# product_bcd_conv

**product_bcd_conv: track usage over the die**

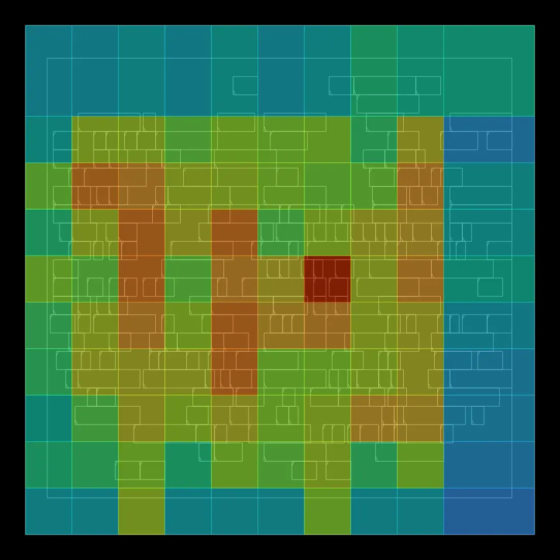

$ cat src/rtl/product_bcd_conv.sv
// Sequential binary-to-BCD converter (shift-and-add-3) for the multiplier product.
// One iteration per clock; the result is offered on a valid/ready output port.
module product_bcd_conv #(
    parameter int IN_WIDTH = 8,
    parameter int NDIG     = 3
) (
    input  logic                clk,
    input  logic                rst,
    input  logic [IN_WIDTH-1:0] io_Product,
    input  logic                in_valid,
    output logic                in_ready,
    input  logic                out_ready,
    output logic                out_valid,
    output logic [3:0]          bcd_hundreds,
    output logic [3:0]          bcd_tens,
    output logic [3:0]          bcd_ones,
    output logic                busy,
    output logic [1:0]          dbg_state
);

    localparam int CNT_W = $clog2(IN_WIDTH + 1);
    localparam int DIG_W = 4 * NDIG;

    typedef enum logic [1:0] {
        IDLE  = 2'd0,
        SHIFT = 2'd1,
        DONE  = 2'd2
    } state_t;

    state_t              state_q, state_d;
    logic [IN_WIDTH-1:0] bin_sr_q, bin_sr_d;
    logic [DIG_W-1:0]    dig_sr_q, dig_sr_d;
    logic [CNT_W-1:0]    cnt_q, cnt_d;
    logic [DIG_W-1:0]    bcd_q, bcd_d;

    logic [DIG_W-1:0]          dig_adj;
    logic [DIG_W+IN_WIDTH-1:0] shifted;

    // Handshakes: a transfer happens on a rising edge where valid and ready are
    // both high; ready/valid depend only on state, never on the partner's signal.
    always_comb begin
        dig_adj = dig_sr_q;
        for (int i = 0; i < NDIG; i++) begin
            if (dig_sr_q[4*i +: 4] >= 4'd5) begin
                dig_adj[4*i +: 4] = dig_sr_q[4*i +: 4] + 4'd3;
            end
        end
        shifted = {dig_adj, bin_sr_q} << 1;
    end

    always_comb begin
        state_d  = state_q;
        bin_sr_d = bin_sr_q;
        dig_sr_d = dig_sr_q;
        cnt_d    = cnt_q;
        bcd_d    = bcd_q;
        case (state_q)
            IDLE: begin
                if (in_valid) begin
                    bin_sr_d = io_Product;
                    dig_sr_d = '0;
                    cnt_d    = '0;
                    state_d  = SHIFT;
                end
            end
            SHIFT: begin
                dig_sr_d = shifted[DIG_W+IN_WIDTH-1 -: DIG_W];
                bin_sr_d = shifted[IN_WIDTH-1:0];
                cnt_d    = cnt_q + 1'b1;
                if (cnt_q == CNT_W'(IN_WIDTH - 1)) begin
                    // Capture the post-shift digits, which hold the final answer.
                    bcd_d   = shifted[DIG_W+IN_WIDTH-1 -: DIG_W];
                    state_d = DONE;
                end
            end
            DONE: begin
                if (out_ready) begin
                    state_d = IDLE;
                end
            end
            default: state_d = IDLE;
        endcase
    end

    always_ff @(posedge clk or negedge rst) begin
        if (!rst) begin
            state_q  <= IDLE;
            bin_sr_q <= '0;
            dig_sr_q <= '0;
            cnt_q    <= '0;
            bcd_q    <= '0;
        end else begin
            state_q  <= state_d;
            bin_sr_q <= bin_sr_d;
            dig_sr_q <= dig_sr_d;
            cnt_q    <= cnt_d;
            bcd_q    <= bcd_d;
        end
    end

    assign in_ready     = (state_q == IDLE);
    assign out_valid    = (state_q == DONE);
    assign busy         = (state_q == SHIFT);
    assign dbg_state    = state_q;
    assign bcd_hundreds = bcd_q[11:8];
    assign bcd_tens     = bcd_q[7:4];
    assign bcd_ones     = bcd_q[3:0];

endmodule

$ cat config.mk
export PLATFORM = sky130hd
export DESIGN_NAME = product_bcd_conv
export DESIGN_NICKNAME = d
export VERILOG_FILES = /design/src/rtl/product_bcd_conv.sv
export SDC_FILE = /design/constraint.sdc
export NUM_CORES = 1
export LEC_CHECK = 0
export CORE_MARGIN = 3
export CORE_UTILIZATION = 39
export DETAILED_ROUTE_END_ITERATION = 7
export GPL_TIMING_DRIVEN = 0
export PLACE_DENSITY = 0.69
export SLEW_MARGIN = 20
export SYNTH_ARGS = -nofsm -noshare
export SYNTH_HDL_FRONTEND = slang
export SYNTH_SLANG_ARGS = --single-unit
$ cat constraint.sdc
create_clock -name clk -period 2.2 [get_ports clk]
set_input_delay 0.44 -clock clk [delete_from_list [all_inputs] [get_ports clk]]
set_output_delay 0.44 -clock clk [all_outputs]
set_load 0.03 [all_outputs]
# axi_lite_regfile

**config.mk**
```make
export PLATFORM = sky130hd
export DESIGN_NAME = axi_lite_regfile
export DESIGN_NICKNAME = d
export VERILOG_FILES = /design/src/rtl/axi_lite_regfile.sv
export SDC_FILE = /design/constraint.sdc
export NUM_CORES = 1
export LEC_CHECK = 0
export CAP_MARGIN = 20
export CORE_AREA = 2 2 448 450
export CTS_BUF_LIST = sky130_fd_sc_hd__clkbuf_8
export DETAILED_ROUTE_END_ITERATION = 6
export DIE_AREA = 0 0 450 452
export GPL_ROUTABILITY_DRIVEN = 0
export GPL_TIMING_DRIVEN = 0
export PLACE_DENSITY = 0.32
export SETUP_SLACK_MARGIN = 0.3
export SYNTH_ARGS = -nofsm -noshare
export SYNTH_HDL_FRONTEND = slang
export SYNTH_SLANG_ARGS = --single-unit
```
**constraint.sdc**
```tcl
create_clock -name ap_clk -period 18.5 [get_ports ap_clk]
set_input_delay 1.85 -clock ap_clk [delete_from_list [all_inputs] [get_ports ap_clk]]
set_output_delay 1.85 -clock ap_clk [all_outputs]
set_load 0.05 [all_outputs]
```
**src/rtl/axi_lite_regfile.sv**
```systemverilog
// AXI4-Lite slave register file: NUM_REGS registers of DATA_WIDTH bits,
// optional read-only status registers, byte strobes, SLVERR on
// out-of-range indices and a one-cycle write pulse per committed RW write.
module axi_lite_regfile #(
  parameter int                   ADDR_WIDTH = 12,
  parameter int                   DATA_WIDTH = 32,  // 32 or 64
  parameter int                   NUM_REGS   = 16,
  parameter logic [NUM_REGS-1:0]  RO_MASK    = '0,
  parameter logic [DATA_WIDTH-1:0] RESET_VAL = '0
) (
  input  logic                                  ap_clk,
  input  logic                                  ap_rst,
  input  logic [ADDR_WIDTH-1:0]                 s_axi_awaddr,
  input  logic                                  s_axi_awvalid,
  output logic                                  s_axi_awready,
  input  logic [DATA_WIDTH-1:0]                 s_axi_wdata,
  input  logic [DATA_WIDTH/8-1:0]               s_axi_wstrb,
  input  logic                                  s_axi_wvalid,
  output logic                                  s_axi_wready,
  output logic [1:0]                            s_axi_bresp,
  output logic                                  s_axi_bvalid,
  input  logic                                  s_axi_bready,
  input  logic [ADDR_WIDTH-1:0]                 s_axi_araddr,
  input  logic                                  s_axi_arvalid,
  output logic                                  s_axi_arready,
  output logic [DATA_WIDTH-1:0]                 s_axi_rdata,
  output logic [1:0]                            s_axi_rresp,
  output logic                                  s_axi_rvalid,
  input  logic                                  s_axi_rready,
  output logic [NUM_REGS-1:0][DATA_WIDTH-1:0]   reg_out,
  input  logic [NUM_REGS-1:0][DATA_WIDTH-1:0]   reg_in,
  output logic [NUM_REGS-1:0]                   reg_wr_pulse
);
  localparam int STRB_W   = DATA_WIDTH / 8;
  localparam int ADDR_LSB = $clog2(STRB_W);
  localparam int IDX_W    = ADDR_WIDTH - ADDR_LSB;
  localparam logic [1:0] RESP_OKAY   = 2'b00;
  localparam logic [1:0] RESP_SLVERR = 2'b10;

  typedef enum logic [2:0] {
    WR_IDLE = 3'd0, WR_DATA = 3'd1, WR_RESP = 3'd2, WR_RST = 3'd3, WR_ADDR = 3'd4
  } wr_state_e;
  typedef enum logic [1:0] {RD_RST = 2'd0, RD_IDLE = 2'd1, RD_DATA = 2'd2} rd_state_e;

  wr_state_e wr_q, wr_d;
  rd_state_e rd_q, rd_d;

  logic [NUM_REGS-1:0][DATA_WIDTH-1:0] reg_q;
  logic [NUM_REGS-1:0]                 pulse_q;
  logic [IDX_W-1:0]                    awidx_q;
  logic [DATA_WIDTH-1:0]               wdata_q;
  logic [STRB_W-1:0]                   wstrb_q;
  logic [1:0]                          bresp_q, rresp_q;
  logic [DATA_WIDTH-1:0]               rdata_q;

  logic [IDX_W-1:0]      aw_idx, ar_idx, c_idx;
  logic [DATA_WIDTH-1:0] c_data, rd_val;
  logic [STRB_W-1:0]     c_strb;
  logic                  commit, aw_cap, w_cap, ar_hs;
  logic                  wr_in_range, rd_in_range;
  logic [NUM_REGS-1:0]   wr_hit;
  logic                  unused_lsb;

  // Sub-word address bits never select anything.
  assign unused_lsb = ^{s_axi_awaddr[ADDR_LSB-1:0], s_axi_araddr[ADDR_LSB-1:0]};
  assign aw_idx     = s_axi_awaddr[ADDR_WIDTH-1:ADDR_LSB];
  assign ar_idx     = s_axi_araddr[ADDR_WIDTH-1:ADDR_LSB];

  // Write FSM next state / handshakes; also selects the beat being committed.
  always_comb begin
    wr_d          = wr_q;
    s_axi_awready = 1'b0;
    s_axi_wready  = 1'b0;
    commit        = 1'b0;
    aw_cap        = 1'b0;
    w_cap         = 1'b0;
    c_idx         = awidx_q;
    c_data        = wdata_q;
    c_strb        = wstrb_q;
    unique case (wr_q)
      WR_RST: wr_d = WR_IDLE;
      WR_IDLE: begin
        s_axi_awready = 1'b1;
        s_axi_wready  = 1'b1;
        if (s_axi_awvalid && s_axi_wvalid) begin
          commit = 1'b1;
          c_idx  = aw_idx;
          c_data = s_axi_wdata;
          c_strb = s_axi_wstrb;
          wr_d   = WR_RESP;
        end else if (s_axi_awvalid) begin
          aw_cap = 1'b1;
          wr_d   = WR_DATA;
        end else if (s_axi_wvalid) begin
          w_cap = 1'b1;
          wr_d  = WR_ADDR;
        end
      end
      WR_DATA: begin
        s_axi_wready = 1'b1;
        if (s_axi_wvalid) begin
          commit = 1'b1;
          c_data = s_axi_wdata;
          c_strb = s_axi_wstrb;
          wr_d   = WR_RESP;
        end
      end
      WR_ADDR: begin
        s_axi_awready = 1'b1;
        if (s_axi_awvalid) begin
          commit = 1'b1;
          c_idx  = aw_idx;
          wr_d   = WR_RESP;
        end
      end
      WR_RESP: if (s_axi_bready) wr_d = WR_IDLE;
      default: wr_d = WR_IDLE;
    endcase
  end

  // Decode which register (if any) a committing write lands on; RO slots never hit.
  always_comb begin
    wr_in_range = (32'(c_idx) < NUM_REGS);
    wr_hit      = '0;
    for (int i = 0; i < NUM_REGS; i++)
      wr_hit[i] = commit && (32'(c_idx) == i) && !RO_MASK[i];
  end

  // Write state register.
  always_ff @(posedge ap_clk or posedge ap_rst) begin
    if (ap_rst) wr_q <= WR_RST;
    else        wr_q <= wr_d;
  end

  // Write datapath: beat capture, strobed register update, response and pulse.
  always_ff @(posedge ap_clk or posedge ap_rst) begin
    if (ap_rst) begin
      reg_q   <= {NUM_REGS{RESET_VAL}};
      pulse_q <= '0;
      awidx_q <= '0;
      wdata_q <= '0;
      wstrb_q <= '0;
      bresp_q <= RESP_OKAY;
    end else begin
      pulse_q <= '0;
      if (aw_cap) awidx_q <= aw_idx;
      if (w_cap) begin
        wdata_q <= s_axi_wdata;
        wstrb_q <= s_axi_wstrb;
      end
      if (commit) bresp_q <= wr_in_range ? RESP_OKAY : RESP_SLVERR;
      for (int i = 0; i < NUM_REGS; i++) begin
        if (wr_hit[i]) begin
          pulse_q[i] <= 1'b1;
          for (int k = 0; k < STRB_W; k++)
            if (c_strb[k]) reg_q[i][8*k +: 8] <= c_data[8*k +: 8];
        end
      end
    end
  end

  // Read FSM next state / handshake.
  always_comb begin
    rd_d          = rd_q;
    s_axi_arready = 1'b0;
    ar_hs         = 1'b0;
    unique case (rd_q)
      RD_RST:  rd_d = RD_IDLE;
      RD_IDLE: begin
        s_axi_arready = 1'b1;
        if (s_axi_arvalid) begin
          ar_hs = 1'b1;
          rd_d  = RD_DATA;
        end
      end
      RD_DATA: if (s_axi_rready) rd_d = RD_IDLE;
      default: rd_d = RD_IDLE;
    endcase
  end

  // Read mux: RO slots return live status, out-of-range returns zero.
  always_comb begin
    rd_in_range = (32'(ar_idx) < NUM_REGS);
    rd_val      = '0;
    for (int i = 0; i < NUM_REGS; i++)
      if (32'(ar_idx) == i) rd_val = RO_MASK[i] ? reg_in[i] : reg_q[i];
  end

  // Read state and response registers; sampling reg_q here yields pre-write data on a same-cycle commit.
  always_ff @(posedge ap_clk or posedge ap_rst) begin
    if (ap_rst) begin
      rd_q    <= RD_RST;
      rdata_q <= '0;
      rresp_q <= RESP_OKAY;
    end else begin
      rd_q <= rd_d;
      if (ar_hs) begin
        rdata_q <= rd_val;
        rresp_q <= rd_in_range ? RESP_OKAY : RESP_SLVERR;
      end
    end
  end

  assign s_axi_bvalid = (wr_q == WR_RESP);
  assign s_axi_bresp  = bresp_q;
  assign s_axi_rvalid = (rd_q == RD_DATA);
  assign s_axi_rdata  = rdata_q;
  assign s_axi_rresp  = rresp_q;
  assign reg_out      = reg_q;
  assign reg_wr_pulse = pulse_q;
endmodule
```
**axi_lite_regfile: floorplan with the power grid**

Scale bar: 100 um. Pins as bars on the die edge. Tap cells in grey.
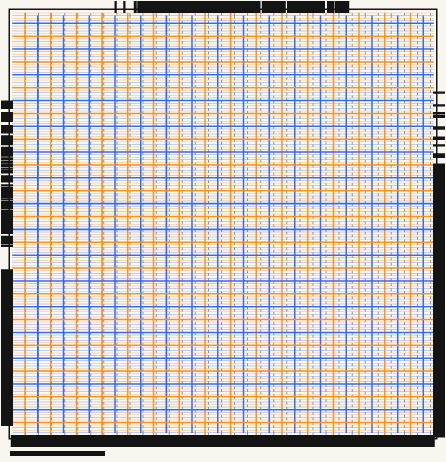
[VSS] orange
[VDD] blue
met1 rails: 165
signal pins: 1148
rows: 164

==> impl_metrics.toml, axi_lite_regfile <==
# physical design summary
[layout]
final-comb-area_mm2 = 0.0135
clkCellAreaFrac_pct = 6.01
nFlopsAndLatches = 613
mostFrequentLayoutCells = "628 x clkdlybuf4s50_1, 613 x mux2_2, 611 x dfrtp_1"
inverters_excl_clock = 16
largest_register_ff_count = 512

[pwr]
clock_power_share_pct = 35.7
peakVddDrop_mv = 0.0544
power.share.combinational_pct = 28.9

[critical_path]
critical_path.n_buffers_inverters = 6
crit_slowest_cell = "buf_2"
max_stage_delay_ps = 820
timing.critical_path.from_type = "primary input"
cp_max_fo = 10
crit_path_cell_trace = "clkdlybuf4s50_1, buf_2, buf_2, buf_2, buf_2, buf_2, o21ai_0, o41ai_1, a31oi_1, o21ai_0"

[clock_network]
cts-root-buf = "clkbuf_8"
cts_post_setup_buffers_inserted = 0
htree_num_levels = 4
max-clock-path-buffers = 3
cts-hold-fix-buffers = 0

[synth]
cells_after_synthesis = 2324
synthTopCellsByCount = "613 x mux2_2, 611 x dfrtp_1, 102 x clkbuf_1, 93 x a21oi_1, 88 x o21ai_0"
yosysCellCount = 2324
synth_cell_type_count = 80

[detailed_routing]
detailedRoute.firstIterationViolations = 2020
routed_wl_um = 228000

[final_timing]
max_slew.worst_pin.slew_ps = 1360
fmax_mhz = 160

[floorplan]
die-height_um = 452
die_w_um = 450
fp_util_pct = 14.9
io_pins = 1148

[status]
outcome = "finished clean"

[global_routing]
grt_usage_pct = 21.8

[placement]
port_buffers = 628
axi_lite_regfile: stage by stage:
stage | area [um2] | util [%] | worst slack [ps] | instances | hold slack [ps]
2_1_floorplan | 29600 | - | 8290 | 2325 | 473
3_3_place_gp | 39200 | 19.7 | 2140 | 5609 | 469
3_5_place_dp | 40400 | 20.3 | 11430 | 5681 | 471
4_1_cts | 43000 | 21.7 | 12400 | 5904 | 483
5_1_grt | 43100 | 21.7 | 12420 | 5913 | 508
6_report | 43100 | 21.7 | 12250 | 5935 | 484
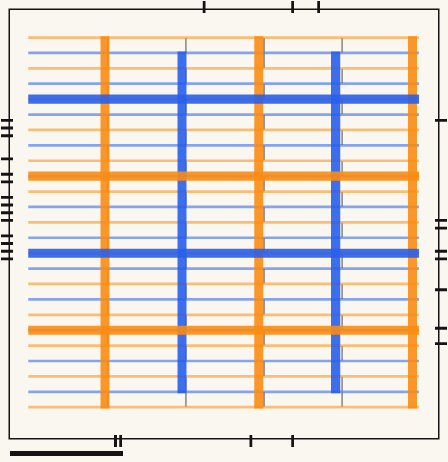
**Above:** product_bcd_conv (floorplan with the power grid).
Scale bar: 20 um. Pins as bars on the die edge. Tap cells in grey.
[VDD] blue
[VSS] orange
met4 straps: 5
signal pins: 29
met1 rails: 25
met5 straps: 4

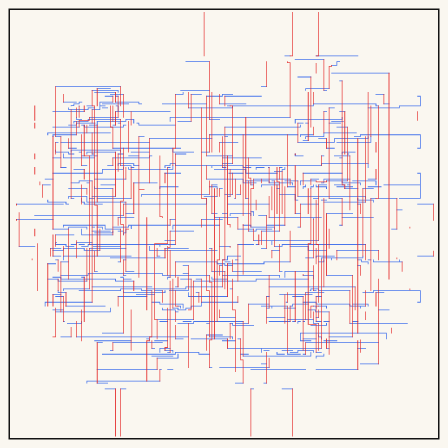
**Above:** product_bcd_conv (signal wires by layer).
Only two layers are drawn.
[M1] blue | wire length: 1850 um
[M2] red | wire length: 1760 um
Detailed Route WL: 3810 um
overall fraction of global-route tracks in use: 14.6%
number of vias after detailed routing: 1415

## Picture notes: 'track usage over the die' of product_bcd_conv
post-layout util: 51.7%
met2 Usage GRT: 21.8%
Global Route met3 Usage: 3.96%

==> impl_metrics.toml, product_bcd_conv <==
# physical design summary
[synth]
enable_flop_cells = 0
ys_seq_elements = 38
yosysCellCount = 182
yosysSeqAreaShare_pct = 50.4
mux_area_share_pct = 6.23
top_area_cell_types = "dfrtp_1 50%, a21oi_1 6.4%, o21ai_0 4.8%"
synth-xor-area-share_pct = 1.39
synth_area_mm2 = 0.00189

[final_timing]
period_used_pct = 91.6
clock_skew_ps = 4.24

[layout]
signal_buf_overhead_pct = 15.0
count_of_antenna_diodes_in_the_layout = 0
clkCellAreaFrac_pct = 3.54
seqAreaFraction_pct = 40.9
mostFrequentLayoutCells = "37 x dfrtp_1, 24 x a21oi_1, 23 x clkdlybuf4s50_1"
flop_area_um2 = 952
largest_registers = "bcd_q (12), dig_sr_q (12), bin_sr_q (8)"

[detailed_routing]
met3WireLength_um = 174

[critical_path]
r2r_start = "dig_sr_q[0]"
arrival_ps = 1570
cp_data_required_time_ps = 1760

[global_routing]
number_of_global_route_vias_before_repair = 1319
globalRouteMet1Util_pct = 20.2
largest_net_degree_at_the_start_of_global_routing = 21
grt_most_used_layer = "met2"

[floorplan]
core_region_area_mm2 = 0.00450
chip_area_mm2 = 0.00571
io_pins = 29
die-height_um = 75.6
die_w_um = 75.6

[job]
max_cap_viol_count = 0

[status]
outcome = "finished clean"

[pwr]
sequentialPower_w = 0.00128
comb_power_w = 0.00179
power.share.combinational_pct = 50.4
swShare_pct = 40.7

[clock_network]
ctsResizeCount = 7

[placement]
placed_cell_count = 262
hpwlAfterDp_um = 2650
pre_cts_slack_ps = -130
[product_bcd_conv: cells in the mapped netlist (3+ instances only)]
| cell type | number |
|---|---|
| buf_2 | 4 |
| nor3b_1 | 5 |
| nand2_1 | 10 |
| inv_1 | 7 |
| o21ai_0 | 18 |
| dfrtp_1 | 38 |
| ha_1 | 7 |
| a22o_1 | 8 |
| nand3_1 | 4 |
| nand2b_1 | 5 |
| xnor2_1 | 3 |
| a21oi_1 | 24 |
| mux2_4 | 5 |
| a22oi_1 | 7 |
| nor2_1 | 9 |
| nor3_1 | 4 |
| nor2b_1 | 10 |

# mp3dec_ctrl

**mp3dec_ctrl: signal wires by layer**

Only two layers are drawn.
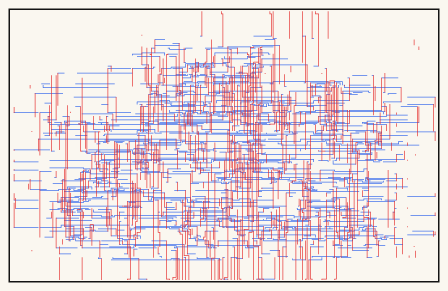

File: config.mk
export PLATFORM = sky130hd
export DESIGN_NAME = mp3dec_ctrl
export DESIGN_NICKNAME = d
export VERILOG_FILES = /design/src/rtl/mp3dec_ctrl.sv
export SDC_FILE = /design/constraint.sdc
export NUM_CORES = 1
export LEC_CHECK = 0
export CORE_ASPECT_RATIO = 0.6
export CORE_MARGIN = 5
export CORE_UTILIZATION = 45
export CTS_CLUSTER_DIAMETER = 80
export DETAILED_ROUTE_END_ITERATION = 16
export PLACE_DENSITY = 0.76
export SLEW_MARGIN = 5
export SYNTH_ARGS = -nofsm -noshare
export SYNTH_HDL_FRONTEND = slang
export SYNTH_SLANG_ARGS = --single-unit
export TNS_END_PERCENT = 20
File: constraint.sdc
create_clock -name HCLK -period 1.89 [get_ports HCLK]
set_input_delay 0.2835 -clock HCLK [delete_from_list [all_inputs] [get_ports HCLK]]
set_output_delay 0.2835 -clock HCLK [all_outputs]
set_load 0.01 [all_outputs]
File: src/rtl/mp3dec_ctrl.sv
// mp3dec_ctrl: decoder reset/start/stop sequencer with FIFO level interrupts; read data 1 cycle after strobe, never stalls.
// Optional stall watchdog (auto soft reset) is built when MP3DEC_WDOG_EN is defined.
module mp3dec_ctrl #(
  parameter int CNT_W      = 10,
  parameter int RST_CYCLES = 16,
  parameter int WDOG_LIMIT = 4096
) (
  input  logic             HCLK,
  input  logic             HRESETn,
  input  logic             reg_sel,
  input  logic             reg_wr,
  input  logic [7:0]       reg_addr,
  input  logic [31:0]      reg_wdata,
  output logic [31:0]      reg_rdata,
  input  logic [CNT_W-1:0] ififo_cnt,
  input  logic [CNT_W-1:0] ofifo_cnt,
  input  logic             fifo_rst_busy,
  output logic             dec_rst,
  output logic             dec_en,
  output logic             intr
);

  localparam int RC_W = (RST_CYCLES > 1) ? $clog2(RST_CYCLES) : 1;
`ifdef MP3DEC_WDOG_EN
  localparam logic [3:0] INT_MASK = 4'hF;
`else
  localparam logic [3:0] INT_MASK = 4'h7;
`endif

  typedef enum logic [2:0] {
    S_IDLE = 3'd0,
    S_RST  = 3'd1,
    S_WAIT = 3'd2,
    S_RUN  = 3'd3
  } state_t;

  state_t            state, state_nxt;
  logic [RC_W-1:0]   rst_cnt, rst_cnt_nxt;
  logic              rst_done_set;
  logic              wdog_fire;
  logic [1:0]        busy_ff;
  logic              busy_sync;
  logic [CNT_W-1:0]  in_thr, out_thr;
  logic [3:0]        int_en, int_stat, int_set, int_clr;
  logic              in_low, out_high, in_low_q, out_high_q;
  logic              run;
  logic              wr_stb, rd_stb;
  logic [5:0]        reg_idx;
  logic              ctrl_start, ctrl_stop, ctrl_srst;
  logic [31:0]       rd_mux;
  logic              unused_bits;

  assign wr_stb     = reg_sel & reg_wr;
  assign rd_stb     = reg_sel & ~reg_wr;
  assign reg_idx    = reg_addr[7:2];
  assign ctrl_start = wr_stb && (reg_idx == 6'h00) && reg_wdata[0];
  assign ctrl_stop  = wr_stb && (reg_idx == 6'h00) && reg_wdata[1];
  assign ctrl_srst  = wr_stb && (reg_idx == 6'h00) && reg_wdata[2];
  assign unused_bits = ^{reg_addr[1:0], reg_wdata};

  assign in_low    = (ififo_cnt <= in_thr);
  assign out_high  = (ofifo_cnt >= out_thr);
  assign run       = (state == S_RUN);
  assign busy_sync = busy_ff[1];

  // fifo_rst_busy is asynchronous to HCLK
  always_ff @(posedge HCLK or negedge HRESETn) begin
    if (!HRESETn) busy_ff <= 2'b11;
    else          busy_ff <= {busy_ff[0], fifo_rst_busy};
  end

  always_comb begin
    state_nxt    = state;
    rst_cnt_nxt  = rst_cnt;
    rst_done_set = 1'b0;
    case (state)
      S_RST: begin
        if (rst_cnt == RC_W'(RST_CYCLES - 1)) begin
          state_nxt   = S_WAIT;
          rst_cnt_nxt = '0;
        end else begin
          rst_cnt_nxt = rst_cnt + 1'b1;
        end
      end
      S_WAIT: begin
        if (!busy_sync) begin
          state_nxt    = S_IDLE;
          rst_done_set = 1'b1;
        end
      end
      S_IDLE:  if (ctrl_start) state_nxt = S_RUN;
      S_RUN:   if (ctrl_stop)  state_nxt = S_IDLE;
      default: state_nxt = S_RST;
    endcase
    // Soft reset (software or watchdog) overrides everything and restarts the count
    if (ctrl_srst || wdog_fire) begin
      state_nxt    = S_RST;
      rst_cnt_nxt  = '0;
      rst_done_set = 1'b0;
    end
  end

  always_ff @(posedge HCLK or negedge HRESETn) begin
    if (!HRESETn) begin
      state   <= S_RST;
      rst_cnt <= '0;
      dec_rst <= 1'b1;
      dec_en  <= 1'b0;
    end else begin
      state   <= state_nxt;
      rst_cnt <= rst_cnt_nxt;
      dec_rst <= (state_nxt == S_RST);
      dec_en  <= (state_nxt == S_RUN);
    end
  end

`ifdef MP3DEC_WDOG_EN
  localparam int WD_W = $clog2(WDOG_LIMIT + 1);
  logic [WD_W-1:0]  wdog_cnt;
  logic [CNT_W-1:0] ififo_q, ofifo_q;
  logic             stalled;

  assign stalled   = run && (ififo_cnt == ififo_q) && (ofifo_cnt == ofifo_q);
  assign wdog_fire = stalled && (wdog_cnt == WD_W'(WDOG_LIMIT - 1));

  always_ff @(posedge HCLK or negedge HRESETn) begin
    if (!HRESETn) begin
      wdog_cnt <= '0;
      ififo_q  <= '0;
      ofifo_q  <= '0;
    end else begin
      ififo_q  <= ififo_cnt;
      ofifo_q  <= ofifo_cnt;
      if (!stalled || wdog_fire) wdog_cnt <= '0;
      else                       wdog_cnt <= wdog_cnt + 1'b1;
    end
  end
`else
  logic unused_wdog_cfg;
  assign wdog_fire       = 1'b0;
  assign unused_wdog_cfg = (WDOG_LIMIT > 0);
`endif

  // Level flags only latch on a rising edge seen while running
  assign int_set = {wdog_fire, rst_done_set,
                    run & out_high & ~out_high_q,
                    run & in_low & ~in_low_q};
  assign int_clr = (wr_stb && (reg_idx == 6'h03)) ? reg_wdata[3:0] : 4'h0;

  always_comb begin
    rd_mux = '0;
    case (reg_idx)
      6'h01: rd_mux[5:0] = {out_high, in_low, busy_sync, state};
      6'h02: rd_mux[3:0] = int_en;
      6'h03: rd_mux[3:0] = int_stat;
      6'h04: begin
        rd_mux[CNT_W-1:0]  = in_thr;
        rd_mux[16 +: CNT_W] = out_thr;
      end
      6'h05: begin
        rd_mux[CNT_W-1:0]  = ififo_cnt;
        rd_mux[16 +: CNT_W] = ofifo_cnt;
      end
      default: rd_mux = '0;
    endcase
  end

  always_ff @(posedge HCLK or negedge HRESETn) begin
    if (!HRESETn) begin
      int_en     <= 4'h0;
      int_stat   <= 4'h0;
      in_thr     <= CNT_W'(256);
      out_thr    <= CNT_W'(768);
      in_low_q   <= 1'b0;
      out_high_q <= 1'b0;
      intr       <= 1'b0;
      reg_rdata  <= 32'h0;
    end else begin
      if (wr_stb && (reg_idx == 6'h02)) int_en <= reg_wdata[3:0] & INT_MASK;
      if (wr_stb && (reg_idx == 6'h04)) begin
        in_thr  <= reg_wdata[CNT_W-1:0];
        out_thr <= reg_wdata[16 +: CNT_W];
      end
      int_stat   <= ((int_stat & ~int_clr) | int_set) & INT_MASK;
      in_low_q   <= run & in_low;
      out_high_q <= run & out_high;
      intr       <= |(int_stat & int_en);
      if (rd_stb) reg_rdata <= rd_mux;
    end
  end

endmodule

# rd_rr_sched

<file path="config.mk">
export PLATFORM = sky130hd
export DESIGN_NAME = rd_rr_sched
export DESIGN_NICKNAME = d
export VERILOG_FILES = /design/src/rtl/rd_rr_sched.sv
export SDC_FILE = /design/constraint.sdc
export NUM_CORES = 1
export LEC_CHECK = 0
export CORE_MARGIN = 4
export CORE_UTILIZATION = 40
export DETAILED_ROUTE_END_ITERATION = 10
export HOLD_SLACK_MARGIN = 0.15
export PLACE_DENSITY_LB_ADDON = 0.15
export REMOVE_ABC_BUFFERS = 1
export SYNTH_ARGS = -nofsm -noshare
export SYNTH_HDL_FRONTEND = slang
export SYNTH_HIERARCHICAL = 1
export SYNTH_SLANG_ARGS = --single-unit
</file>
<file path="constraint.sdc">
create_clock -name clk_i -period 6.21 [get_ports clk_i]
set_clock_uncertainty 0.2 [all_clocks]
set_input_delay 1.242 -clock clk_i [delete_from_list [all_inputs] [get_ports clk_i]]
set_output_delay 1.242 -clock clk_i [all_outputs]
set_load 0.1 [all_outputs]
</file>
<file path="src/rtl/rd_rr_sched.sv">
// Round-robin read-path scheduler: picks one non-empty, enabled egress queue,
// offers it with a valid/ready handshake and holds off until the frame is done.

module lzc #(
    parameter int unsigned WIDTH = 8,
    parameter int unsigned MODE  = 0,
    parameter int unsigned CNT_W = (WIDTH > 1) ? $clog2(WIDTH) : 1
) (
    input  logic [WIDTH-1:0] in_i,
    output logic [CNT_W-1:0] cnt_o,
    output logic             empty_o
);

    // MODE 0: index of the lowest set bit; otherwise leading-zero count
    if (MODE == 0) begin : g_trailing
        always_comb begin
            cnt_o = '0;
            for (int i = int'(WIDTH) - 1; i >= 0; i--) begin
                if (in_i[i]) cnt_o = CNT_W'(i);
            end
        end
    end else begin : g_leading
        always_comb begin
            cnt_o = '0;
            for (int i = 0; i < int'(WIDTH); i++) begin
                if (in_i[i]) cnt_o = CNT_W'(int'(WIDTH) - 1 - i);
            end
        end
    end

    assign empty_o = ~|in_i;

endmodule

module rd_rr_sched #(
    parameter int unsigned NUM_PORTS = 8,
    parameter int unsigned IDX_W     = (NUM_PORTS > 1) ? $clog2(NUM_PORTS) : 1
) (
    input  logic                 clk_i,
    input  logic                 rst_i,
    input  logic [NUM_PORTS-1:0] req_i,
    input  logic [NUM_PORTS-1:0] port_en_i,
    output logic                 gnt_valid_o,
    input  logic                 gnt_ready_i,
    output logic [IDX_W-1:0]     gnt_idx_o,
    output logic [NUM_PORTS-1:0] gnt_onehot_o,
    input  logic                 done_i,
    output logic                 busy_o
);

    typedef enum logic [1:0] {IDLE, GRANT, BUSY} state_e;

    state_e               state_q, state_d;
    logic [IDX_W-1:0]     ptr_q, ptr_d;
    logic [IDX_W-1:0]     idx_q, idx_d;
    logic [NUM_PORTS-1:0] onehot_d;
    logic [NUM_PORTS-1:0] eligible;
    logic [NUM_PORTS-1:0] masked;
    logic [IDX_W-1:0]     cnt_masked, cnt_elig;
    logic                 empty_masked, empty_elig;
    logic [IDX_W-1:0]     winner;
    logic [IDX_W-1:0]     ptr_wrap;

    assign eligible = req_i & port_en_i;

    // Queues at or above the pointer get first pick
    always_comb begin
        masked = '0;
        for (int i = 0; i < int'(NUM_PORTS); i++) begin
            masked[i] = eligible[i] && (i >= int'(ptr_q));
        end
    end

    lzc #(.WIDTH(NUM_PORTS), .MODE(0), .CNT_W(IDX_W)) u_lzc_masked (
        .in_i    (masked),
        .cnt_o   (cnt_masked),
        .empty_o (empty_masked)
    );

    lzc #(.WIDTH(NUM_PORTS), .MODE(0), .CNT_W(IDX_W)) u_lzc_elig (
        .in_i    (eligible),
        .cnt_o   (cnt_elig),
        .empty_o (empty_elig)
    );

    assign winner   = empty_masked ? cnt_elig : cnt_masked;
    assign ptr_wrap = (idx_q == IDX_W'(NUM_PORTS - 1)) ? '0 : idx_q + IDX_W'(1);

    // Next-state logic; outputs are registered from the next state
    always_comb begin
        state_d  = state_q;
        ptr_d    = ptr_q;
        idx_d    = idx_q;
        onehot_d = '0;
        unique case (state_q)
            IDLE: begin
                if (!empty_elig) begin
                    idx_d   = winner;
                    state_d = GRANT;
                end
            end
            GRANT: begin
                if (gnt_ready_i) begin
                    ptr_d   = ptr_wrap;
                    state_d = BUSY;
                end
            end
            BUSY: begin
                if (done_i) state_d = IDLE;
            end
            default: state_d = IDLE;
        endcase
        if (state_d == GRANT) onehot_d = NUM_PORTS'(1) << idx_d;
    end

    always_ff @(posedge clk_i) begin
        if (rst_i) begin
            state_q      <= IDLE;
            ptr_q        <= '0;
            idx_q        <= '0;
            gnt_valid_o  <= 1'b0;
            busy_o       <= 1'b0;
            gnt_onehot_o <= '0;
        end else begin
            state_q      <= state_d;
            ptr_q        <= ptr_d;
            idx_q        <= idx_d;
            gnt_valid_o  <= (state_d == GRANT);
            busy_o       <= (state_d == BUSY);
            gnt_onehot_o <= onehot_d;
        end
    end

    assign gnt_idx_o = idx_q;

endmodule

</file>
# spi_slave_param

==> config.mk <==
export PLATFORM = sky130hd
export DESIGN_NAME = spi_slave_param
export DESIGN_NICKNAME = d
export VERILOG_FILES = /design/src/rtl/spi_pkg.sv /design/src/rtl/spi_pin_sync.sv /design/src/rtl/spi_slave_param.sv
export SDC_FILE = /design/constraint.sdc
export NUM_CORES = 1
export LEC_CHECK = 0
export ABC_AREA = 1
export CAP_MARGIN = 20
export CORE_MARGIN = 1.5
export CORE_UTILIZATION = 52
export DETAILED_ROUTE_END_ITERATION = 16
export GPL_TIMING_DRIVEN = 0
export PLACE_DENSITY = 0.91
export SLEW_MARGIN = 40
export SYNTH_ARGS = -nofsm -noshare
export SYNTH_HDL_FRONTEND = slang
export SYNTH_SLANG_ARGS = --single-unit
==> constraint.sdc <==
create_clock -name clock_in -period 1.9 [get_ports clock_in]
set_input_delay 0.285 -clock clock_in [delete_from_list [all_inputs] [get_ports clock_in]]
set_output_delay 0.285 -clock clock_in [all_outputs]
set_load 0.01 [all_outputs]
==> src/rtl/spi_pkg.sv <==
`default_nettype none
// ============================================================================
// Module   : spi_pkg
// Purpose  : Shared state type, mode decode and idle-word constant for
//            spi_slave_param.
// Revision : 1.0 - initial release
// ============================================================================
package spi_pkg;

   typedef enum logic [0:0] {
      IDLE = 1'b0,
      XFER = 1'b1
   } spi_state_e;

   localparam logic [31:0] TX_IDLE_DEFAULT = 32'hFFFF_FFFF;

   // mosi is sampled on the sclk rising edge when CPOL and CPHA agree.
   function automatic logic sample_on_rise(input logic cpol, input logic cpha);
      return (cpol == cpha);
   endfunction

endpackage
`default_nettype wire

==> src/rtl/spi_pin_sync.sv <==
`default_nettype none
// ============================================================================
// Module   : spi_pin_sync
// Purpose  : Synchronises sclk, cs_n and mosi into the system clock domain
//            and detects rising/falling edges of the synchronised sclk.
// Revision : 1.0 - initial release
// ============================================================================
module spi_pin_sync #(
   parameter int SYNC_STAGES = 2,
   parameter bit SCLK_IDLE   = 1'b0
) (
   input  logic clk,
   input  logic rst_n,
   input  logic sclk,
   input  logic cs_n,
   input  logic mosi,
   output logic cs_n_s,
   output logic mosi_s,
   output logic sclk_rise,
   output logic sclk_fall
);

   logic [SYNC_STAGES-1:0] sclk_sync_q, sclk_sync_d;
   logic [SYNC_STAGES-1:0] cs_sync_q,   cs_sync_d;
   logic [SYNC_STAGES-1:0] mosi_sync_q, mosi_sync_d;
   logic                   sclk_last_q, sclk_last_d;

   always_comb begin
      sclk_sync_d = {sclk_sync_q[SYNC_STAGES-2:0], sclk};
      cs_sync_d   = {cs_sync_q[SYNC_STAGES-2:0],   cs_n};
      mosi_sync_d = {mosi_sync_q[SYNC_STAGES-2:0], mosi};
      sclk_last_d = sclk_sync_q[SYNC_STAGES-1];
   end

   // sclk resets to its idle level so no false edge appears after reset
   always_ff @(posedge clk or negedge rst_n) begin
      if (!rst_n) begin
         sclk_sync_q <= {SYNC_STAGES{SCLK_IDLE}};
         cs_sync_q   <= '1;
         mosi_sync_q <= '0;
         sclk_last_q <= SCLK_IDLE;
      end else begin
         sclk_sync_q <= sclk_sync_d;
         cs_sync_q   <= cs_sync_d;
         mosi_sync_q <= mosi_sync_d;
         sclk_last_q <= sclk_last_d;
      end
   end

   assign cs_n_s    = cs_sync_q[SYNC_STAGES-1];
   assign mosi_s    = mosi_sync_q[SYNC_STAGES-1];
   assign sclk_rise =  sclk_sync_q[SYNC_STAGES-1] & ~sclk_last_q;
   assign sclk_fall = ~sclk_sync_q[SYNC_STAGES-1] &  sclk_last_q;

endmodule
`default_nettype wire

==> src/rtl/spi_slave_param.sv <==
`default_nettype none
// ============================================================================
// Module   : spi_slave_param
// Purpose  : Oversampled SPI slave, all four modes, DATA_W-bit words, many
//            words per frame. Define SPI_SLAVE_ECHO_EN to echo the last rx
//            word instead of TX_IDLE when no tx word is available.
// Revision : 1.0 - initial release
// ============================================================================
module spi_slave_param
   import spi_pkg::*;
#(
   parameter int                 DATA_W      = 8,
   parameter bit                 CPOL        = 1'b0,
   parameter bit                 CPHA        = 1'b0,
   parameter bit                 MSB_FIRST   = 1'b1,
   parameter int                 SYNC_STAGES = 2,
   parameter logic [DATA_W-1:0]  TX_IDLE     = TX_IDLE_DEFAULT[DATA_W-1:0]
) (
   input  logic              clock_in,
   input  logic              rs_n,
   input  logic              sclk,
   input  logic              cs_n,
   input  logic              mosi,
   output logic              miso,
   output logic              miso_oe,
   input  logic [DATA_W-1:0] tx_data,
   input  logic              tx_valid,
   output logic              tx_ready,
   output logic [DATA_W-1:0] rx_data,
   output logic              rx_valid,
   input  logic              rx_ready,
   output logic              busy,
   output logic              rx_overrun,
   output logic              tx_underrun,
   input  logic              flag_clr
);

   localparam int               CNT_W       = $clog2(DATA_W + 1);
   localparam logic [CNT_W-1:0] CNT_LAST    = CNT_W'(DATA_W);
   localparam logic [CNT_W-1:0] CNT_ONE     = CNT_W'(1);
   localparam bit               SAMPLE_RISE = sample_on_rise(CPOL, CPHA);

   logic cs_n_s, mosi_s, sclk_rise, sclk_fall;
   logic sample_edge, shift_edge, load;

   spi_state_e        state_q, state_d;
   logic [CNT_W-1:0]  bit_cnt_q, bit_cnt_d;
   logic [DATA_W-1:0] rx_shift_q, rx_shift_d;
   logic [DATA_W-1:0] tx_shift_q, tx_shift_d;
   logic [DATA_W-1:0] rx_data_q, rx_data_d;
   logic [DATA_W-1:0] tx_word;
   logic              rx_valid_q, rx_valid_d;
   logic              miso_q, miso_d;
   logic              ovr_q, ovr_d;
   logic              und_q, und_d;
`ifdef SPI_SLAVE_ECHO_EN
   logic [DATA_W-1:0] echo_q, echo_d;
`endif

   spi_pin_sync #(
      .SYNC_STAGES (SYNC_STAGES),
      .SCLK_IDLE   (CPOL)
   ) u_pin_sync (
      .clk       (clock_in),
      .rst_n     (rs_n),
      .sclk      (sclk),
      .cs_n      (cs_n),
      .mosi      (mosi),
      .cs_n_s    (cs_n_s),
      .mosi_s    (mosi_s),
      .sclk_rise (sclk_rise),
      .sclk_fall (sclk_fall)
   );

   assign sample_edge = SAMPLE_RISE ? sclk_rise : sclk_fall;
   assign shift_edge  = SAMPLE_RISE ? sclk_fall : sclk_rise;

   function automatic logic first_bit(input logic [DATA_W-1:0] v);
      return MSB_FIRST ? v[DATA_W-1] : v[0];
   endfunction

   function automatic logic [DATA_W-1:0] shift_out(input logic [DATA_W-1:0] v);
      return MSB_FIRST ? {v[DATA_W-2:0], 1'b1} : {1'b1, v[DATA_W-1:1]};
   endfunction

   function automatic logic [DATA_W-1:0] shift_in(input logic [DATA_W-1:0] v, input logic b);
      return MSB_FIRST ? {v[DATA_W-2:0], b} : {b, v[DATA_W-1:1]};
   endfunction

   always_comb begin
      state_d    = state_q;
      bit_cnt_d  = bit_cnt_q;
      rx_shift_d = rx_shift_q;
      tx_shift_d = tx_shift_q;
      rx_data_d  = rx_data_q;
      rx_valid_d = rx_valid_q;
      miso_d     = miso_q;
      ovr_d      = ovr_q;
      und_d      = und_q;
      tx_word    = TX_IDLE;
      tx_ready   = 1'b0;
      load       = 1'b0;
`ifdef SPI_SLAVE_ECHO_EN
      echo_d     = echo_q;
`endif

      if (flag_clr) begin
         ovr_d = 1'b0;
         und_d = 1'b0;
      end
      if (rx_valid_q && rx_ready) begin
         rx_valid_d = 1'b0;
      end

      case (state_q)
         IDLE: begin
            if (!cs_n_s) begin
               state_d   = XFER;
               bit_cnt_d = '0;
               load      = 1'b1;
            end
         end
         XFER: begin
            if (cs_n_s) begin
               state_d   = IDLE;
               bit_cnt_d = '0;
               miso_d    = 1'b1;
            end else if (bit_cnt_q == CNT_LAST) begin
               bit_cnt_d = '0;
               load      = 1'b1;
`ifdef SPI_SLAVE_ECHO_EN
               echo_d    = rx_shift_q;
`endif
               if (!rx_valid_q || rx_ready) begin
                  rx_data_d  = rx_shift_q;
                  rx_valid_d = 1'b1;
               end else begin
                  ovr_d = 1'b1;
               end
            end else if (sample_edge) begin
               rx_shift_d = shift_in(rx_shift_q, mosi_s);
               bit_cnt_d  = bit_cnt_q + CNT_ONE;
            end else if (shift_edge && (CPHA || (bit_cnt_q != '0))) begin
               // CPHA=0 drove bit 0 at load, so the edge before the first sample is skipped
               miso_d     = first_bit(tx_shift_q);
               tx_shift_d = shift_out(tx_shift_q);
            end
         end
         default: state_d = IDLE;
      endcase

      if (load) begin
         if (tx_valid) begin
            tx_word  = tx_data;
            tx_ready = 1'b1;
         end else begin
`ifdef SPI_SLAVE_ECHO_EN
            tx_word  = echo_d;
`else
            tx_word  = TX_IDLE;
`endif
            und_d    = 1'b1;
         end
         if (CPHA) begin
            tx_shift_d = tx_word;
         end else begin
            miso_d     = first_bit(tx_word);
            tx_shift_d = shift_out(tx_word);
         end
      end
   end

   always_ff @(posedge clock_in or negedge rs_n) begin
      if (!rs_n) begin
         state_q    <= IDLE;
         bit_cnt_q  <= '0;
         rx_shift_q <= '0;
         tx_shift_q <= '1;
         rx_data_q  <= '0;
         rx_valid_q <= 1'b0;
         miso_q     <= 1'b1;
         ovr_q      <= 1'b0;
         und_q      <= 1'b0;
      end else begin
         state_q    <= state_d;
         bit_cnt_q  <= bit_cnt_d;
         rx_shift_q <= rx_shift_d;
         tx_shift_q <= tx_shift_d;
         rx_data_q  <= rx_data_d;
         rx_valid_q <= rx_valid_d;
         miso_q     <= miso_d;
         ovr_q      <= ovr_d;
         und_q      <= und_d;
      end
   end

`ifdef SPI_SLAVE_ECHO_EN
   always_ff @(posedge clock_in or negedge rs_n) begin
      if (!rs_n) begin
         echo_q <= '0;
      end else begin
         echo_q <= echo_d;
      end
   end
`endif

   assign miso        = miso_q;
   assign miso_oe     = (state_q == XFER);
   assign busy        = (state_q == XFER);
   assign rx_data     = rx_data_q;
   assign rx_valid    = rx_valid_q;
   assign rx_overrun  = ovr_q;
   assign tx_underrun = und_q;

endmodule
`default_nettype wire

# zombie_spawner

### src/rtl/zombie_spawner.sv
// rtl/zombie_spawner.sv - whack-a-zombie game controller: LFSR lane pick, punch judging, score/lives
module zombie_spawner #(
    parameter int GAP_CYC = 50_000_000,
    parameter int TIMEOUT = 100_000_000,
    parameter int LIVES   = 3
) (
    input  logic       clk,
    input  logic       rst,
    input  logic       start,
    input  logic       btn1,
    input  logic       btn2,
    input  logic       btn3,
    output logic [3:1] led,
    output logic [7:0] score,
    output logic [1:0] lives,
    output logic       hit,
    output logic       miss,
    output logic       game_over
);

    typedef enum logic [1:0] {S_IDLE, S_GAP, S_SHOW, S_OVER} state_t;

    localparam logic [31:0] GAP_LOAD   = 32'(GAP_CYC - 1);
    localparam logic [31:0] TO_LOAD    = 32'(TIMEOUT - 1);
    localparam logic [1:0]  LIVES_INIT = 2'(LIVES);

    state_t      state_q, state_d;
    logic [31:0] cnt_q, cnt_d;
    logic [7:0]  lfsr_q, lfsr_d;
    logic [2:0]  btn_q, btn_d;
    logic [2:0]  led_q, led_d;
    logic [7:0]  score_q, score_d;
    logic [1:0]  lives_q, lives_d;
    logic        hit_q, hit_d;
    logic        miss_q, miss_d;
    logic        go_q, go_d;

    logic [2:0]  press_w;
    logic [2:0]  lane_w;
    logic        miss_ev;

    always_comb begin
        btn_d   = {btn3, btn2, btn1};
        press_w = btn_d & ~btn_q;
        lfsr_d  = {lfsr_q[6:0], lfsr_q[7] ^ lfsr_q[5] ^ lfsr_q[4] ^ lfsr_q[3]};
        case (lfsr_q[1:0])
            2'b00:   lane_w = 3'b001;
            2'b01:   lane_w = 3'b010;
            2'b10:   lane_w = 3'b100;
            default: lane_w = 3'b010;
        endcase

        state_d = state_q;
        cnt_d   = cnt_q;
        led_d   = led_q;
        score_d = score_q;
        lives_d = lives_q;
        hit_d   = 1'b0;
        miss_d  = 1'b0;
        go_d    = go_q;
        miss_ev = 1'b0;

        case (state_q)
            S_IDLE: begin
                if (start) begin
                    state_d = S_GAP;
                    cnt_d   = GAP_LOAD;
                end
            end
            S_GAP: begin
                if (cnt_q == 32'd0) begin
                    state_d = S_SHOW;
                    cnt_d   = TO_LOAD;
                    led_d   = lane_w;
                end else begin
                    cnt_d = cnt_q - 32'd1;
                end
            end
            S_SHOW: begin
                // A press on the final timer cycle is still judged as a press.
                if (press_w != 3'b000) begin
                    if (press_w == led_q) begin
                        hit_d   = 1'b1;
                        score_d = (score_q == 8'hFF) ? score_q : score_q + 8'd1;
                        led_d   = 3'b000;
                        state_d = S_GAP;
                        cnt_d   = GAP_LOAD;
                    end else begin
                        miss_ev = 1'b1;
                    end
                end else if (cnt_q == 32'd0) begin
                    miss_ev = 1'b1;
                end else begin
                    cnt_d = cnt_q - 32'd1;
                end
                if (miss_ev) begin
                    miss_d  = 1'b1;
                    lives_d = lives_q - 2'd1;
                    if (lives_q <= 2'd1) begin
                        state_d = S_OVER;
                        led_d   = 3'b111;
                        go_d    = 1'b1;
                        cnt_d   = 32'd0;
                    end else begin
                        state_d = S_GAP;
                        led_d   = 3'b000;
                        cnt_d   = GAP_LOAD;
                    end
                end
            end
            default: begin
                if (start) begin
                    score_d = 8'd0;
                    lives_d = LIVES_INIT;
                    go_d    = 1'b0;
                    led_d   = 3'b000;
                    state_d = S_GAP;
                    cnt_d   = GAP_LOAD;
                end
            end
        endcase
    end

    always_ff @(posedge clk) begin
        if (!rst) begin
            state_q <= S_IDLE;
            cnt_q   <= 32'd0;
            lfsr_q  <= 8'hA5;
            btn_q   <= 3'b000;
            led_q   <= 3'b000;
            score_q <= 8'd0;
            lives_q <= LIVES_INIT;
            hit_q   <= 1'b0;
            miss_q  <= 1'b0;
            go_q    <= 1'b0;
        end else begin
            state_q <= state_d;
            cnt_q   <= cnt_d;
            lfsr_q  <= lfsr_d;
            btn_q   <= btn_d;
            led_q   <= led_d;
            score_q <= score_d;
            lives_q <= lives_d;
            hit_q   <= hit_d;
            miss_q  <= miss_d;
            go_q    <= go_d;
        end
    end

    assign led       = led_q;
    assign score     = score_q;
    assign lives     = lives_q;
    assign hit       = hit_q;
    assign miss      = miss_q;
    assign game_over = go_q;

endmodule

### config.mk
export PLATFORM = sky130hd
export DESIGN_NAME = zombie_spawner
export DESIGN_NICKNAME = d
export VERILOG_FILES = /design/src/rtl/zombie_spawner.sv
export SDC_FILE = /design/constraint.sdc
export NUM_CORES = 1
export LEC_CHECK = 0
export CORE_MARGIN = 5
export CORE_UTILIZATION = 24
export DETAILED_ROUTE_END_ITERATION = 10
export SYNTH_ARGS = -nofsm -noshare
export SYNTH_HDL_FRONTEND = slang
export SYNTH_SLANG_ARGS = --single-unit
export TNS_END_PERCENT = 100
### constraint.sdc
create_clock -name clk -period 3.2 [get_ports clk]
set_input_delay 0.64 -clock clk [delete_from_list [all_inputs] [get_ports clk]]
set_output_delay 0.64 -clock clk [all_outputs]
set_load 0.01 [all_outputs]

## Gallery

Register map, names as in the netlist.
Other sequential cells in the stronger grey, the rest of the logic in the fainter grey.
panel A
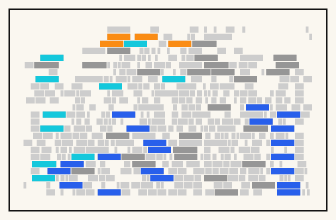
panel B
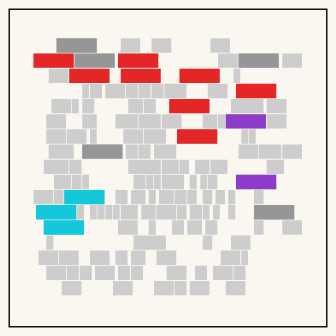
panel C
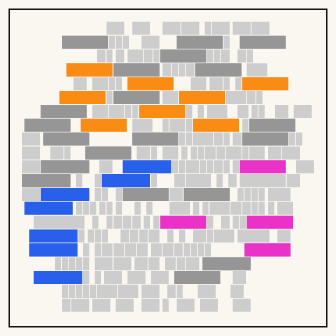
For rd_rr_sched, see panel B.
For mp3dec_ctrl, see panel A.
For spi_slave_param, see panel C.
The one with the fewest sequential cells is panel B.
The one with the most cells is panel A.

**mp3dec_ctrl: zoomed window**

Region (79, 7) to (104, 32) um. Cells in grey, sequential cells in the stronger grey; small squares are vias.
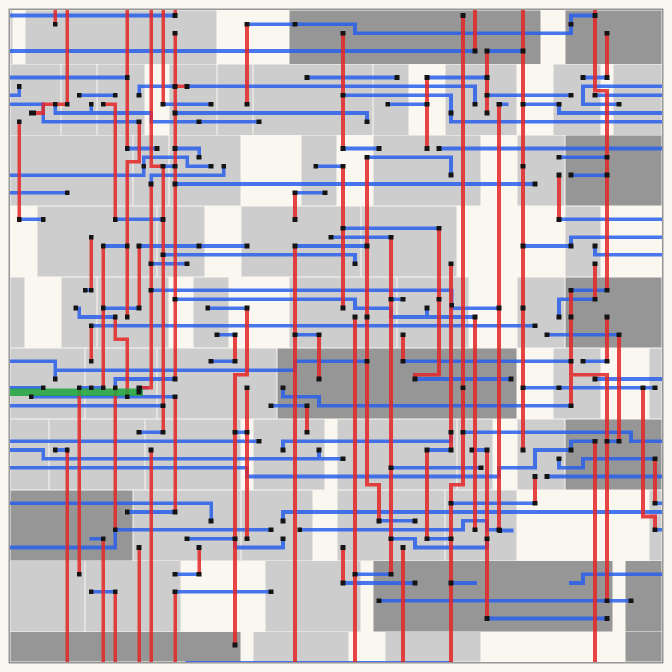
[M3] green
[M2] red
[M1] blue
sequential cells in the window: 4
most frequent: clkdlybuf4s50_1 (7)
netlist names of flops here include: `out_thr` (4)
cells with their middle in the window: 50

## Picture notes: 'signal wires by layer' of mp3dec_ctrl
[M1] blue | wire length: 4350 um
[M2] red | wire length: 3900 um
number of vias after detailed routing: 2776
Detailed Route WL: 8880 um

==> impl_metrics.toml, mp3dec_ctrl <==
# physical design summary
[critical_path]
crit_slowest_cell = "or4_4"
max_stage_delay_ps = 610
timing.critical_path.from_type = "primary input"
endpoint_kind = "flop"
arrival_ps = 2080
criticalPathCategory = "primary input to flop"
r2r_start = "in_thr[8]"
cp_max_fo = 7
worst_path_dominant_cell_family = "simple AND/OR/NAND/NOR gates"

[layout]
finalNonFillerCells = 535
largest_register_ff_count = 20

[synth]
synth-xor-area-share_pct = 0.261
yosys_warnings = 0
synthAdderAreaFrac_pct = 7.82
yosysCellCount = 323
yosysSeqAreaShare_pct = 44.9
ff_type = "dfrtp_1"
synth_area_mm2 = 0.00336
synthAoiAreaFrac_pct = 14.3
asyncSetResetFlopFracSynth_pct = 100

[global_routing]
number_of_global_route_vias_before_repair = 2831
grt_usage_pct = 19.6
globalRouteMet1Util_pct = 28.0

[pwr]
power_density_mw_per_mm2 = 832
comb_power_w = 0.000676
p_int_w = 0.00296
clock_power_share_pct = 44.2
sequentialPower_w = 0.00154

[detailed_routing]
met2_wire_length_um = 3890
ant_nets = 0
detail_route.drc_violations = 0
met3WireLength_um = 534

[worst_hold_path]
startpoint_of_the_lowest_slack_hold_path = "busy_ff[0]"
whs_endpoint = "busy_ff[1]"

[floorplan]
die-height_um = 76.9
io_pins = 100
floorplan.rows = 24

[status]
outcome = "finished clean"

[final_timing]
final-setup-viol-count = 0
fin_hold_ws_ps = 357
hold_violations = 0

[clock_network]
max-clock-path-buffers = 2
cts-buffers-inserted = 9

[job]
max_cap_viol_count = 0
## mp3dec_ctrl: area by class of cell
class / count / area, um2 / area share [%]
Timing Repair Buffer: 105 / 1020 / 21.4
Tap cell: 104 / 130 / 2.72
Clock inverter: 5 / 75.1 / 1.57
Sequential cell: 60 / 1510 / 31.6
Inverter: 27 / 101 / 2.12
Clock buffer: 11 / 243 / 5.08
Multi-Input combinational cell: 223 / 1690 / 35.5
## mp3dec_ctrl: worst reg2reg max path, cell delays in order, from the launching register on
cell and delay (ps):
dfstp_2 540, inv_1 40, ha_1 300, and2_1 180
a211oi_1 200, buf_4 150, nand3_1 70, a21oi_1 170
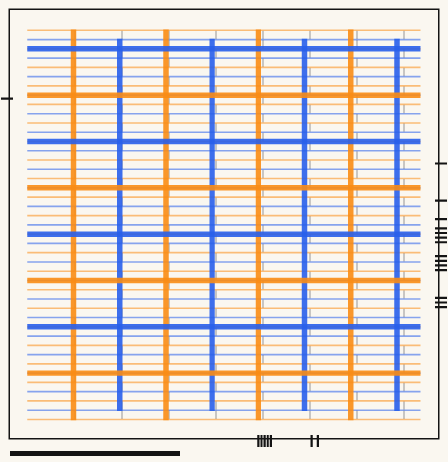
**Above:** zombie_spawner (floorplan with the power grid).
Scale bar: 50 um. Pins as bars on the die edge. Tap cells in grey.
[VSS] orange
[VDD] blue
rows: 42
met4 straps: 8
met5 straps: 8
met1 rails: 43

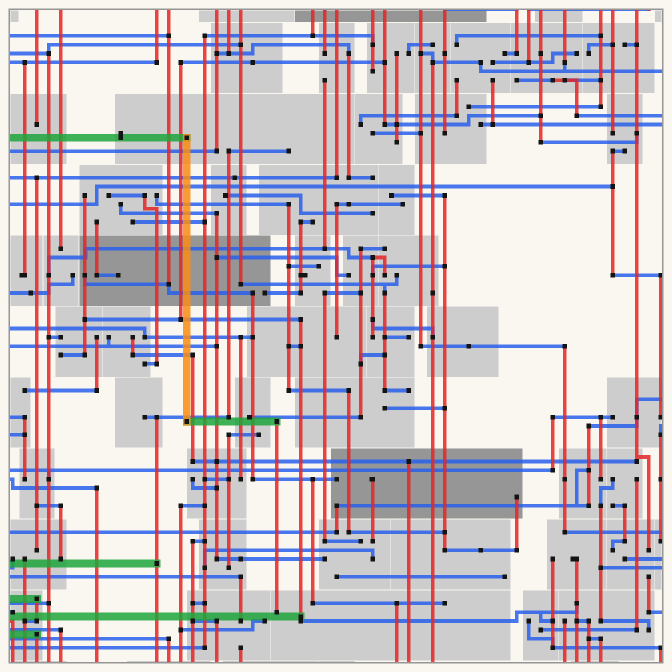
**Above:** zombie_spawner (zoomed window).
Region (82, 19) to (107, 44) um. Cells in grey, sequential cells in the stronger grey; small squares are vias.
[M2] red
[M4] orange
[M3] green
[M1] blue
sequential cells in the window: 2
cells with their middle in the window: 46
netlist names of flops here include: `state_q` (2)
most frequent: inv_1 (5), nand2_1 (5)

==> impl_metrics.toml, zombie_spawner <==
# physical design summary
[final_timing]
min_period_ps = 2670
clock_skew_ps = 15.5

[pwr]
p_switching_w = 0.000865
p_int_w = 0.00168
p_total_w = 0.00255
seqPwrFrac_pct = 38.2

[synth]
synth_area_mm2 = 0.00321
mux_area_share_pct = 0.936
synth_top_area_share_pct = 38.1
post-synth-top-count-cell = "dfxtp_1"
yosysCellCount = 394

[clock_network]
max-clock-path-buffers = 2
cts.clk_slew.worst_paths_ps = 50
ctsResizeCount = 0
clock.latency.late_pin_ps = 330
tritoncts_clock_tree = "built"

[worst_hold_path]
startpoint_of_the_lowest_slack_hold_path = "lfsr_q[6]"

[critical_path]
regToRegSetupSlack_ps = 530
r2r_start = "cnt_q[0]"
timing.rr.end = "cnt_q[5]"
endpoint_kind = "flop"
crit_path_end = "cnt_q[5]"

[detailed_routing]
1st_pass_router_iterations = 5
ant_nets = 0
met3WireLength_um = 446
number_of_vias_after_detailed_routing = 3165
routed.top_layer = "met4"

[floorplan]
number_of_well_taps = 176

[layout]
final_core_util_pct = 30.0
flop_area_mm2 = 0.00122
nFlopsAndLatches = 61
final-comb-area_mm2 = 0.00186
final_area_mm2 = 0.00396
clkCellAreaFrac_pct = 7.05

[status]
outcome = "finished clean"

[job]
warning_count = 29

[global_routing]
largest_net_degree_at_the_start_of_global_routing = 30
-- zombie_spawner: sequential cells by signal, indices dropped and copies added (netlist names) --
signal and count:
btn_q 3, cnt_q 32, game_over 1, hit 1, led 3, lfsr_q 8
lives 2, miss 1, score 8, state_q 2
-- zombie_spawner: worst max-delay path, stage by stage (launching register included) --
cell	delay, ps
dfxtp_1	320
inv_1	60
ha_1	200
nor4b_1	440
and4_1	410
a31oi_1	140
o31a_1	470
buf_4	230
a31o_1	210
a22oi_1	120
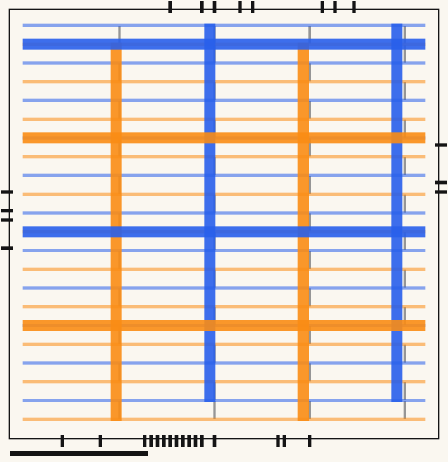
**Above:** spi_slave_param (floorplan with the power grid).
Scale bar: 20 um. Pins as bars on the die edge. Tap cells in grey.
[VSS] orange
[VDD] blue
met1 rails: 22
met4 straps: 4
Core Footprint: 0.00334 mm2
Chip Width: 62.1 um
height of the die: 62.1 um
Max rail drop VDD: 0.667 mV

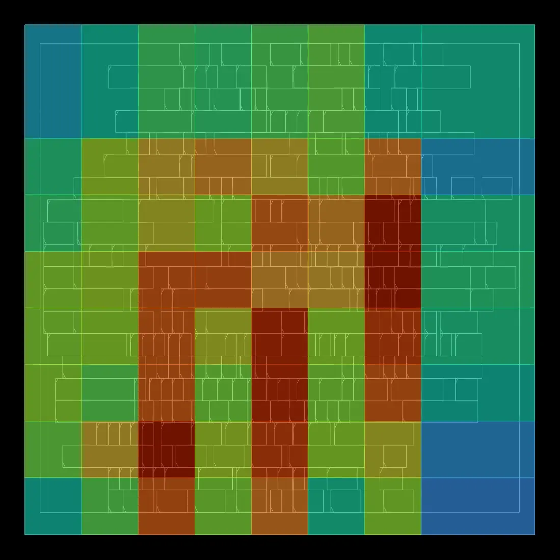
**Above:** spi_slave_param (track usage over the die).
peak-usage layer in the global routing report: met2
met2 Usage GRT: 33.0%
met1 global-route usage: 26.9%
overall fraction of global-route tracks in use: 20.6%

==> impl_metrics.toml, spi_slave_param <==
# physical design summary
[clock_network]
htree_num_levels = 2
max-clock-path-buffers = 2
cts.sink_count = 39
cts-root-buf = "clkbuf_4"

[detailed_routing]
1st_pass_router_iterations = 4

[pwr]
p_total_w = 0.00200
power.largest_group = "registers"
clock_power_share_pct = 21.2

[synth]
synth_top_area_share_pct = 40.0
synth_simple_gate_area_share_pct = 27.8
yosys_warnings = 0
asyncSetResetFlopFracSynth_pct = 100
synth_cell_type_count = 24

[global_routing]
grt_pass1_wl_um = 5720
antenna_found_initial = 0

[layout]
area_delta_synth_final_pct = 29.5
finalNetCount = 267
seqAreaFraction_pct = 42.0
inverters_excl_clock = 23
clkCellAreaFrac_pct = 2.50
mostFrequentLayoutCells = "72 x nand2_1, 29 x dfrtp_1, 28 x clkdlybuf4s50_1"

[worst_hold_path]
startpoint_of_the_lowest_slack_hold_path = "cs_n"
timing.hold.worst.class = "primary input to flop"
whs_endpoint = "u_pin_sync.cs_sync_q[0]"

[floorplan]
io_pins = 31
floorplan.rows = 21

[placement]
pre_cts_slack_ps = -240

[status]
outcome = "finished clean"

[critical_path]
regToRegSetupSlack_ps = 350

[final_timing]
finalSetupTns_ps = 0
[spi_slave_param: critical path: stages, from the launching register on]
cell and delay [ps]:
dfrtp_1 410, inv_2 90, ha_4 150, nand3_4 70
nand2_4 70, nand2_2 70, buf_6 140, nor2_4 110
buf_6 110
[spi_slave_param: what timing repair did]
| item | 4_1_cts | 5_1_grt |
|---|---|---|
| endpoints found under the setup margin | 1 | 1 |
| cloned | 0 | 0 |
| gates resized | 8 | 2 |
| buffers inserted | 5 | 4 |
| endpoints found under the hold margin | 9 | 0 |
| pin swaps | 3 | 3 |
| hold buffers | 1 | 0 |
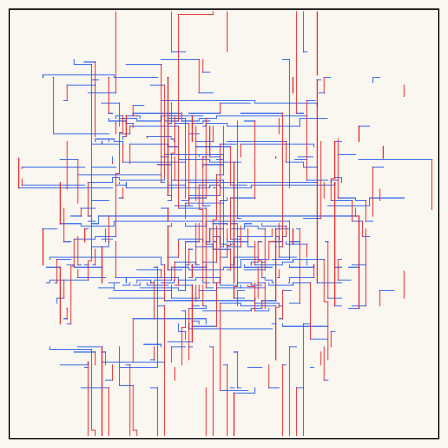
**Above:** rd_rr_sched (signal wires by layer).
Only two layers are drawn.
[M2] red | wire length: 1120 um
[M1] blue | wire length: 971 um

==> impl_metrics.toml, rd_rr_sched <==
# physical design summary
[detailed_routing]
detailedRoute.firstIterationViolations = 9
detail_route.drc_violations = 0

[layout]
final_area_mm2 = 0.00132
area_delta_synth_final_pct = 39.4
final_layout_size_suffix_gt1_share_pct = 12.1
num-fill-cells = 220
largest_register = "gnt_onehot_o"

[pwr]
power.largest_group = "registers"
p_total_w = 0.000311
seqPwrFrac_pct = 42.1
pg_clk_w = 0.0000555
p_switching_w = 0.000121

[critical_path]
max_stage_delay_ps = 490
cp_data_required_time_ps = 6200
cp-startpoint = "req_i[0]"
criticalPathCategory = "primary input to flop"
arrival_ps = 3610
crit_slowest_cell = "nor4b_1"

[status]
outcome = "finished clean"

[final_timing]
period_used_pct = 58.3
max_slew.worst_pin.slew_ps = 985

[job]
max_cap_viol_count = 0

[clock_network]
cts.clk_slew.worst_paths_ps = 100

[synth]
synth_top_area_share_pct = 38.0

[global_routing]
largest_net_degree_at_the_start_of_global_routing = 11

[floorplan]
die-height_um = 56.7
io_pins = 33
rd_rr_sched: worst min-delay path, stage by stage, from the launching register on:
cell	delay (ps)
dfxtp_1	360
nand2_1	70
a21oi_1	50
rd_rr_sched: layer usage:
layer,vias up,GRT usage [%],share of wire (%)
met4,0,1.69,0.27
li1,448,-,-
met2,19,27.1,51
met5,-,0,0
met1,412,15.7,44
met3,2,5.29,4.2
rd_rr_sched: cells by family after synthesis:
group                      synth area share, %
muxes                                     12.4
adders and majority gates                 2.64
buffers and inverters                     2.37
and+or+nand+nor                           30.7
DFF                                       38.0
AOI/OAI and AO/OA                         13.9

# lsu_arbiter

**lsu_arbiter: track usage over the die**

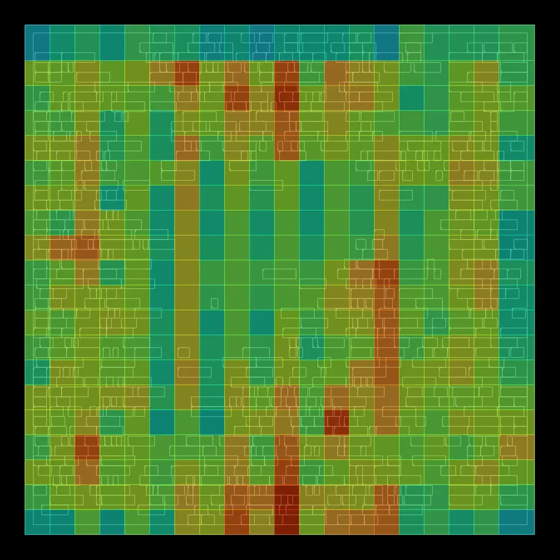

==> config.mk <==
export PLATFORM = sky130hd
export DESIGN_NAME = lsu_arbiter
export DESIGN_NICKNAME = d
export VERILOG_FILES = /design/src/rtl/lsu_arb_pkg.sv /design/src/rtl/lsu_arbiter_rr_arb2.sv /design/src/rtl/lsu_arbiter.sv
export SDC_FILE = /design/constraint.sdc
export NUM_CORES = 1
export LEC_CHECK = 0
export ABC_AREA = 0
export ABC_CLOCK_PERIOD_IN_PS = 1500
export CORE_MARGIN = 2
export CORE_UTILIZATION = 25
export DETAILED_ROUTE_END_ITERATION = 16
export PLACE_DENSITY = 0.59
export RECOVER_POWER = 50
export SLEW_MARGIN = 20
export SYNTH_ARGS = -nofsm -noshare
export SYNTH_HDL_FRONTEND = slang
export SYNTH_SLANG_ARGS = --single-unit
==> constraint.sdc <==
create_clock -name i_clk -period 1.5 [get_ports i_clk]
set_input_delay 0.45 -clock i_clk [delete_from_list [all_inputs] [get_ports i_clk]]
set_output_delay 0.45 -clock i_clk [all_outputs]
set_load 0.05 [all_outputs]
==> src/rtl/lsu_arb_pkg.sv <==
// Shared types and funct3 encodings for the two-master LSU arbiter.
package lsu_arb_pkg;

    typedef enum logic {
        IDLE   = 1'b0,
        ACCESS = 1'b1
    } lsu_state_e;

    localparam logic [2:0] LB  = 3'b000;
    localparam logic [2:0] LH  = 3'b001;
    localparam logic [2:0] LW  = 3'b010;
    localparam logic [2:0] LBU = 3'b100;
    localparam logic [2:0] LHU = 3'b101;

endpackage

==> src/rtl/lsu_arbiter_rr_arb2.sv <==
// Two-input picker: combinational grant, pointer remembers the last winner.
module rr_arb2 #(
    parameter int unsigned PRIO_FIXED = 0
) (
    input  logic i_clk,
    input  logic i_rst_n,
    input  logic i_req0,
    input  logic i_req1,
    input  logic i_update,
    output logic o_gnt0,
    output logic o_gnt1
);

    // 1 means master 1 won the last transfer, so master 0 wins the next tie.
    logic last_q;

    always_comb begin
        o_gnt0 = 1'b0;
        o_gnt1 = 1'b0;
        if (i_req0 && i_req1) begin
            if ((PRIO_FIXED != 0) || last_q) begin
                o_gnt0 = 1'b1;
            end else begin
                o_gnt1 = 1'b1;
            end
        end else begin
            o_gnt0 = i_req0;
            o_gnt1 = i_req1;
        end
    end

    always_ff @(posedge i_clk or negedge i_rst_n) begin
        if (!i_rst_n) begin
            last_q <= 1'b1;
        end else if (i_update) begin
            last_q <= o_gnt1;
        end
    end

endmodule

==> src/rtl/lsu_arbiter.sv <==
// Arbitrates two load/store masters onto one LSU; one access per two cycles.
module lsu_arbiter
    import lsu_arb_pkg::*;
#(
    parameter int unsigned PRIO_FIXED = 0
) (
    input  logic        i_clk,
    input  logic        i_rst_n,
    input  logic        i_m0_valid,
    input  logic        i_m1_valid,
    input  logic        i_m0_wren,
    input  logic        i_m1_wren,
    input  logic [2:0]  i_m0_func3,
    input  logic [2:0]  i_m1_func3,
    input  logic [31:0] i_m0_addr,
    input  logic [31:0] i_m1_addr,
    input  logic [31:0] i_m0_wdata,
    input  logic [31:0] i_m1_wdata,
    output logic        o_m0_ready,
    output logic        o_m1_ready,
    output logic        o_m0_rsp_valid,
    output logic        o_m1_rsp_valid,
    output logic [31:0] o_rsp_rdata,
    output logic        o_rsp_err,
    output logic [31:0] o_lsu_addr,
    output logic [31:0] o_lsu_st_data,
    output logic [2:0]  o_lsu_func3,
    output logic        o_lsu_wren,
    input  logic [31:0] i_lsu_ld_data
);

    lsu_state_e  state_q;
    logic        gnt0, gnt1, xfer, req_err;
    logic        sel_wren;
    logic [2:0]  sel_func3;
    logic [31:0] sel_addr, sel_wdata;

    logic [31:0] addr_q, wdata_q, rdata_q;
    logic [2:0]  func3_q;
    logic        wren_q, err_q, owner_q;
    logic        lsu_wren_q, rsp_v0_q, rsp_v1_q, rsp_err_q;

    // Requests are arbitrated every cycle; the pointer only moves on a transfer.
    rr_arb2 #(
        .PRIO_FIXED(PRIO_FIXED)
    ) u_rr_arb2 (
        .i_clk    (i_clk),
        .i_rst_n  (i_rst_n),
        .i_req0   (i_m0_valid),
        .i_req1   (i_m1_valid),
        .i_update (xfer),
        .o_gnt0   (gnt0),
        .o_gnt1   (gnt1)
    );

    assign o_m0_ready = (state_q == IDLE) && gnt0;
    assign o_m1_ready = (state_q == IDLE) && gnt1;
    assign xfer       = o_m0_ready || o_m1_ready;

    assign sel_wren  = gnt1 ? i_m1_wren  : i_m0_wren;
    assign sel_func3 = gnt1 ? i_m1_func3 : i_m0_func3;
    assign sel_addr  = gnt1 ? i_m1_addr  : i_m0_addr;
    assign sel_wdata = gnt1 ? i_m1_wdata : i_m0_wdata;

    always_comb begin
        req_err = 1'b0;
        case (sel_func3)
            LB, LBU: req_err = 1'b0;
            LH, LHU: req_err = sel_addr[0];
            LW:      req_err = |sel_addr[1:0];
            default: req_err = 1'b1;
        endcase
    end

    always_ff @(posedge i_clk or negedge i_rst_n) begin
        if (!i_rst_n) begin
            state_q    <= IDLE;
            addr_q     <= '0;
            wdata_q    <= '0;
            func3_q    <= '0;
            wren_q     <= 1'b0;
            err_q      <= 1'b0;
            owner_q    <= 1'b0;
            rdata_q    <= '0;
            lsu_wren_q <= 1'b0;
            rsp_v0_q   <= 1'b0;
            rsp_v1_q   <= 1'b0;
            rsp_err_q  <= 1'b0;
        end else begin
            lsu_wren_q <= 1'b0;
            rsp_v0_q   <= 1'b0;
            rsp_v1_q   <= 1'b0;
            case (state_q)
                IDLE: begin
                    if (xfer) begin
                        addr_q     <= sel_addr;
                        wdata_q    <= sel_wdata;
                        func3_q    <= sel_func3;
                        wren_q     <= sel_wren;
                        err_q      <= req_err;
                        owner_q    <= gnt1;
                        lsu_wren_q <= sel_wren && !req_err;
                        state_q    <= ACCESS;
                    end
                end
                ACCESS: begin
                    if (!wren_q && !err_q) begin
                        rdata_q <= i_lsu_ld_data;
                    end
                    rsp_err_q <= err_q;
                    rsp_v0_q  <= !owner_q;
                    rsp_v1_q  <= owner_q;
                    state_q   <= IDLE;
                end
                default: state_q <= IDLE;
            endcase
        end
    end

    assign o_lsu_addr     = addr_q;
    assign o_lsu_st_data  = wdata_q;
    assign o_lsu_func3    = func3_q;
    assign o_lsu_wren     = lsu_wren_q;
    assign o_rsp_rdata    = rdata_q;
    assign o_rsp_err      = rsp_err_q;
    assign o_m0_rsp_valid = rsp_v0_q;
    assign o_m1_rsp_valid = rsp_v1_q;

endmodule

# pipe_hazard_ctrl

## src/rtl/vec_ctrl_pkg.sv

```systemverilog
// -----------------------------------------------------------------------------
// vec_ctrl_pkg
// Shared definitions for the Vec_CPU pipeline control slice:
//   - mem_op_e    : memory-operation encoding carried by the *_cl_mem_op fields
//   - hz_state_e  : hazard-controller FSM states
//   - REG_AW_DEF  : default register-address width (scalar and vector files)
//   - is_mem_access() : true for operations that actually touch memory
// -----------------------------------------------------------------------------
package vec_ctrl_pkg;

    localparam int REG_AW_DEF = 5;

    typedef enum logic [1:0] {
        MEM_NONE  = 2'd0,
        MEM_LOAD  = 2'd1,
        MEM_STORE = 2'd2,
        MEM_RSVD  = 2'd3
    } mem_op_e;

    typedef enum logic [0:0] {
        HZ_RUN  = 1'b0,
        HZ_VMEM = 1'b1
    } hz_state_e;

    // The reserved encoding behaves exactly like "no memory operation".
    function automatic logic is_mem_access(input logic [1:0] op);
        logic hit;
        case (op)
            MEM_LOAD, MEM_STORE: hit = 1'b1;
            MEM_NONE, MEM_RSVD:  hit = 1'b0;
            default:             hit = 1'b0;
        endcase
        return hit;
    endfunction

endpackage

```

## src/rtl/hz_detect.sv

```systemverilog
// -----------------------------------------------------------------------------
// hz_detect
// Purely combinational load-use hazard detector between ID and EX. Kept as a
// separate block so a future forwarding unit can reuse the same match logic.
// Ports:
//   id_src1, id_src2 : ID-stage source registers
//   id_vec_src       : 1 = ID sources name vector registers, 0 = scalar
//   ex_cl_mem_op     : EX-stage memory op (mem_op_e encoding)
//   ex_cl_esc_wr     : EX-stage scalar write control (non-zero = writes)
//   ex_cl_vec_wr     : EX-stage vector write control (non-zero = writes)
//   ex_rd            : EX-stage destination register
//   lu               : load-use hazard present this cycle
// -----------------------------------------------------------------------------
module hz_detect
    import vec_ctrl_pkg::*;
#(
    parameter int REG_AW = REG_AW_DEF
) (
    input  logic [REG_AW-1:0] id_src1,
    input  logic [REG_AW-1:0] id_src2,
    input  logic              id_vec_src,
    input  logic [1:0]        ex_cl_mem_op,
    input  logic [1:0]        ex_cl_esc_wr,
    input  logic [1:0]        ex_cl_vec_wr,
    input  logic [REG_AW-1:0] ex_rd,
    output logic              lu
);

    logic is_load_s;
    logic src_match_s;
    logic wr_active_s;

    // Hazard only when the EX load writes the same register class ID reads.
    always_comb begin
        is_load_s   = (ex_cl_mem_op == MEM_LOAD);
        src_match_s = (ex_rd == id_src1) || (ex_rd == id_src2);
        if (id_vec_src) begin
            wr_active_s = (ex_cl_vec_wr != 2'd0);
        end else begin
            wr_active_s = (ex_cl_esc_wr != 2'd0);
        end
        lu = is_load_s && src_match_s && wr_active_s;
    end

endmodule

```

## src/rtl/pipe_hazard_ctrl.sv

```systemverilog
// -----------------------------------------------------------------------------
// pipe_hazard_ctrl
// Generates per-stage enables and flushes for the Vec_CPU pipeline registers
// (IF/ID, ID/EX, EX/MEM, MEM/WB). Inserts one bubble on a load-use hazard and
// freezes the whole pipeline while a multi-cycle vector memory op sits in MEM.
// A saturating counter records stalled cycles (en_if low) for debug.
// Ports:
//   clk, rst             : clock (rising edge), asynchronous active-high reset
//   id_src1/2, id_vec_src: ID-stage source operands and their register class
//   ex_cl_mem_op, ex_cl_esc_wr, ex_cl_vec_wr, ex_rd : EX-stage controls
//   mem_cl_mem_op, mem_vec_op : MEM-stage op and vector flag
//   en_if/en_id/en_ex/en_mem  : pipeline register enables
//   flush_ex, flush_wb        : bubble-load controls (override enables)
//   busy                      : vector-memory occupancy in progress
//   stall_cnt                 : saturating stalled-cycle counter
// -----------------------------------------------------------------------------
module pipe_hazard_ctrl
    import vec_ctrl_pkg::*;
#(
    parameter int REG_AW         = REG_AW_DEF,
    parameter int VEC_MEM_CYCLES = 4,
    parameter int STALL_CNT_W    = 16
) (
    input  logic                   clk,
    input  logic                   rst,
    input  logic [REG_AW-1:0]      id_src1,
    input  logic [REG_AW-1:0]      id_src2,
    input  logic                   id_vec_src,
    input  logic [1:0]             ex_cl_mem_op,
    input  logic [1:0]             ex_cl_esc_wr,
    input  logic [1:0]             ex_cl_vec_wr,
    input  logic [REG_AW-1:0]      ex_rd,
    input  logic [1:0]             mem_cl_mem_op,
    input  logic                   mem_vec_op,
    output logic                   en_if,
    output logic                   en_id,
    output logic                   en_ex,
    output logic                   en_mem,
    output logic                   flush_ex,
    output logic                   flush_wb,
    output logic                   busy,
    output logic [STALL_CNT_W-1:0] stall_cnt
);

    localparam int CNT_W    = $clog2(VEC_MEM_CYCLES) + 1;
    // The trigger cycle and the exit cycle are not counted by cnt, hence -2.
    localparam int CNT_INIT = (VEC_MEM_CYCLES > 1) ? (VEC_MEM_CYCLES - 2) : 0;
    localparam logic [CNT_W-1:0]       CNT_LOAD   = CNT_W'(CNT_INIT);
    localparam logic [CNT_W-1:0]       CNT_ONE    = CNT_W'(1);
    localparam logic                   VM_ENABLED = (VEC_MEM_CYCLES > 1);
    localparam logic [STALL_CNT_W-1:0] STALL_MAX  = '1;
    localparam logic [STALL_CNT_W-1:0] STALL_ONE  = STALL_CNT_W'(1);

    localparam logic [0:0] ST_RUN  = 1'(HZ_RUN);
    localparam logic [0:0] ST_VMEM = 1'(HZ_VMEM);

    logic [0:0]             state_r;
    logic [0:0]             state_nxt_s;
    logic [CNT_W-1:0]       cnt_r;
    logic [CNT_W-1:0]       cnt_nxt_s;
    logic [STALL_CNT_W-1:0] stall_cnt_r;
    logic                   lu_s;
    logic                   vm_s;
    logic                   freeze_s;

    hz_detect #(
        .REG_AW (REG_AW)
    ) u_hz_detect (
        .id_src1      (id_src1),
        .id_src2      (id_src2),
        .id_vec_src   (id_vec_src),
        .ex_cl_mem_op (ex_cl_mem_op),
        .ex_cl_esc_wr (ex_cl_esc_wr),
        .ex_cl_vec_wr (ex_cl_vec_wr),
        .ex_rd        (ex_rd),
        .lu           (lu_s)
    );

    // Vector-memory trigger and freeze condition; vm is masked in VMEM so the
    // op already being serviced cannot restart its own freeze.
    always_comb begin
        vm_s     = is_mem_access(mem_cl_mem_op) && mem_vec_op && VM_ENABLED
                   && (state_r == ST_RUN);
        freeze_s = vm_s || ((state_r == ST_VMEM) && (cnt_r != '0));
    end

    // FSM next state and occupancy countdown.
    always_comb begin
        state_nxt_s = ST_RUN;
        cnt_nxt_s   = '0;
        case (state_r)
            ST_RUN: begin
                if (vm_s) begin
                    state_nxt_s = ST_VMEM;
                    cnt_nxt_s   = CNT_LOAD;
                end else begin
                    state_nxt_s = ST_RUN;
                    cnt_nxt_s   = '0;
                end
            end
            ST_VMEM: begin
                if (cnt_r != '0) begin
                    state_nxt_s = ST_VMEM;
                    cnt_nxt_s   = cnt_r - CNT_ONE;
                end else begin
                    state_nxt_s = ST_RUN;
                    cnt_nxt_s   = '0;
                end
            end
            default: begin
                state_nxt_s = ST_RUN;
                cnt_nxt_s   = '0;
            end
        endcase
    end

    // FSM state and countdown registers.
    always_ff @(posedge clk or posedge rst) begin
        if (rst) begin
            state_r <= ST_RUN;
            cnt_r   <= '0;
        end else begin
            state_r <= state_nxt_s;
            cnt_r   <= cnt_nxt_s;
        end
    end

    // Stage controls; reset dominates, then freeze, then the load-use bubble.
    // During a freeze EX/MEM holds (no flush) while WB takes bubbles.
    always_comb begin
        if (rst) begin
            en_if    = 1'b0;
            en_id    = 1'b0;
            en_ex    = 1'b0;
            en_mem   = 1'b0;
            flush_ex = 1'b1;
            flush_wb = 1'b1;
            busy     = 1'b0;
        end else if (freeze_s) begin
            en_if    = 1'b0;
            en_id    = 1'b0;
            en_ex    = 1'b0;
            en_mem   = 1'b0;
            flush_ex = 1'b0;
            flush_wb = 1'b1;
            busy     = 1'b1;
        end else if (lu_s) begin
            en_if    = 1'b0;
            en_id    = 1'b0;
            en_ex    = 1'b1;
            en_mem   = 1'b1;
            flush_ex = 1'b1;
            flush_wb = 1'b0;
            busy     = (state_r == ST_VMEM);
        end else begin
            en_if    = 1'b1;
            en_id    = 1'b1;
            en_ex    = 1'b1;
            en_mem   = 1'b1;
            flush_ex = 1'b0;
            flush_wb = 1'b0;
            busy     = (state_r == ST_VMEM);
        end
    end

    // Saturating stalled-cycle counter.
    always_ff @(posedge clk or posedge rst) begin
        if (rst) begin
            stall_cnt_r <= '0;
        end else if (!en_if && (stall_cnt_r != STALL_MAX)) begin
            stall_cnt_r <= stall_cnt_r + STALL_ONE;
        end else begin
            stall_cnt_r <= stall_cnt_r;
        end
    end

    assign stall_cnt = stall_cnt_r;

endmodule

```

## config.mk

```make
export PLATFORM = sky130hd
export DESIGN_NAME = pipe_hazard_ctrl
export DESIGN_NICKNAME = d
export VERILOG_FILES = /design/src/rtl/vec_ctrl_pkg.sv /design/src/rtl/hz_detect.sv /design/src/rtl/pipe_hazard_ctrl.sv
export SDC_FILE = /design/constraint.sdc
export NUM_CORES = 1
export LEC_CHECK = 0
export CORE_MARGIN = 1
export CORE_UTILIZATION = 38
export DETAILED_ROUTE_END_ITERATION = 10
export PLACE_DENSITY = 0.76
export SLEW_MARGIN = 30
export SYNTH_ARGS = -nofsm -noshare
export SYNTH_HDL_FRONTEND = slang
export SYNTH_SLANG_ARGS = --single-unit
```

## constraint.sdc

```tcl
create_clock -name clk -period 1.8 [get_ports clk]
set_input_delay 0.27 -clock clk [delete_from_list [all_inputs] [get_ports clk]]
set_output_delay 0.27 -clock clk [all_outputs]
set_load 0.05 [all_outputs]
```

# child_stream_aggregator

**config.mk**
```make
export PLATFORM = sky130hd
export DESIGN_NAME = child_stream_aggregator
export DESIGN_NICKNAME = d
export VERILOG_FILES = /design/src/rtl/child_stream_aggregator.sv
export SDC_FILE = /design/constraint.sdc
export NUM_CORES = 1
export LEC_CHECK = 0
export CORE_ASPECT_RATIO = 1.2
export CORE_MARGIN = 4
export CORE_UTILIZATION = 45
export CTS_CLUSTER_SIZE = 12
export DETAILED_ROUTE_END_ITERATION = 7
export PLACE_DENSITY = 0.8
export SLEW_MARGIN = 25
export SYNTH_ARGS = -nofsm -noshare
export SYNTH_HDL_FRONTEND = slang
export SYNTH_SLANG_ARGS = --single-unit
```
**constraint.sdc**
```tcl
create_clock -name clk -period 9.3 [get_ports clk]
set_input_delay 2.79 -clock clk [delete_from_list [all_inputs] [get_ports clk]]
set_output_delay 2.79 -clock clk [all_outputs]
set_load 0.01 [all_outputs]
```
**src/rtl/child_stream_aggregator.sv**
```systemverilog
// Merges result words from NUM_CH child channels into one tagged stream.
// Round-robin arbitration feeds a small FIFO that drains through a valid/ready port.
module child_stream_aggregator #(
    parameter int NUM_CH     = 5,
    parameter int DATA_W     = 16,
    parameter int FIFO_DEPTH = 4,
    localparam int SRC_W     = $clog2(NUM_CH),
    localparam int PTR_W     = $clog2(FIFO_DEPTH),
    localparam int CNT_W     = $clog2(FIFO_DEPTH) + 1
) (
    input  logic                       clk,
    input  logic                       rst,
    input  logic [NUM_CH-1:0]          in_valid,
    input  logic [NUM_CH*DATA_W-1:0]   in_data,
    output logic [NUM_CH-1:0]          in_ready,
    output logic                       out_valid,
    output logic [DATA_W-1:0]          out_data,
    output logic [SRC_W-1:0]           out_src,
    input  logic                       out_ready,
    output logic [CNT_W-1:0]           fifo_count,
    output logic [15:0]                accept_total
);

    logic [SRC_W-1:0]  rr_ptr;
    logic [PTR_W-1:0]  wr_ptr;
    logic [PTR_W-1:0]  rd_ptr;
    logic [CNT_W-1:0]  count;
    logic [15:0]       total;

    logic [DATA_W-1:0] mem_data [FIFO_DEPTH];
    logic [SRC_W-1:0]  mem_src  [FIFO_DEPTH];

    logic              grant_valid;
    logic [SRC_W-1:0]  grant_idx;
    logic [DATA_W-1:0] grant_data;
    logic              can_push;
    logic              push;
    logic              pop;
    logic [SRC_W-1:0]  rr_next;

    // Scan channels starting at rr_ptr, wrapping at NUM_CH rather than 2^SRC_W.
    always_comb begin
        int unsigned idx;
        grant_valid = 1'b0;
        grant_idx   = '0;
        grant_data  = '0;
        idx         = 0;
        for (int unsigned k = 0; k < NUM_CH; k++) begin
            idx = int'(rr_ptr) + k;
            if (idx >= NUM_CH) begin
                idx = idx - NUM_CH;
            end
            if (!grant_valid && in_valid[idx]) begin
                grant_valid = 1'b1;
                grant_idx   = SRC_W'(idx);
                grant_data  = in_data[idx*DATA_W +: DATA_W];
            end
        end
    end

    // A pop in the same cycle does not free a slot for this cycle's push.
    assign can_push = (count != CNT_W'(FIFO_DEPTH));
    assign push     = grant_valid && can_push && !rst;
    assign out_valid = (count != '0);
    assign pop      = out_valid && out_ready;
    assign rr_next  = (grant_idx == SRC_W'(NUM_CH - 1)) ? '0 : grant_idx + SRC_W'(1);

    always_comb begin
        in_ready = '0;
        if (push) begin
            in_ready[grant_idx] = 1'b1;
        end
    end

    // Storage is deliberately left unreset; occupancy alone decides validity.
    always_ff @(posedge clk) begin
        if (push) begin
            mem_data[wr_ptr] <= grant_data;
            mem_src[wr_ptr]  <= grant_idx;
        end
    end

    always_ff @(posedge clk) begin
        if (rst) begin
            rr_ptr <= '0;
            wr_ptr <= '0;
            rd_ptr <= '0;
            count  <= '0;
            total  <= '0;
        end else begin
            if (push) begin
                wr_ptr <= wr_ptr + PTR_W'(1);
                rr_ptr <= rr_next;
                total  <= total + 16'd1;
            end
            if (pop) begin
                rd_ptr <= rd_ptr + PTR_W'(1);
            end
            case ({push, pop})
                2'b10:   count <= count + CNT_W'(1);
                2'b01:   count <= count - CNT_W'(1);
                default: count <= count;
            endcase
        end
    end

    assign out_data     = out_valid ? mem_data[rd_ptr] : '0;
    assign out_src      = out_valid ? mem_src[rd_ptr]  : '0;
    assign fifo_count   = count;
    assign accept_total = total;

endmodule
```
# multibyte_add_seq_flat

## src/rtl/multibyte_add_seq_pkg.sv

```systemverilog
// Shared constants and state encoding for the sequential multi-byte adder.
// Optional signed-overflow output is enabled with MULTIBYTE_ADD_OVF_EN.
package multibyte_add_seq_pkg;

    localparam int unsigned BYTE_W = 8;

    localparam logic [1:0] ST_IDLE = 2'd0;
    localparam logic [1:0] ST_RUN  = 2'd1;
    localparam logic [1:0] ST_DONE = 2'd2;

    typedef enum logic [1:0] {
        StIdle = ST_IDLE,
        StRun  = ST_RUN,
        StDone = ST_DONE
    } state_e;

    // Byte index width: clog2(nbytes), never narrower than one bit.
    function automatic int unsigned idx_width(input int unsigned nbytes);
        return (nbytes > 1) ? $clog2(nbytes) : 1;
    endfunction

endpackage

```

## src/rtl/multibyte_add_seq_if.sv

```systemverilog
// Start/done handshake and operand/result bus of the multi-byte adder.
// The ovf signal exists only when MULTIBYTE_ADD_OVF_EN is defined.
interface multibyte_add_seq_if #(
    parameter int unsigned NBYTES = 4
);
    import multibyte_add_seq_pkg::*;

    localparam int unsigned W = BYTE_W * NBYTES;

    logic         start;
    logic [W-1:0] a_in;
    logic [W-1:0] b_in;
    logic         cin;
    logic         busy;
    logic         done;
    logic [W-1:0] sum;
    logic         cout;
`ifdef MULTIBYTE_ADD_OVF_EN
    logic         ovf;

    modport master (
        output start, a_in, b_in, cin,
        input  busy, done, sum, cout, ovf
    );

    modport slave (
        input  start, a_in, b_in, cin,
        output busy, done, sum, cout, ovf
    );
`else
    modport master (
        output start, a_in, b_in, cin,
        input  busy, done, sum, cout
    );

    modport slave (
        input  start, a_in, b_in, cin,
        output busy, done, sum, cout
    );
`endif

endinterface

```

## src/rtl/multibyte_add_seq_fulladder8b.sv

```systemverilog
// Purely combinational 8-bit ripple-carry adder.
module fulladder8b
    import multibyte_add_seq_pkg::*;
(
    input  logic [BYTE_W-1:0] a,
    input  logic [BYTE_W-1:0] b,
    input  logic              cin,
    output logic [BYTE_W-1:0] s,
    output logic              cout
);

    logic [BYTE_W:0] c;

    always_comb begin
        c    = '0;
        s    = '0;
        c[0] = cin;
        for (int i = 0; i < BYTE_W; i++) begin
            s[i]   = a[i] ^ b[i] ^ c[i];
            c[i+1] = (a[i] & b[i]) | (c[i] & (a[i] ^ b[i]));
        end
        cout = c[BYTE_W];
    end

endmodule

```

## src/rtl/multibyte_add_seq.sv

```systemverilog
// Sequential W-bit adder: one byte pair per cycle through a single 8-bit adder, LSB first.
// Define MULTIBYTE_ADD_OVF_EN to add the signed-overflow flag.
module multibyte_add_seq
    import multibyte_add_seq_pkg::*;
#(
    parameter int unsigned NBYTES = 4
) (
    input logic                  clk,
    input logic                  rst_n,
    multibyte_add_seq_if.slave   bus
);

    localparam int unsigned W    = BYTE_W * NBYTES;
    localparam int unsigned IdxW = idx_width(NBYTES);
    localparam logic [IdxW-1:0] LastIdx = IdxW'(NBYTES - 1);

    state_e            state_q, state_d;
    logic [IdxW-1:0]   idx_q, idx_d;
    logic              carry_q, carry_d;
    logic [W-1:0]      a_q, a_d;
    logic [W-1:0]      b_q, b_d;
    logic [W-1:0]      sum_q, sum_d;
    logic              cout_q, cout_d;

    logic [BYTE_W-1:0] add_a, add_b, add_s;
    logic              add_cout;
    logic              last;

    assign add_a = a_q[BYTE_W*int'(idx_q) +: BYTE_W];
    assign add_b = b_q[BYTE_W*int'(idx_q) +: BYTE_W];
    assign last  = (idx_q == LastIdx);

    fulladder8b u_adder (
        .a    (add_a),
        .b    (add_b),
        .cin  (carry_q),
        .s    (add_s),
        .cout (add_cout)
    );

`ifdef MULTIBYTE_ADD_OVF_EN
    logic ovf_q, ovf_d;
`endif

    always_comb begin
        state_d = state_q;
        idx_d   = idx_q;
        carry_d = carry_q;
        a_d     = a_q;
        b_d     = b_q;
        sum_d   = sum_q;
        cout_d  = cout_q;
`ifdef MULTIBYTE_ADD_OVF_EN
        ovf_d   = ovf_q;
`endif
        unique case (state_q)
            StIdle: begin
                if (bus.start) begin
                    state_d = StRun;
                    a_d     = bus.a_in;
                    b_d     = bus.b_in;
                    carry_d = bus.cin;
                    idx_d   = '0;
                    sum_d   = '0;
                    cout_d  = 1'b0;
`ifdef MULTIBYTE_ADD_OVF_EN
                    ovf_d   = 1'b0;
`endif
                end
            end
            StRun: begin
                sum_d[BYTE_W*int'(idx_q) +: BYTE_W] = add_s;
                carry_d = add_cout;
                if (last) begin
                    state_d = StDone;
                    cout_d  = add_cout;
`ifdef MULTIBYTE_ADD_OVF_EN
                    ovf_d   = (a_q[W-1] == b_q[W-1]) && (add_s[BYTE_W-1] != a_q[W-1]);
`endif
                end else begin
                    idx_d = idx_q + 1'b1;
                end
            end
            StDone:  state_d = StIdle;
            default: state_d = StIdle;
        endcase
    end

    always_ff @(posedge clk or negedge rst_n) begin
        if (!rst_n) begin
            state_q <= StIdle;
            idx_q   <= '0;
            carry_q <= 1'b0;
            a_q     <= '0;
            b_q     <= '0;
            sum_q   <= '0;
            cout_q  <= 1'b0;
        end else begin
            state_q <= state_d;
            idx_q   <= idx_d;
            carry_q <= carry_d;
            a_q     <= a_d;
            b_q     <= b_d;
            sum_q   <= sum_d;
            cout_q  <= cout_d;
        end
    end

`ifdef MULTIBYTE_ADD_OVF_EN
    always_ff @(posedge clk or negedge rst_n) begin
        if (!rst_n) begin
            ovf_q <= 1'b0;
        end else begin
            ovf_q <= ovf_d;
        end
    end

    assign bus.ovf = ovf_q;
`endif

    assign bus.busy = (state_q == StRun);
    assign bus.done = (state_q == StDone);
    assign bus.sum  = sum_q;
    assign bus.cout = cout_q;

endmodule

```

## src/flat_wrapper.sv

```systemverilog
// flat-port wrapper written by rule: the top's interface ports become plain ports
module multibyte_add_seq_flat import multibyte_add_seq_pkg::*;
#(
    parameter int unsigned NBYTES = 4
)
  (clk, rst_n, bus_start, bus_a_in, bus_b_in, bus_cin, bus_busy, bus_done, bus_sum, bus_cout);
  multibyte_add_seq_if #(.NBYTES(NBYTES)) bus_i ();
  input logic clk;
  input logic rst_n;
  input wire logic [$bits(bus_i.start)-1:0] bus_start;
  input wire logic [$bits(bus_i.a_in)-1:0] bus_a_in;
  input wire logic [$bits(bus_i.b_in)-1:0] bus_b_in;
  input wire logic [$bits(bus_i.cin)-1:0] bus_cin;
  output wire logic [$bits(bus_i.busy)-1:0] bus_busy;
  output wire logic [$bits(bus_i.done)-1:0] bus_done;
  output wire logic [$bits(bus_i.sum)-1:0] bus_sum;
  output wire logic [$bits(bus_i.cout)-1:0] bus_cout;
  assign bus_i.start = bus_start;
  assign bus_i.a_in = bus_a_in;
  assign bus_i.b_in = bus_b_in;
  assign bus_i.cin = bus_cin;
  assign bus_busy = bus_i.busy;
  assign bus_done = bus_i.done;
  assign bus_sum = bus_i.sum;
  assign bus_cout = bus_i.cout;
  multibyte_add_seq #(.NBYTES(NBYTES)) u_core (.clk(clk), .rst_n(rst_n), .bus(bus_i));
endmodule
```

## config.mk

```make
export PLATFORM = sky130hd
export DESIGN_NAME = multibyte_add_seq_flat
export DESIGN_NICKNAME = d
export VERILOG_FILES = /design/src/rtl/multibyte_add_seq_pkg.sv /design/src/rtl/multibyte_add_seq_if.sv /design/src/rtl/multibyte_add_seq_fulladder8b.sv /design/src/rtl/multibyte_add_seq.sv /design/src/flat_wrapper.sv
export SDC_FILE = /design/constraint.sdc
export NUM_CORES = 1
export LEC_CHECK = 0
export ABC_AREA = 1
export CAP_MARGIN = 30
export CORE_ASPECT_RATIO = 0.9
export CORE_MARGIN = 2
export CORE_UTILIZATION = 36
export CTS_BUF_LIST = sky130_fd_sc_hd__clkbuf_4 sky130_fd_sc_hd__clkbuf_8
export DETAILED_ROUTE_END_ITERATION = 8
export PLACE_DENSITY = 0.7
export SLEW_MARGIN = 20
export SYNTH_ARGS = -nofsm -noshare
export SYNTH_HDL_FRONTEND = slang
export SYNTH_SLANG_ARGS = --single-unit
```

## constraint.sdc

```tcl
create_clock -name clk -period 10.2 [get_ports clk]
set_input_delay 1.53 -clock clk [delete_from_list [all_inputs] [get_ports clk]]
set_output_delay 1.53 -clock clk [all_outputs]
set_load 0.1 [all_outputs]
```

**multibyte_add_seq_flat: signal wires by layer**

Only two layers are drawn.
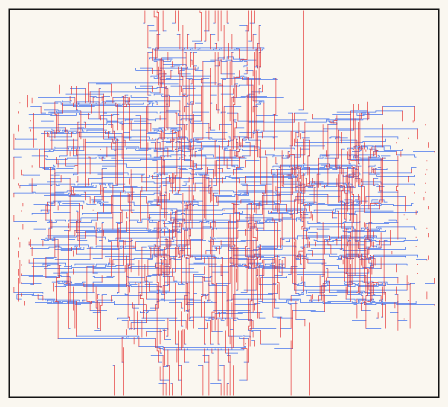
[M2] red | wire length: 5210 um
[M1] blue | wire length: 6030 um
overall fraction of global-route tracks in use: 16.9%
number of vias after detailed routing: 4271
detail-routed net length per standard cell: 13.6 um

==> impl_metrics.toml, multibyte_add_seq_flat <==
# physical design summary
[layout]
final_layout_size_suffix_gt1_share_pct = 6.11
final-comb-area_mm2 = 0.00218
num-fill-cells = 1389
finalNetCount = 779
mostFrequentLayoutCells = "262 x nand2_1, 119 x nand3_1, 102 x dfrtp_1"

[pwr]
sequentialPower_w = 0.000705
swShare_pct = 53.4
clock_power_share_pct = 10.0
peakVddDrop_mv = 0.179
comb_power_w = 0.00140

[critical_path]
cp_max_fo = 48
cp-startpoint = "u_core.idx_q[0]"
endpoint_kind = "flop"
critical_path.n_buffers_inverters = 5
worst-r2r-cell-count = 20
criticalPathCategory = "flop to flop"

[synth]
yosys_warnings = 0
synth_chip_area_mm2 = 0.00508
synthDominantAreaCellType = "dfrtp_1"
post-synth-top-count-cell = "nand2_1"
ff_type = "dfrtp_1"
cells_after_synthesis = 621
asyncSetResetFlopFracSynth_pct = 100

[final_timing]
min_period_ps = 5020
period_used_pct = 49.2
final-setup-viol-count = 0
finalSetupTns_ps = 0
fin_hold_ws_ps = 479
slew_violations = 0

[detailed_routing]
1st_pass_router_iterations = 5

[clock_network]
htree_num_levels = 3
cts-buffers-inserted = 9
cts-root-buf = "clkbuf_8"

[placement]
hpwlAfterDp_um = 8770
pre_cts_slack_ps = 5210

[global_routing]
grt_pass1_wl_um = 19900
antenna_found_initial = 0

[status]
outcome = "finished clean"
## multibyte_add_seq_flat: metal layers
layer / global-route usage, % / vias to the layer above / routed length (um)
met5: 0 / - / 0
li1: - / 2145 / -
met2: 24.6 / 142 / 5210
met4: 5.00 / 0 / 190
met3: 3.71 / 17 / 734
met1: 25.2 / 1967 / 6030
## multibyte_add_seq_flat: state kept, by name (all words and copies together), names as in the netlist
name,count
u_core.idx_q,2
u_core.a_q,32
u_core.state_q,2
u_core.b_q,32
u_core.bus.cout,1
u_core.carry_q,1
u_core.bus.sum,32
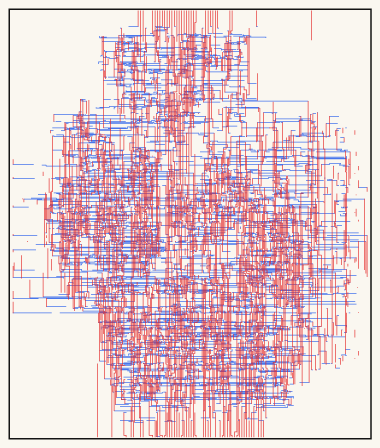
**Above:** child_stream_aggregator (signal wires by layer).
Only two layers are drawn.
[M1] blue | wire length: 10800 um
[M2] red | wire length: 13900 um
Detailed Route WL: 29300 um
detail-routed net length per standard cell: 23.6 um

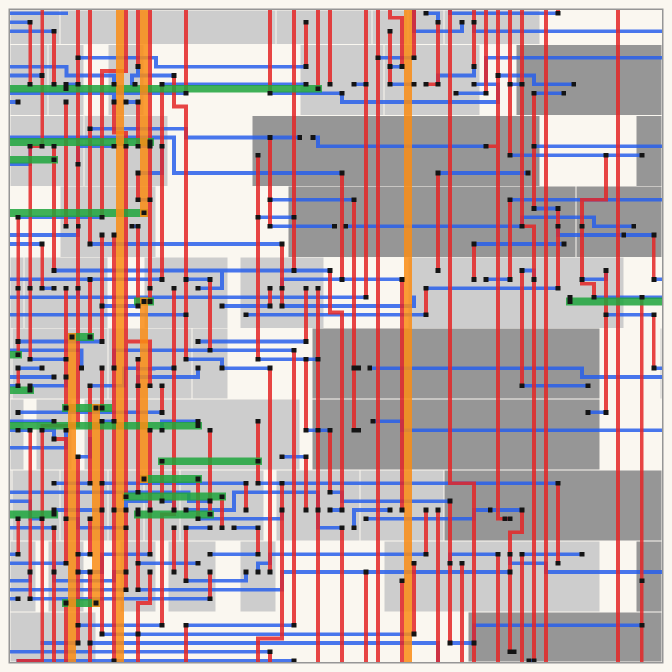
**Above:** child_stream_aggregator (zoomed window).
Region (91, 28) to (116, 53) um. Cells in grey, sequential cells in the stronger grey; small squares are vias.
[M4] orange
[M2] red
[M1] blue
[M3] green
most frequent: edfxtp_1 (7), nand2_1 (6), a22o_1 (5)
netlist names of flops here include: `mem_data` (7)
cells with their middle in the window: 36
sequential cells in the window: 7

==> impl_metrics.toml, child_stream_aggregator <==
# physical design summary
[floorplan]
io_pins = 132
core_region_area_mm2 = 0.0197
floorplan.rows = 56
fp_util_pct = 46.1
die_w_um = 138

[global_routing]
grt_usage_pct = 26.0
globalRouteMet1Util_pct = 33.9
largest_net_degree_at_the_start_of_global_routing = 34
grt_most_used_layer = "met2"
grt_util_met3_pct = 5.51
grt_pass1_wl_um = 45600

[synth]
enable_flop_cells = 76
synth_nets = 988
mux_area_share_pct = 22.2
synthDominantAreaCellType = "edfxtp_1"
synthAdderAreaFrac_pct = 3.48
synth_cell_type_count = 83
synth_top_area_share_pct = 25.2
cells_after_synthesis = 876
synth_chip_area_mm2 = 0.00907

[final_timing]
period_used_pct = 95.7
fmax_mhz = 112
clock_skew_ps = 9.81
finalSetupTns_ps = 0

[pwr]
power_leakage_nw = 4.00
p_total_w = 0.00491
peakVddDrop_mv = 0.274

[detailed_routing]
detailedRoute.firstIterationViolations = 1367
detail_route.drc_violations = 1
met2_wire_length_um = 13900

[layout]
largest_register = "mem_data"
largest_register_ff_count = 64
layout.comb_gates.multi_input = 685
finalNonFillerCells = 1241
final_layout_size_suffix_gt1_share_pct = 15.1
flop_area_mm2 = 0.00284

[critical_path]
r2r_start = "rr_ptr[0]"
timing.critical_path.from_type = "primary input"

[clock_network]
htree_num_levels = 3

[status]
outcome = "finished with violations"
violations = "design-rule violations"
child_stream_aggregator: final timing paths:
path	cells past startpoint	endpoint	slack (ps)
max	11	in_ready[2]	400
min	2	accept_total[15]	500
max reg2reg	15	fifo_count[2]	3700
min reg2reg	2	accept_total[15]	500
child_stream_aggregator: power by group:
part	switching [W]	internal [W]	leakage, nW	total [W]
registers	0.0000759	0.000831	0.935	0.000907
logic	0.00211	0.00154	2.93	0.00365
clock network	0.000169	0.000185	0.136	0.000354
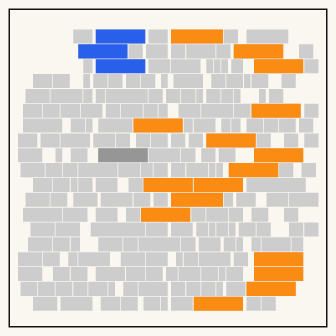
**Above:** pipe_hazard_ctrl (register map, names as in the netlist).
Other sequential cells in the stronger grey, the rest of the logic in the fainter grey.
[`stall_cnt`] orange | flops: 16
[`cnt_r`] blue | flops: 3
not coloured: 1
area taken by flip-flops and latches: 503 um2
power consumed by sequential cells: 0.000701 W

==> impl_metrics.toml, pipe_hazard_ctrl <==
# physical design summary
[detailed_routing]
drt-wirelength-per-cell_um = 16.4
routed_wl_um = 4070
met2_wire_length_um = 2260
detail_route.drc_violations = 5

[clock_network]
max-clock-path-buffers = 2
htree_num_levels = 1
cts-buffers-inserted = 3

[final_timing]
post-route-worst-setup-slack_ps = -269
final-setup-viol-count = 22
slew_violations = 0

[pwr]
power.largest_group = "combinational logic"
p_total_w = 0.00300
p_int_w = 0.00161
swShare_pct = 46.4
power_density_mw_per_mm2 = 1270

[synth]
syn_area_per_cell_um2 = 9.98
yosysCellCount = 119
cells_after_synthesis = 119
synth_chip_area_mm2 = 0.00119
asyncSetResetFlopFracSynth_pct = 100
yosysSeqAreaShare_pct = 42.1
synthAoiAreaFrac_pct = 10.6
enable_flop_cells = 0

[global_routing]
grt_most_used_layer = "met2"
grt_usage_pct = 25.2

[floorplan]
floorplan.rows = 19
die-height_um = 57.9
fp_util_pct = 41.6

[critical_path]
cp-startpoint = "cnt_r[2]"
max_stage_delay_ps = 430

[status]
outcome = "finished with violations"
violations = "design-rule violations, negative setup slack"

[layout]
seqAreaFraction_pct = 21.3

[placement]
postPlaceCellArea_mm2 = 0.00195
[pipe_hazard_ctrl: repair_timing]
action	4_1_cts	5_1_grt
pin swaps	11	18
setup endpoints to repair	20	23
resized	45	25
buffers inserted	14	6
[pipe_hazard_ctrl: worst register-to-register path, cell delays in order, from the launching register on]
cell	delay, ps
dfrtp_1	430
o31ai_4	310
nand3_4	120
buf_4	150
buf_6	110
clkinvlp_4	90
a21oi_4	40
a31oi_4	250
buf_6	150
mux2_4	290
[pipe_hazard_ctrl: flip-flops by register name (all words and copies together), names as in the netlist]
| register | flops |
|---|---|
| stall_cnt | 16 |
| state_r | 1 |
| cnt_r | 3 |
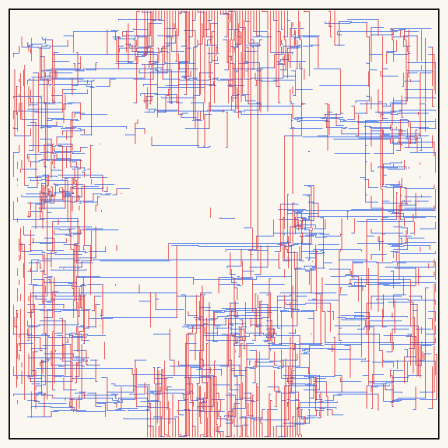
**Above:** lsu_arbiter (signal wires by layer).
Only two layers are drawn.
[M1] blue | wire length: 5870 um
[M2] red | wire length: 7310 um

Notes on 'track usage over the die' of lsu_arbiter above:
met1 global-route usage: 16.8%
met2 Usage GRT: 25.6%
detail-routed net length per standard cell: 15.5 um
Global Route met3 Usage: 4.99%
post-layout util: 49.8%

==> impl_metrics.toml, lsu_arbiter <==
# physical design summary
[status]
outcome = "finished with violations"
violations = "negative setup slack"

[critical_path]
timing.rr.end = "o_lsu_st_data[12]"
crit_cells = 4

[global_routing]
total_overflow_reported_by_the_global_router = 0
number_of_global_route_vias_before_repair = 4275

[layout]
clkCellAreaFrac_pct = 3.33
final_area_mm2 = 0.00925
lay_top_count = "clkdlybuf4s50_1"
num-fill-cells = 1654

[clock_network]
cts_post_setup_buffers_inserted = 4
cts.sink_count = 108
ctsResizeCount = 16
cts-hold-fix-buffers = 1
cts.clk_slew.worst_paths_ps = 80
clock.latency.late_pin_ps = 350

[final_timing]
timing.max_slew.rel_slack_pct = 71.3
slew_violations = 0
post-route-worst-setup-slack_ps = -309
final-setup-viol-count = 43

[pwr]
p_int_w = 0.00911
peakVddDrop_mv = 0.575

[synth]
post-synth-top-count-cell = "dfrtp_1"

[detailed_routing]
routed_wl_um = 14700
number_of_vias_after_detailed_routing = 4043
-- lsu_arbiter: cell families after synthesis --
| kind of cell | Yosys count | share of synthesized area, % |
|---|---|---|
| flops | 108 | 57.7 |
| mux | 101 | 22.5 |
| compound gates | 81 | 8.92 |
| simple gates | 80 | 6.86 |
| buf+inv | 28 | 4.08 |
-- lsu_arbiter: registers in the layout, indices dropped and copies added, names as in the netlist, 3 cells and up --
register and count:
o_lsu_st_data 32, o_lsu_func3 3, o_lsu_addr 32, o_rsp_rdata 32

==> screenshots <==
The metal 4 layer.
Cells faint in the background.
(a)
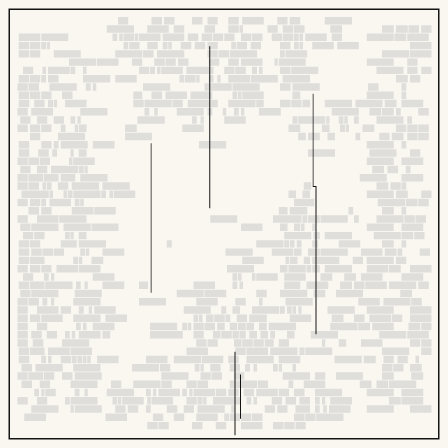
(b)
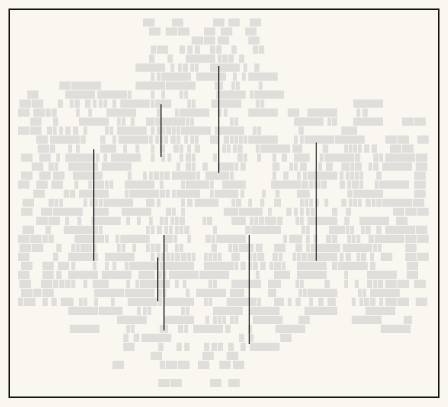
(c)
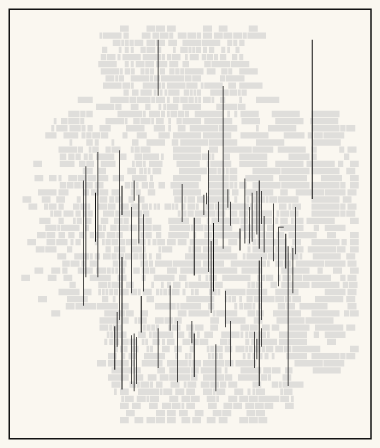
(b) comes from multibyte_add_seq_flat.
(c) comes from child_stream_aggregator.
(a) comes from lsu_arbiter.

Key to (c):
nets with wire on the layer: 39
share of all routed wire: 4.4%
longest straight run: 64.6 um
wire length on this layer: 1290 um
main direction: vertical


# sr_flag_sequencer

**sr_flag_sequencer: register map, names as in the netlist**

Other sequential cells in the stronger grey, the rest of the logic in the fainter grey.
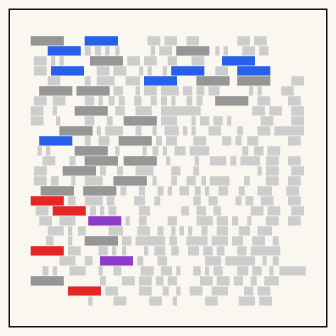
**sr_flag_sequencer: signal wires by layer**

Only two layers are drawn.
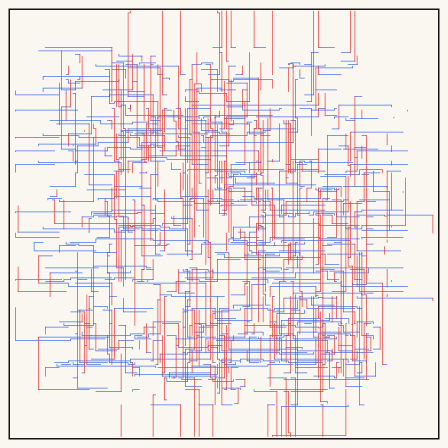
File: src/rtl/sr_flag_sequencer.sv
// Round-robin command sequencer in front of an SR flag bank: one S or R strobe per
// transaction, flag state held locally, one-cycle ack (plus err for bad indices) per grant.
module sr_flag_sequencer #(
   parameter int NREQ  = 4,
   parameter int NFLAG = 8,
   parameter int IW    = $clog2(NFLAG)
) (
   input  logic                 clk,
   input  logic                 rst_n,
   input  logic [NREQ-1:0]      req,
   input  logic [2*NREQ-1:0]    op,
   input  logic [IW*NREQ-1:0]   idx,
   output logic [NREQ-1:0]      ack,
   output logic                 err,
   output logic [NFLAG-1:0]     s_vec,
   output logic [NFLAG-1:0]     r_vec,
   output logic [NFLAG-1:0]     flags,
   output logic                 busy
);

   localparam int WW = (NREQ > 1) ? $clog2(NREQ) : 1;

   localparam logic [1:0] ST_IDLE  = 2'd0;
   localparam logic [1:0] ST_APPLY = 2'd1;
   localparam logic [1:0] ST_ACK   = 2'd2;

   localparam logic [1:0] OP_SET = 2'b01;
   localparam logic [1:0] OP_CLR = 2'b10;
   localparam logic [1:0] OP_TOG = 2'b11;

   logic [1:0]       state_q, state_d;
   logic [WW-1:0]    ptr_q, ptr_d;
   logic [WW-1:0]    win_q, win_d;
   logic             oor_q, oor_d;
   logic [NFLAG-1:0] flags_q, flags_d;
   logic [NFLAG-1:0] s_q, s_d;
   logic [NFLAG-1:0] r_q, r_d;
   logic [NREQ-1:0]  ack_q, ack_d;
   logic             err_q, err_d;
   logic             busy_q, busy_d;

   logic [1:0]       op_a  [NREQ];
   logic [IW-1:0]    idx_a [NREQ];
   logic             found_s;
   logic [WW-1:0]    j_s;
   logic [WW-1:0]    win_s;
   logic [1:0]       op_s;
   logic [IW-1:0]    idx_s;
   logic             oor_s;
   logic [NFLAG-1:0] s_st;
   logic [NFLAG-1:0] r_st;

   for (genvar g = 0; g < NREQ; g++) begin : g_unpack
      assign op_a[g]  = op[2*g +: 2];
      assign idx_a[g] = idx[IW*g +: IW];
   end

   // Round-robin search starting at ptr_q; first requester found wins.
   always_comb begin
      found_s = 1'b0;
      j_s     = '0;
      win_s   = '0;
      op_s    = 2'b00;
      idx_s   = '0;
      for (int k = 0; k < NREQ; k++) begin
         j_s = WW'((int'(ptr_q) + k) % NREQ);
         if (!found_s && req[j_s]) begin
            found_s = 1'b1;
            win_s   = j_s;
            op_s    = op_a[j_s];
            idx_s   = idx_a[j_s];
         end else begin
            found_s = found_s;
         end
      end
      oor_s = (int'(idx_s) >= NFLAG);
   end

   // Strobe decode for the winning command; flags are stable while IDLE so toggle can look ahead.
   always_comb begin
      s_st = '0;
      r_st = '0;
      if (!oor_s) begin
         case (op_s)
            OP_SET: s_st[idx_s] = 1'b1;
            OP_CLR: r_st[idx_s] = 1'b1;
            OP_TOG: begin
               if (flags_q[idx_s]) begin
                  r_st[idx_s] = 1'b1;
               end else begin
                  s_st[idx_s] = 1'b1;
               end
            end
            default: s_st = '0;
         endcase
      end else begin
         s_st = '0;
      end
   end

   // Sequencer next state; strobes, ack and err are registered so they never see req/op/idx directly.
   always_comb begin
      state_d = state_q;
      ptr_d   = ptr_q;
      win_d   = win_q;
      oor_d   = oor_q;
      s_d     = '0;
      r_d     = '0;
      ack_d   = '0;
      err_d   = 1'b0;
      flags_d = (flags_q | s_q) & ~r_q;
      case (state_q)
         ST_IDLE: begin
            if (found_s) begin
               state_d = ST_APPLY;
               win_d   = win_s;
               oor_d   = oor_s;
               s_d     = s_st;
               r_d     = r_st;
            end else begin
               state_d = ST_IDLE;
            end
         end
         ST_APPLY: begin
            state_d        = ST_ACK;
            ack_d[win_q]   = 1'b1;
            err_d          = oor_q;
         end
         ST_ACK: begin
            state_d = ST_IDLE;
            ptr_d   = (win_q == WW'(NREQ - 1)) ? '0 : win_q + WW'(1);
         end
         default: state_d = ST_IDLE;
      endcase
      busy_d = (state_d != ST_IDLE);
   end

   // State and output registers.
   always_ff @(posedge clk or negedge rst_n) begin
      if (!rst_n) begin
         state_q <= ST_IDLE;
         ptr_q   <= '0;
         win_q   <= '0;
         oor_q   <= 1'b0;
         flags_q <= '0;
         s_q     <= '0;
         r_q     <= '0;
         ack_q   <= '0;
         err_q   <= 1'b0;
         busy_q  <= 1'b0;
      end else begin
         state_q <= state_d;
         ptr_q   <= ptr_d;
         win_q   <= win_d;
         oor_q   <= oor_d;
         flags_q <= flags_d;
         s_q     <= s_d;
         r_q     <= r_d;
         ack_q   <= ack_d;
         err_q   <= err_d;
         busy_q  <= busy_d;
      end
   end

   assign ack   = ack_q;
   assign err   = err_q;
   assign s_vec = s_q;
   assign r_vec = r_q;
   assign flags = flags_q;
   assign busy  = busy_q;

endmodule

File: config.mk
export PLATFORM = sky130hd
export DESIGN_NAME = sr_flag_sequencer
export DESIGN_NICKNAME = d
export VERILOG_FILES = /design/src/rtl/sr_flag_sequencer.sv
export SDC_FILE = /design/constraint.sdc
export NUM_CORES = 1
export LEC_CHECK = 0
export ABC_CLOCK_PERIOD_IN_PS = 3800
export CAP_MARGIN = 20
export CELL_PAD_IN_SITES_DETAIL_PLACEMENT = 1
export CELL_PAD_IN_SITES_GLOBAL_PLACEMENT = 1
export CORE_MARGIN = 5
export CORE_UTILIZATION = 40
export DETAILED_ROUTE_END_ITERATION = 6
export PLACE_DENSITY_LB_ADDON = 0.15
export SETUP_SLACK_MARGIN = 0.4
export SYNTH_ARGS = -nofsm -noshare
export SYNTH_HDL_FRONTEND = slang
export SYNTH_SLANG_ARGS = --single-unit
export TNS_END_PERCENT = 50
File: constraint.sdc
create_clock -name clk -period 3.8 [get_ports clk]
set_input_delay 0.57 -clock clk [delete_from_list [all_inputs] [get_ports clk]]
set_output_delay 0.57 -clock clk [all_outputs]
set_load 0.1 [all_outputs]
==> impl_metrics.toml <==
# physical design summary
[critical_path]
max_stage_delay_ps = 660
criticalPathCategory = "primary input to flop"
crit_slowest_cell = "or4b_2"
crit_path_cell_trace = "clkdlybuf4s50_1, nor3b_2, a32oi_2, nand2_1, a211oi_2, or4b_2, o31ai_2, a31oi_2, nor3_1"
cp_data_required_time_ps = 4000

[final_timing]
period_used_pct = 85.8
max_slew.worst_pin.slew_ps = 989
slew_violations = 0
final-setup-viol-count = 0
clock_skew_ps = 11.9

[placement]
placed_cell_count = 364

[global_routing]
number_of_global_route_vias_before_repair = 2274
globalRouteMet1Util_pct = 25.3

[synth]
top_area_cell_types = "dfrtp_1 38%, mux2i_1 5.6%, nor2_1 4.6%"
synth_top_area_share_pct = 38.0
mux_area_share_pct = 11.5
synth_cell_type_count = 54
synth-xor-area-share_pct = 0
asyncSetResetFlopFracSynth_pct = 100
synthTopCellsByCount = "35 x dfrtp_1, 28 x nor2_1, 20 x nand2_1, 14 x a21oi_1"
cells_after_synthesis = 244
synthAoiAreaFrac_pct = 18.6

[job]
warning_count = 30

[layout]
count_of_antenna_diodes_in_the_layout = 0
lay_top_count = "clkdlybuf4s50_1"
finalNonFillerCells = 372
mostFrequentLayoutCells = "52 x clkdlybuf4s50_1, 35 x dfrtp_1, 28 x nor2_1"

[status]
outcome = "finished clean"

[clock_network]
cts-root-buf = "clkbuf_8"
cts_post_setup_buffers_inserted = 0
ctsResizeCount = 0
clock.latency.late_pin_ps = 290

[detailed_routing]
detailedRoute.firstIterationViolations = 51
routed.top_layer = "met4"
detail_route.drc_violations = 0

[pwr]
power_density_mw_per_mm2 = 990

[worst_hold_path]
timing.hold.worst.class = "flop to flop"
startpoint_of_the_lowest_slack_hold_path = "r_vec[6]"

[floorplan]
io_pins = 56
die_w_um = 85.9
Notes on 'register map, names as in the netlist' of sr_flag_sequencer above:
[`ack`] red | flops: 4
[`ptr_q`] purple | flops: 2
[`flags`] blue | flops: 8
not coloured: 21

Notes on 'signal wires by layer' of sr_flag_sequencer above:
[M2] red | wire length: 3270 um
[M1] blue | wire length: 3160 um

cell type report:
cell class | instances | area [um2]
timing repair buffer | 61 | 611
inverter | 7 | 26.3
multi-input combinational | 189 | 1330
clock buffer | 6 | 82.6
sequential | 35 | 876
tap | 72 | 90.1
fill | 644 | 2480
clock inverter | 2 | 38.8
where the power goes:
group	total [W]	switching (W)	internal [W]	leakage [nW]
clock network	0.000355	0.000139	0.000216	0.0618
logic	0.00204	0.00141	0.000628	0.764
registers	0.000631	0.000136	0.000495	0.460


==> gallery <==
Zoomed window.
picture 1
Region (44, 6) to (69, 31) um. Cells in grey, sequential cells in the stronger grey; small squares are vias.
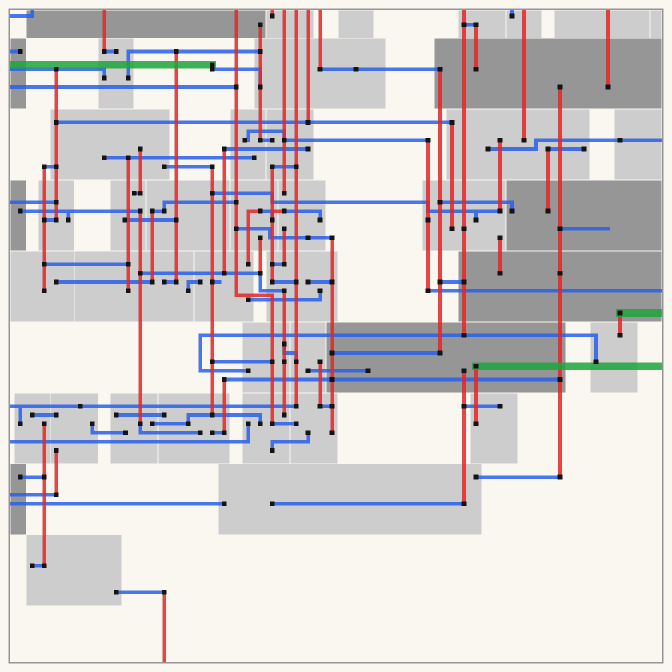
picture 2
Region (31, 2) to (56, 27) um. Cells in grey, sequential cells in the stronger grey; small squares are vias.
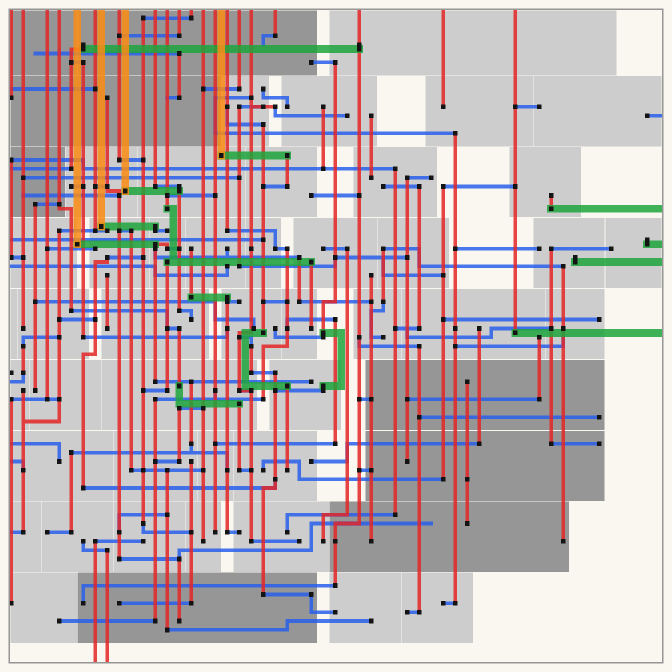
picture 3
Region (325, 100) to (350, 125) um. Cells in grey, sequential cells in the stronger grey; small squares are vias.
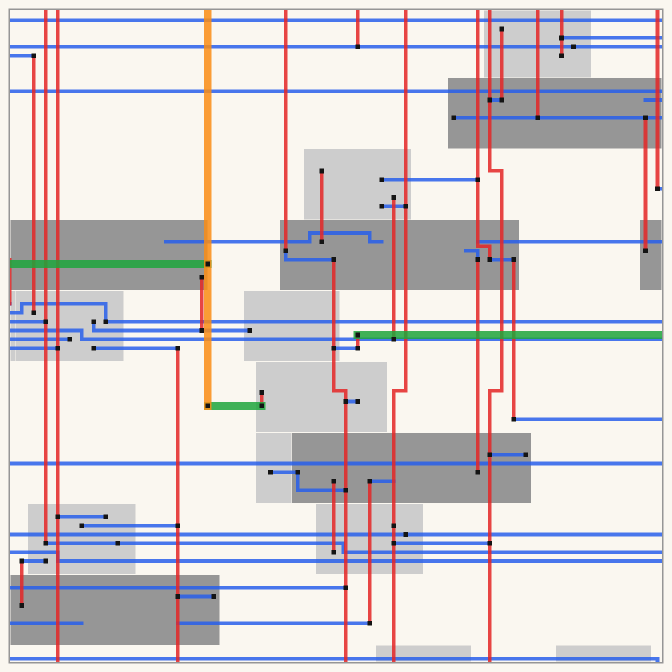
picture 4
Region (84, 17) to (109, 42) um. Cells in grey, sequential cells in the stronger grey; small squares are vias.
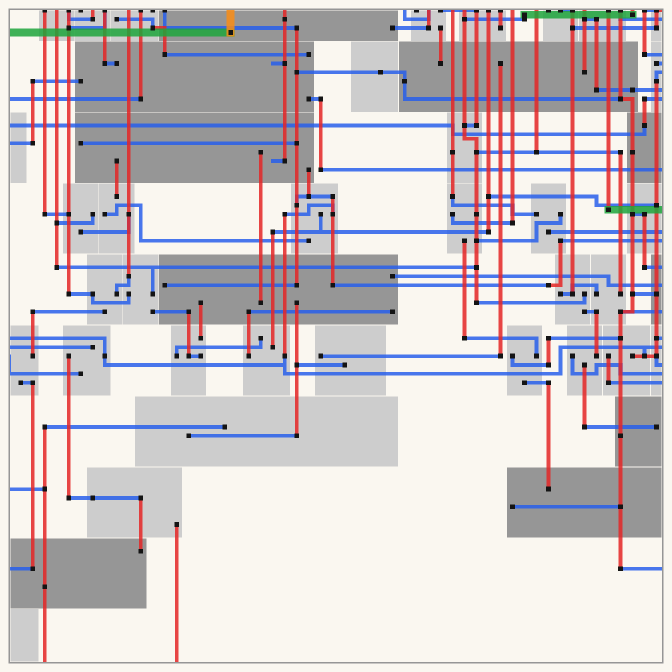
picture 5
Region (30, 2) to (55, 27) um. Cells in grey, sequential cells in the stronger grey; small squares are vias.
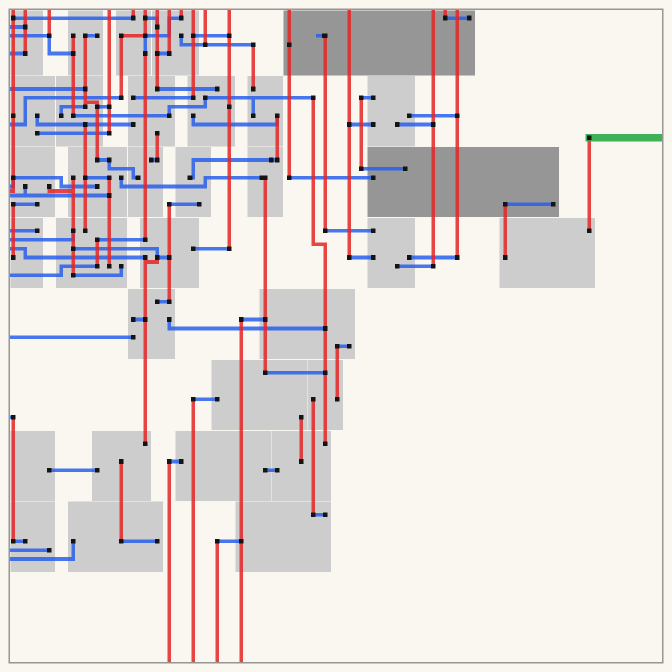
picture 6
Region (93, 23) to (118, 48) um. Cells in grey, sequential cells in the stronger grey; small squares are vias.
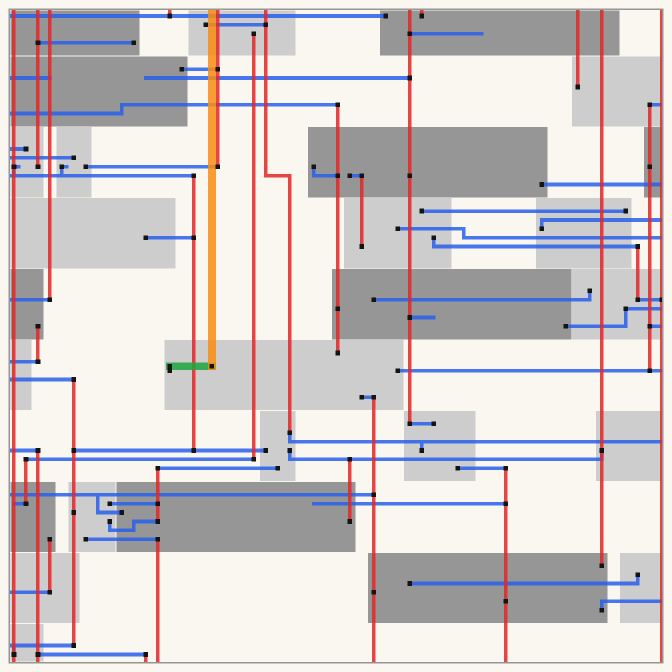
- picture 2 = pipe_hazard_ctrl
- picture 1 = product_bcd_conv
- picture 3 = axi_lite_regfile
- picture 6 = lsu_arbiter
- picture 4 = multibyte_add_seq_flat
- picture 5 = rd_rr_sched


## Gallery

Signal wires by layer.
Only two layers are drawn.
image #1
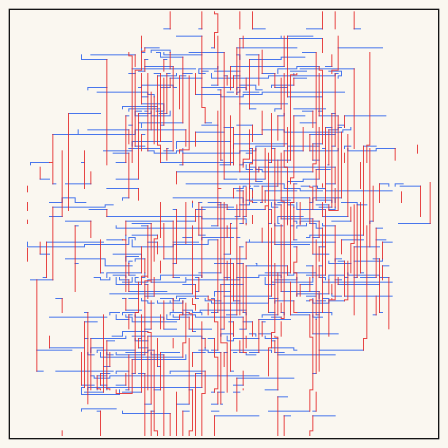
image #2
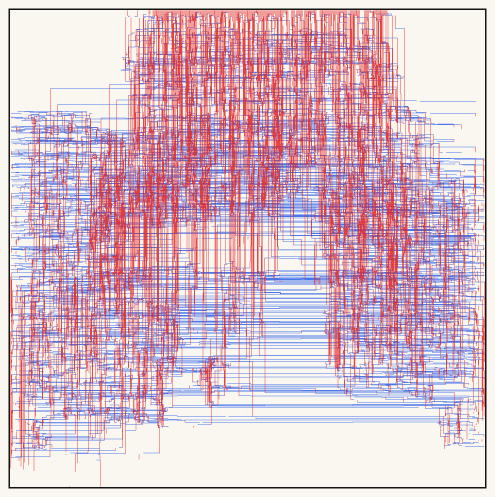
image #3
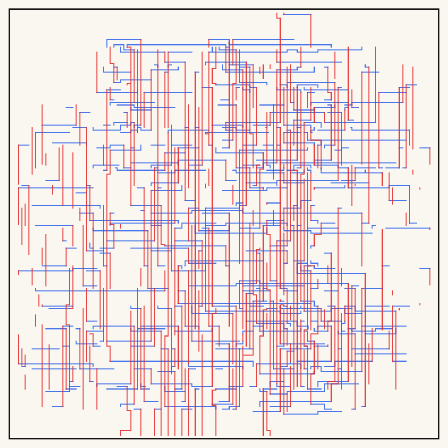
image #4
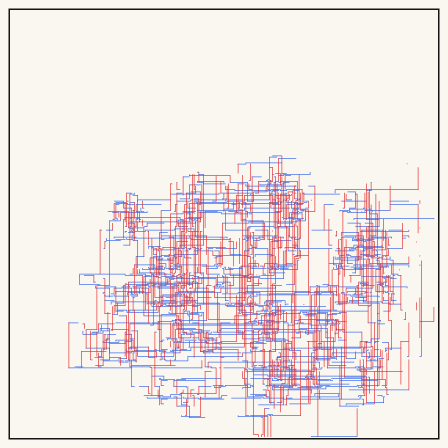
Of these, least wire: image #1
Of these, most wire: image #2
Image #2 is axi_lite_regfile.
Image #4 is zombie_spawner.
Image #3 is pipe_hazard_ctrl.
Image #1 is spi_slave_param.

Key to image #3:
[M1] blue | wire length: 1450 um
[M2] red | wire length: 2260 um

Power is estimated from default activity; no workload was simulated.
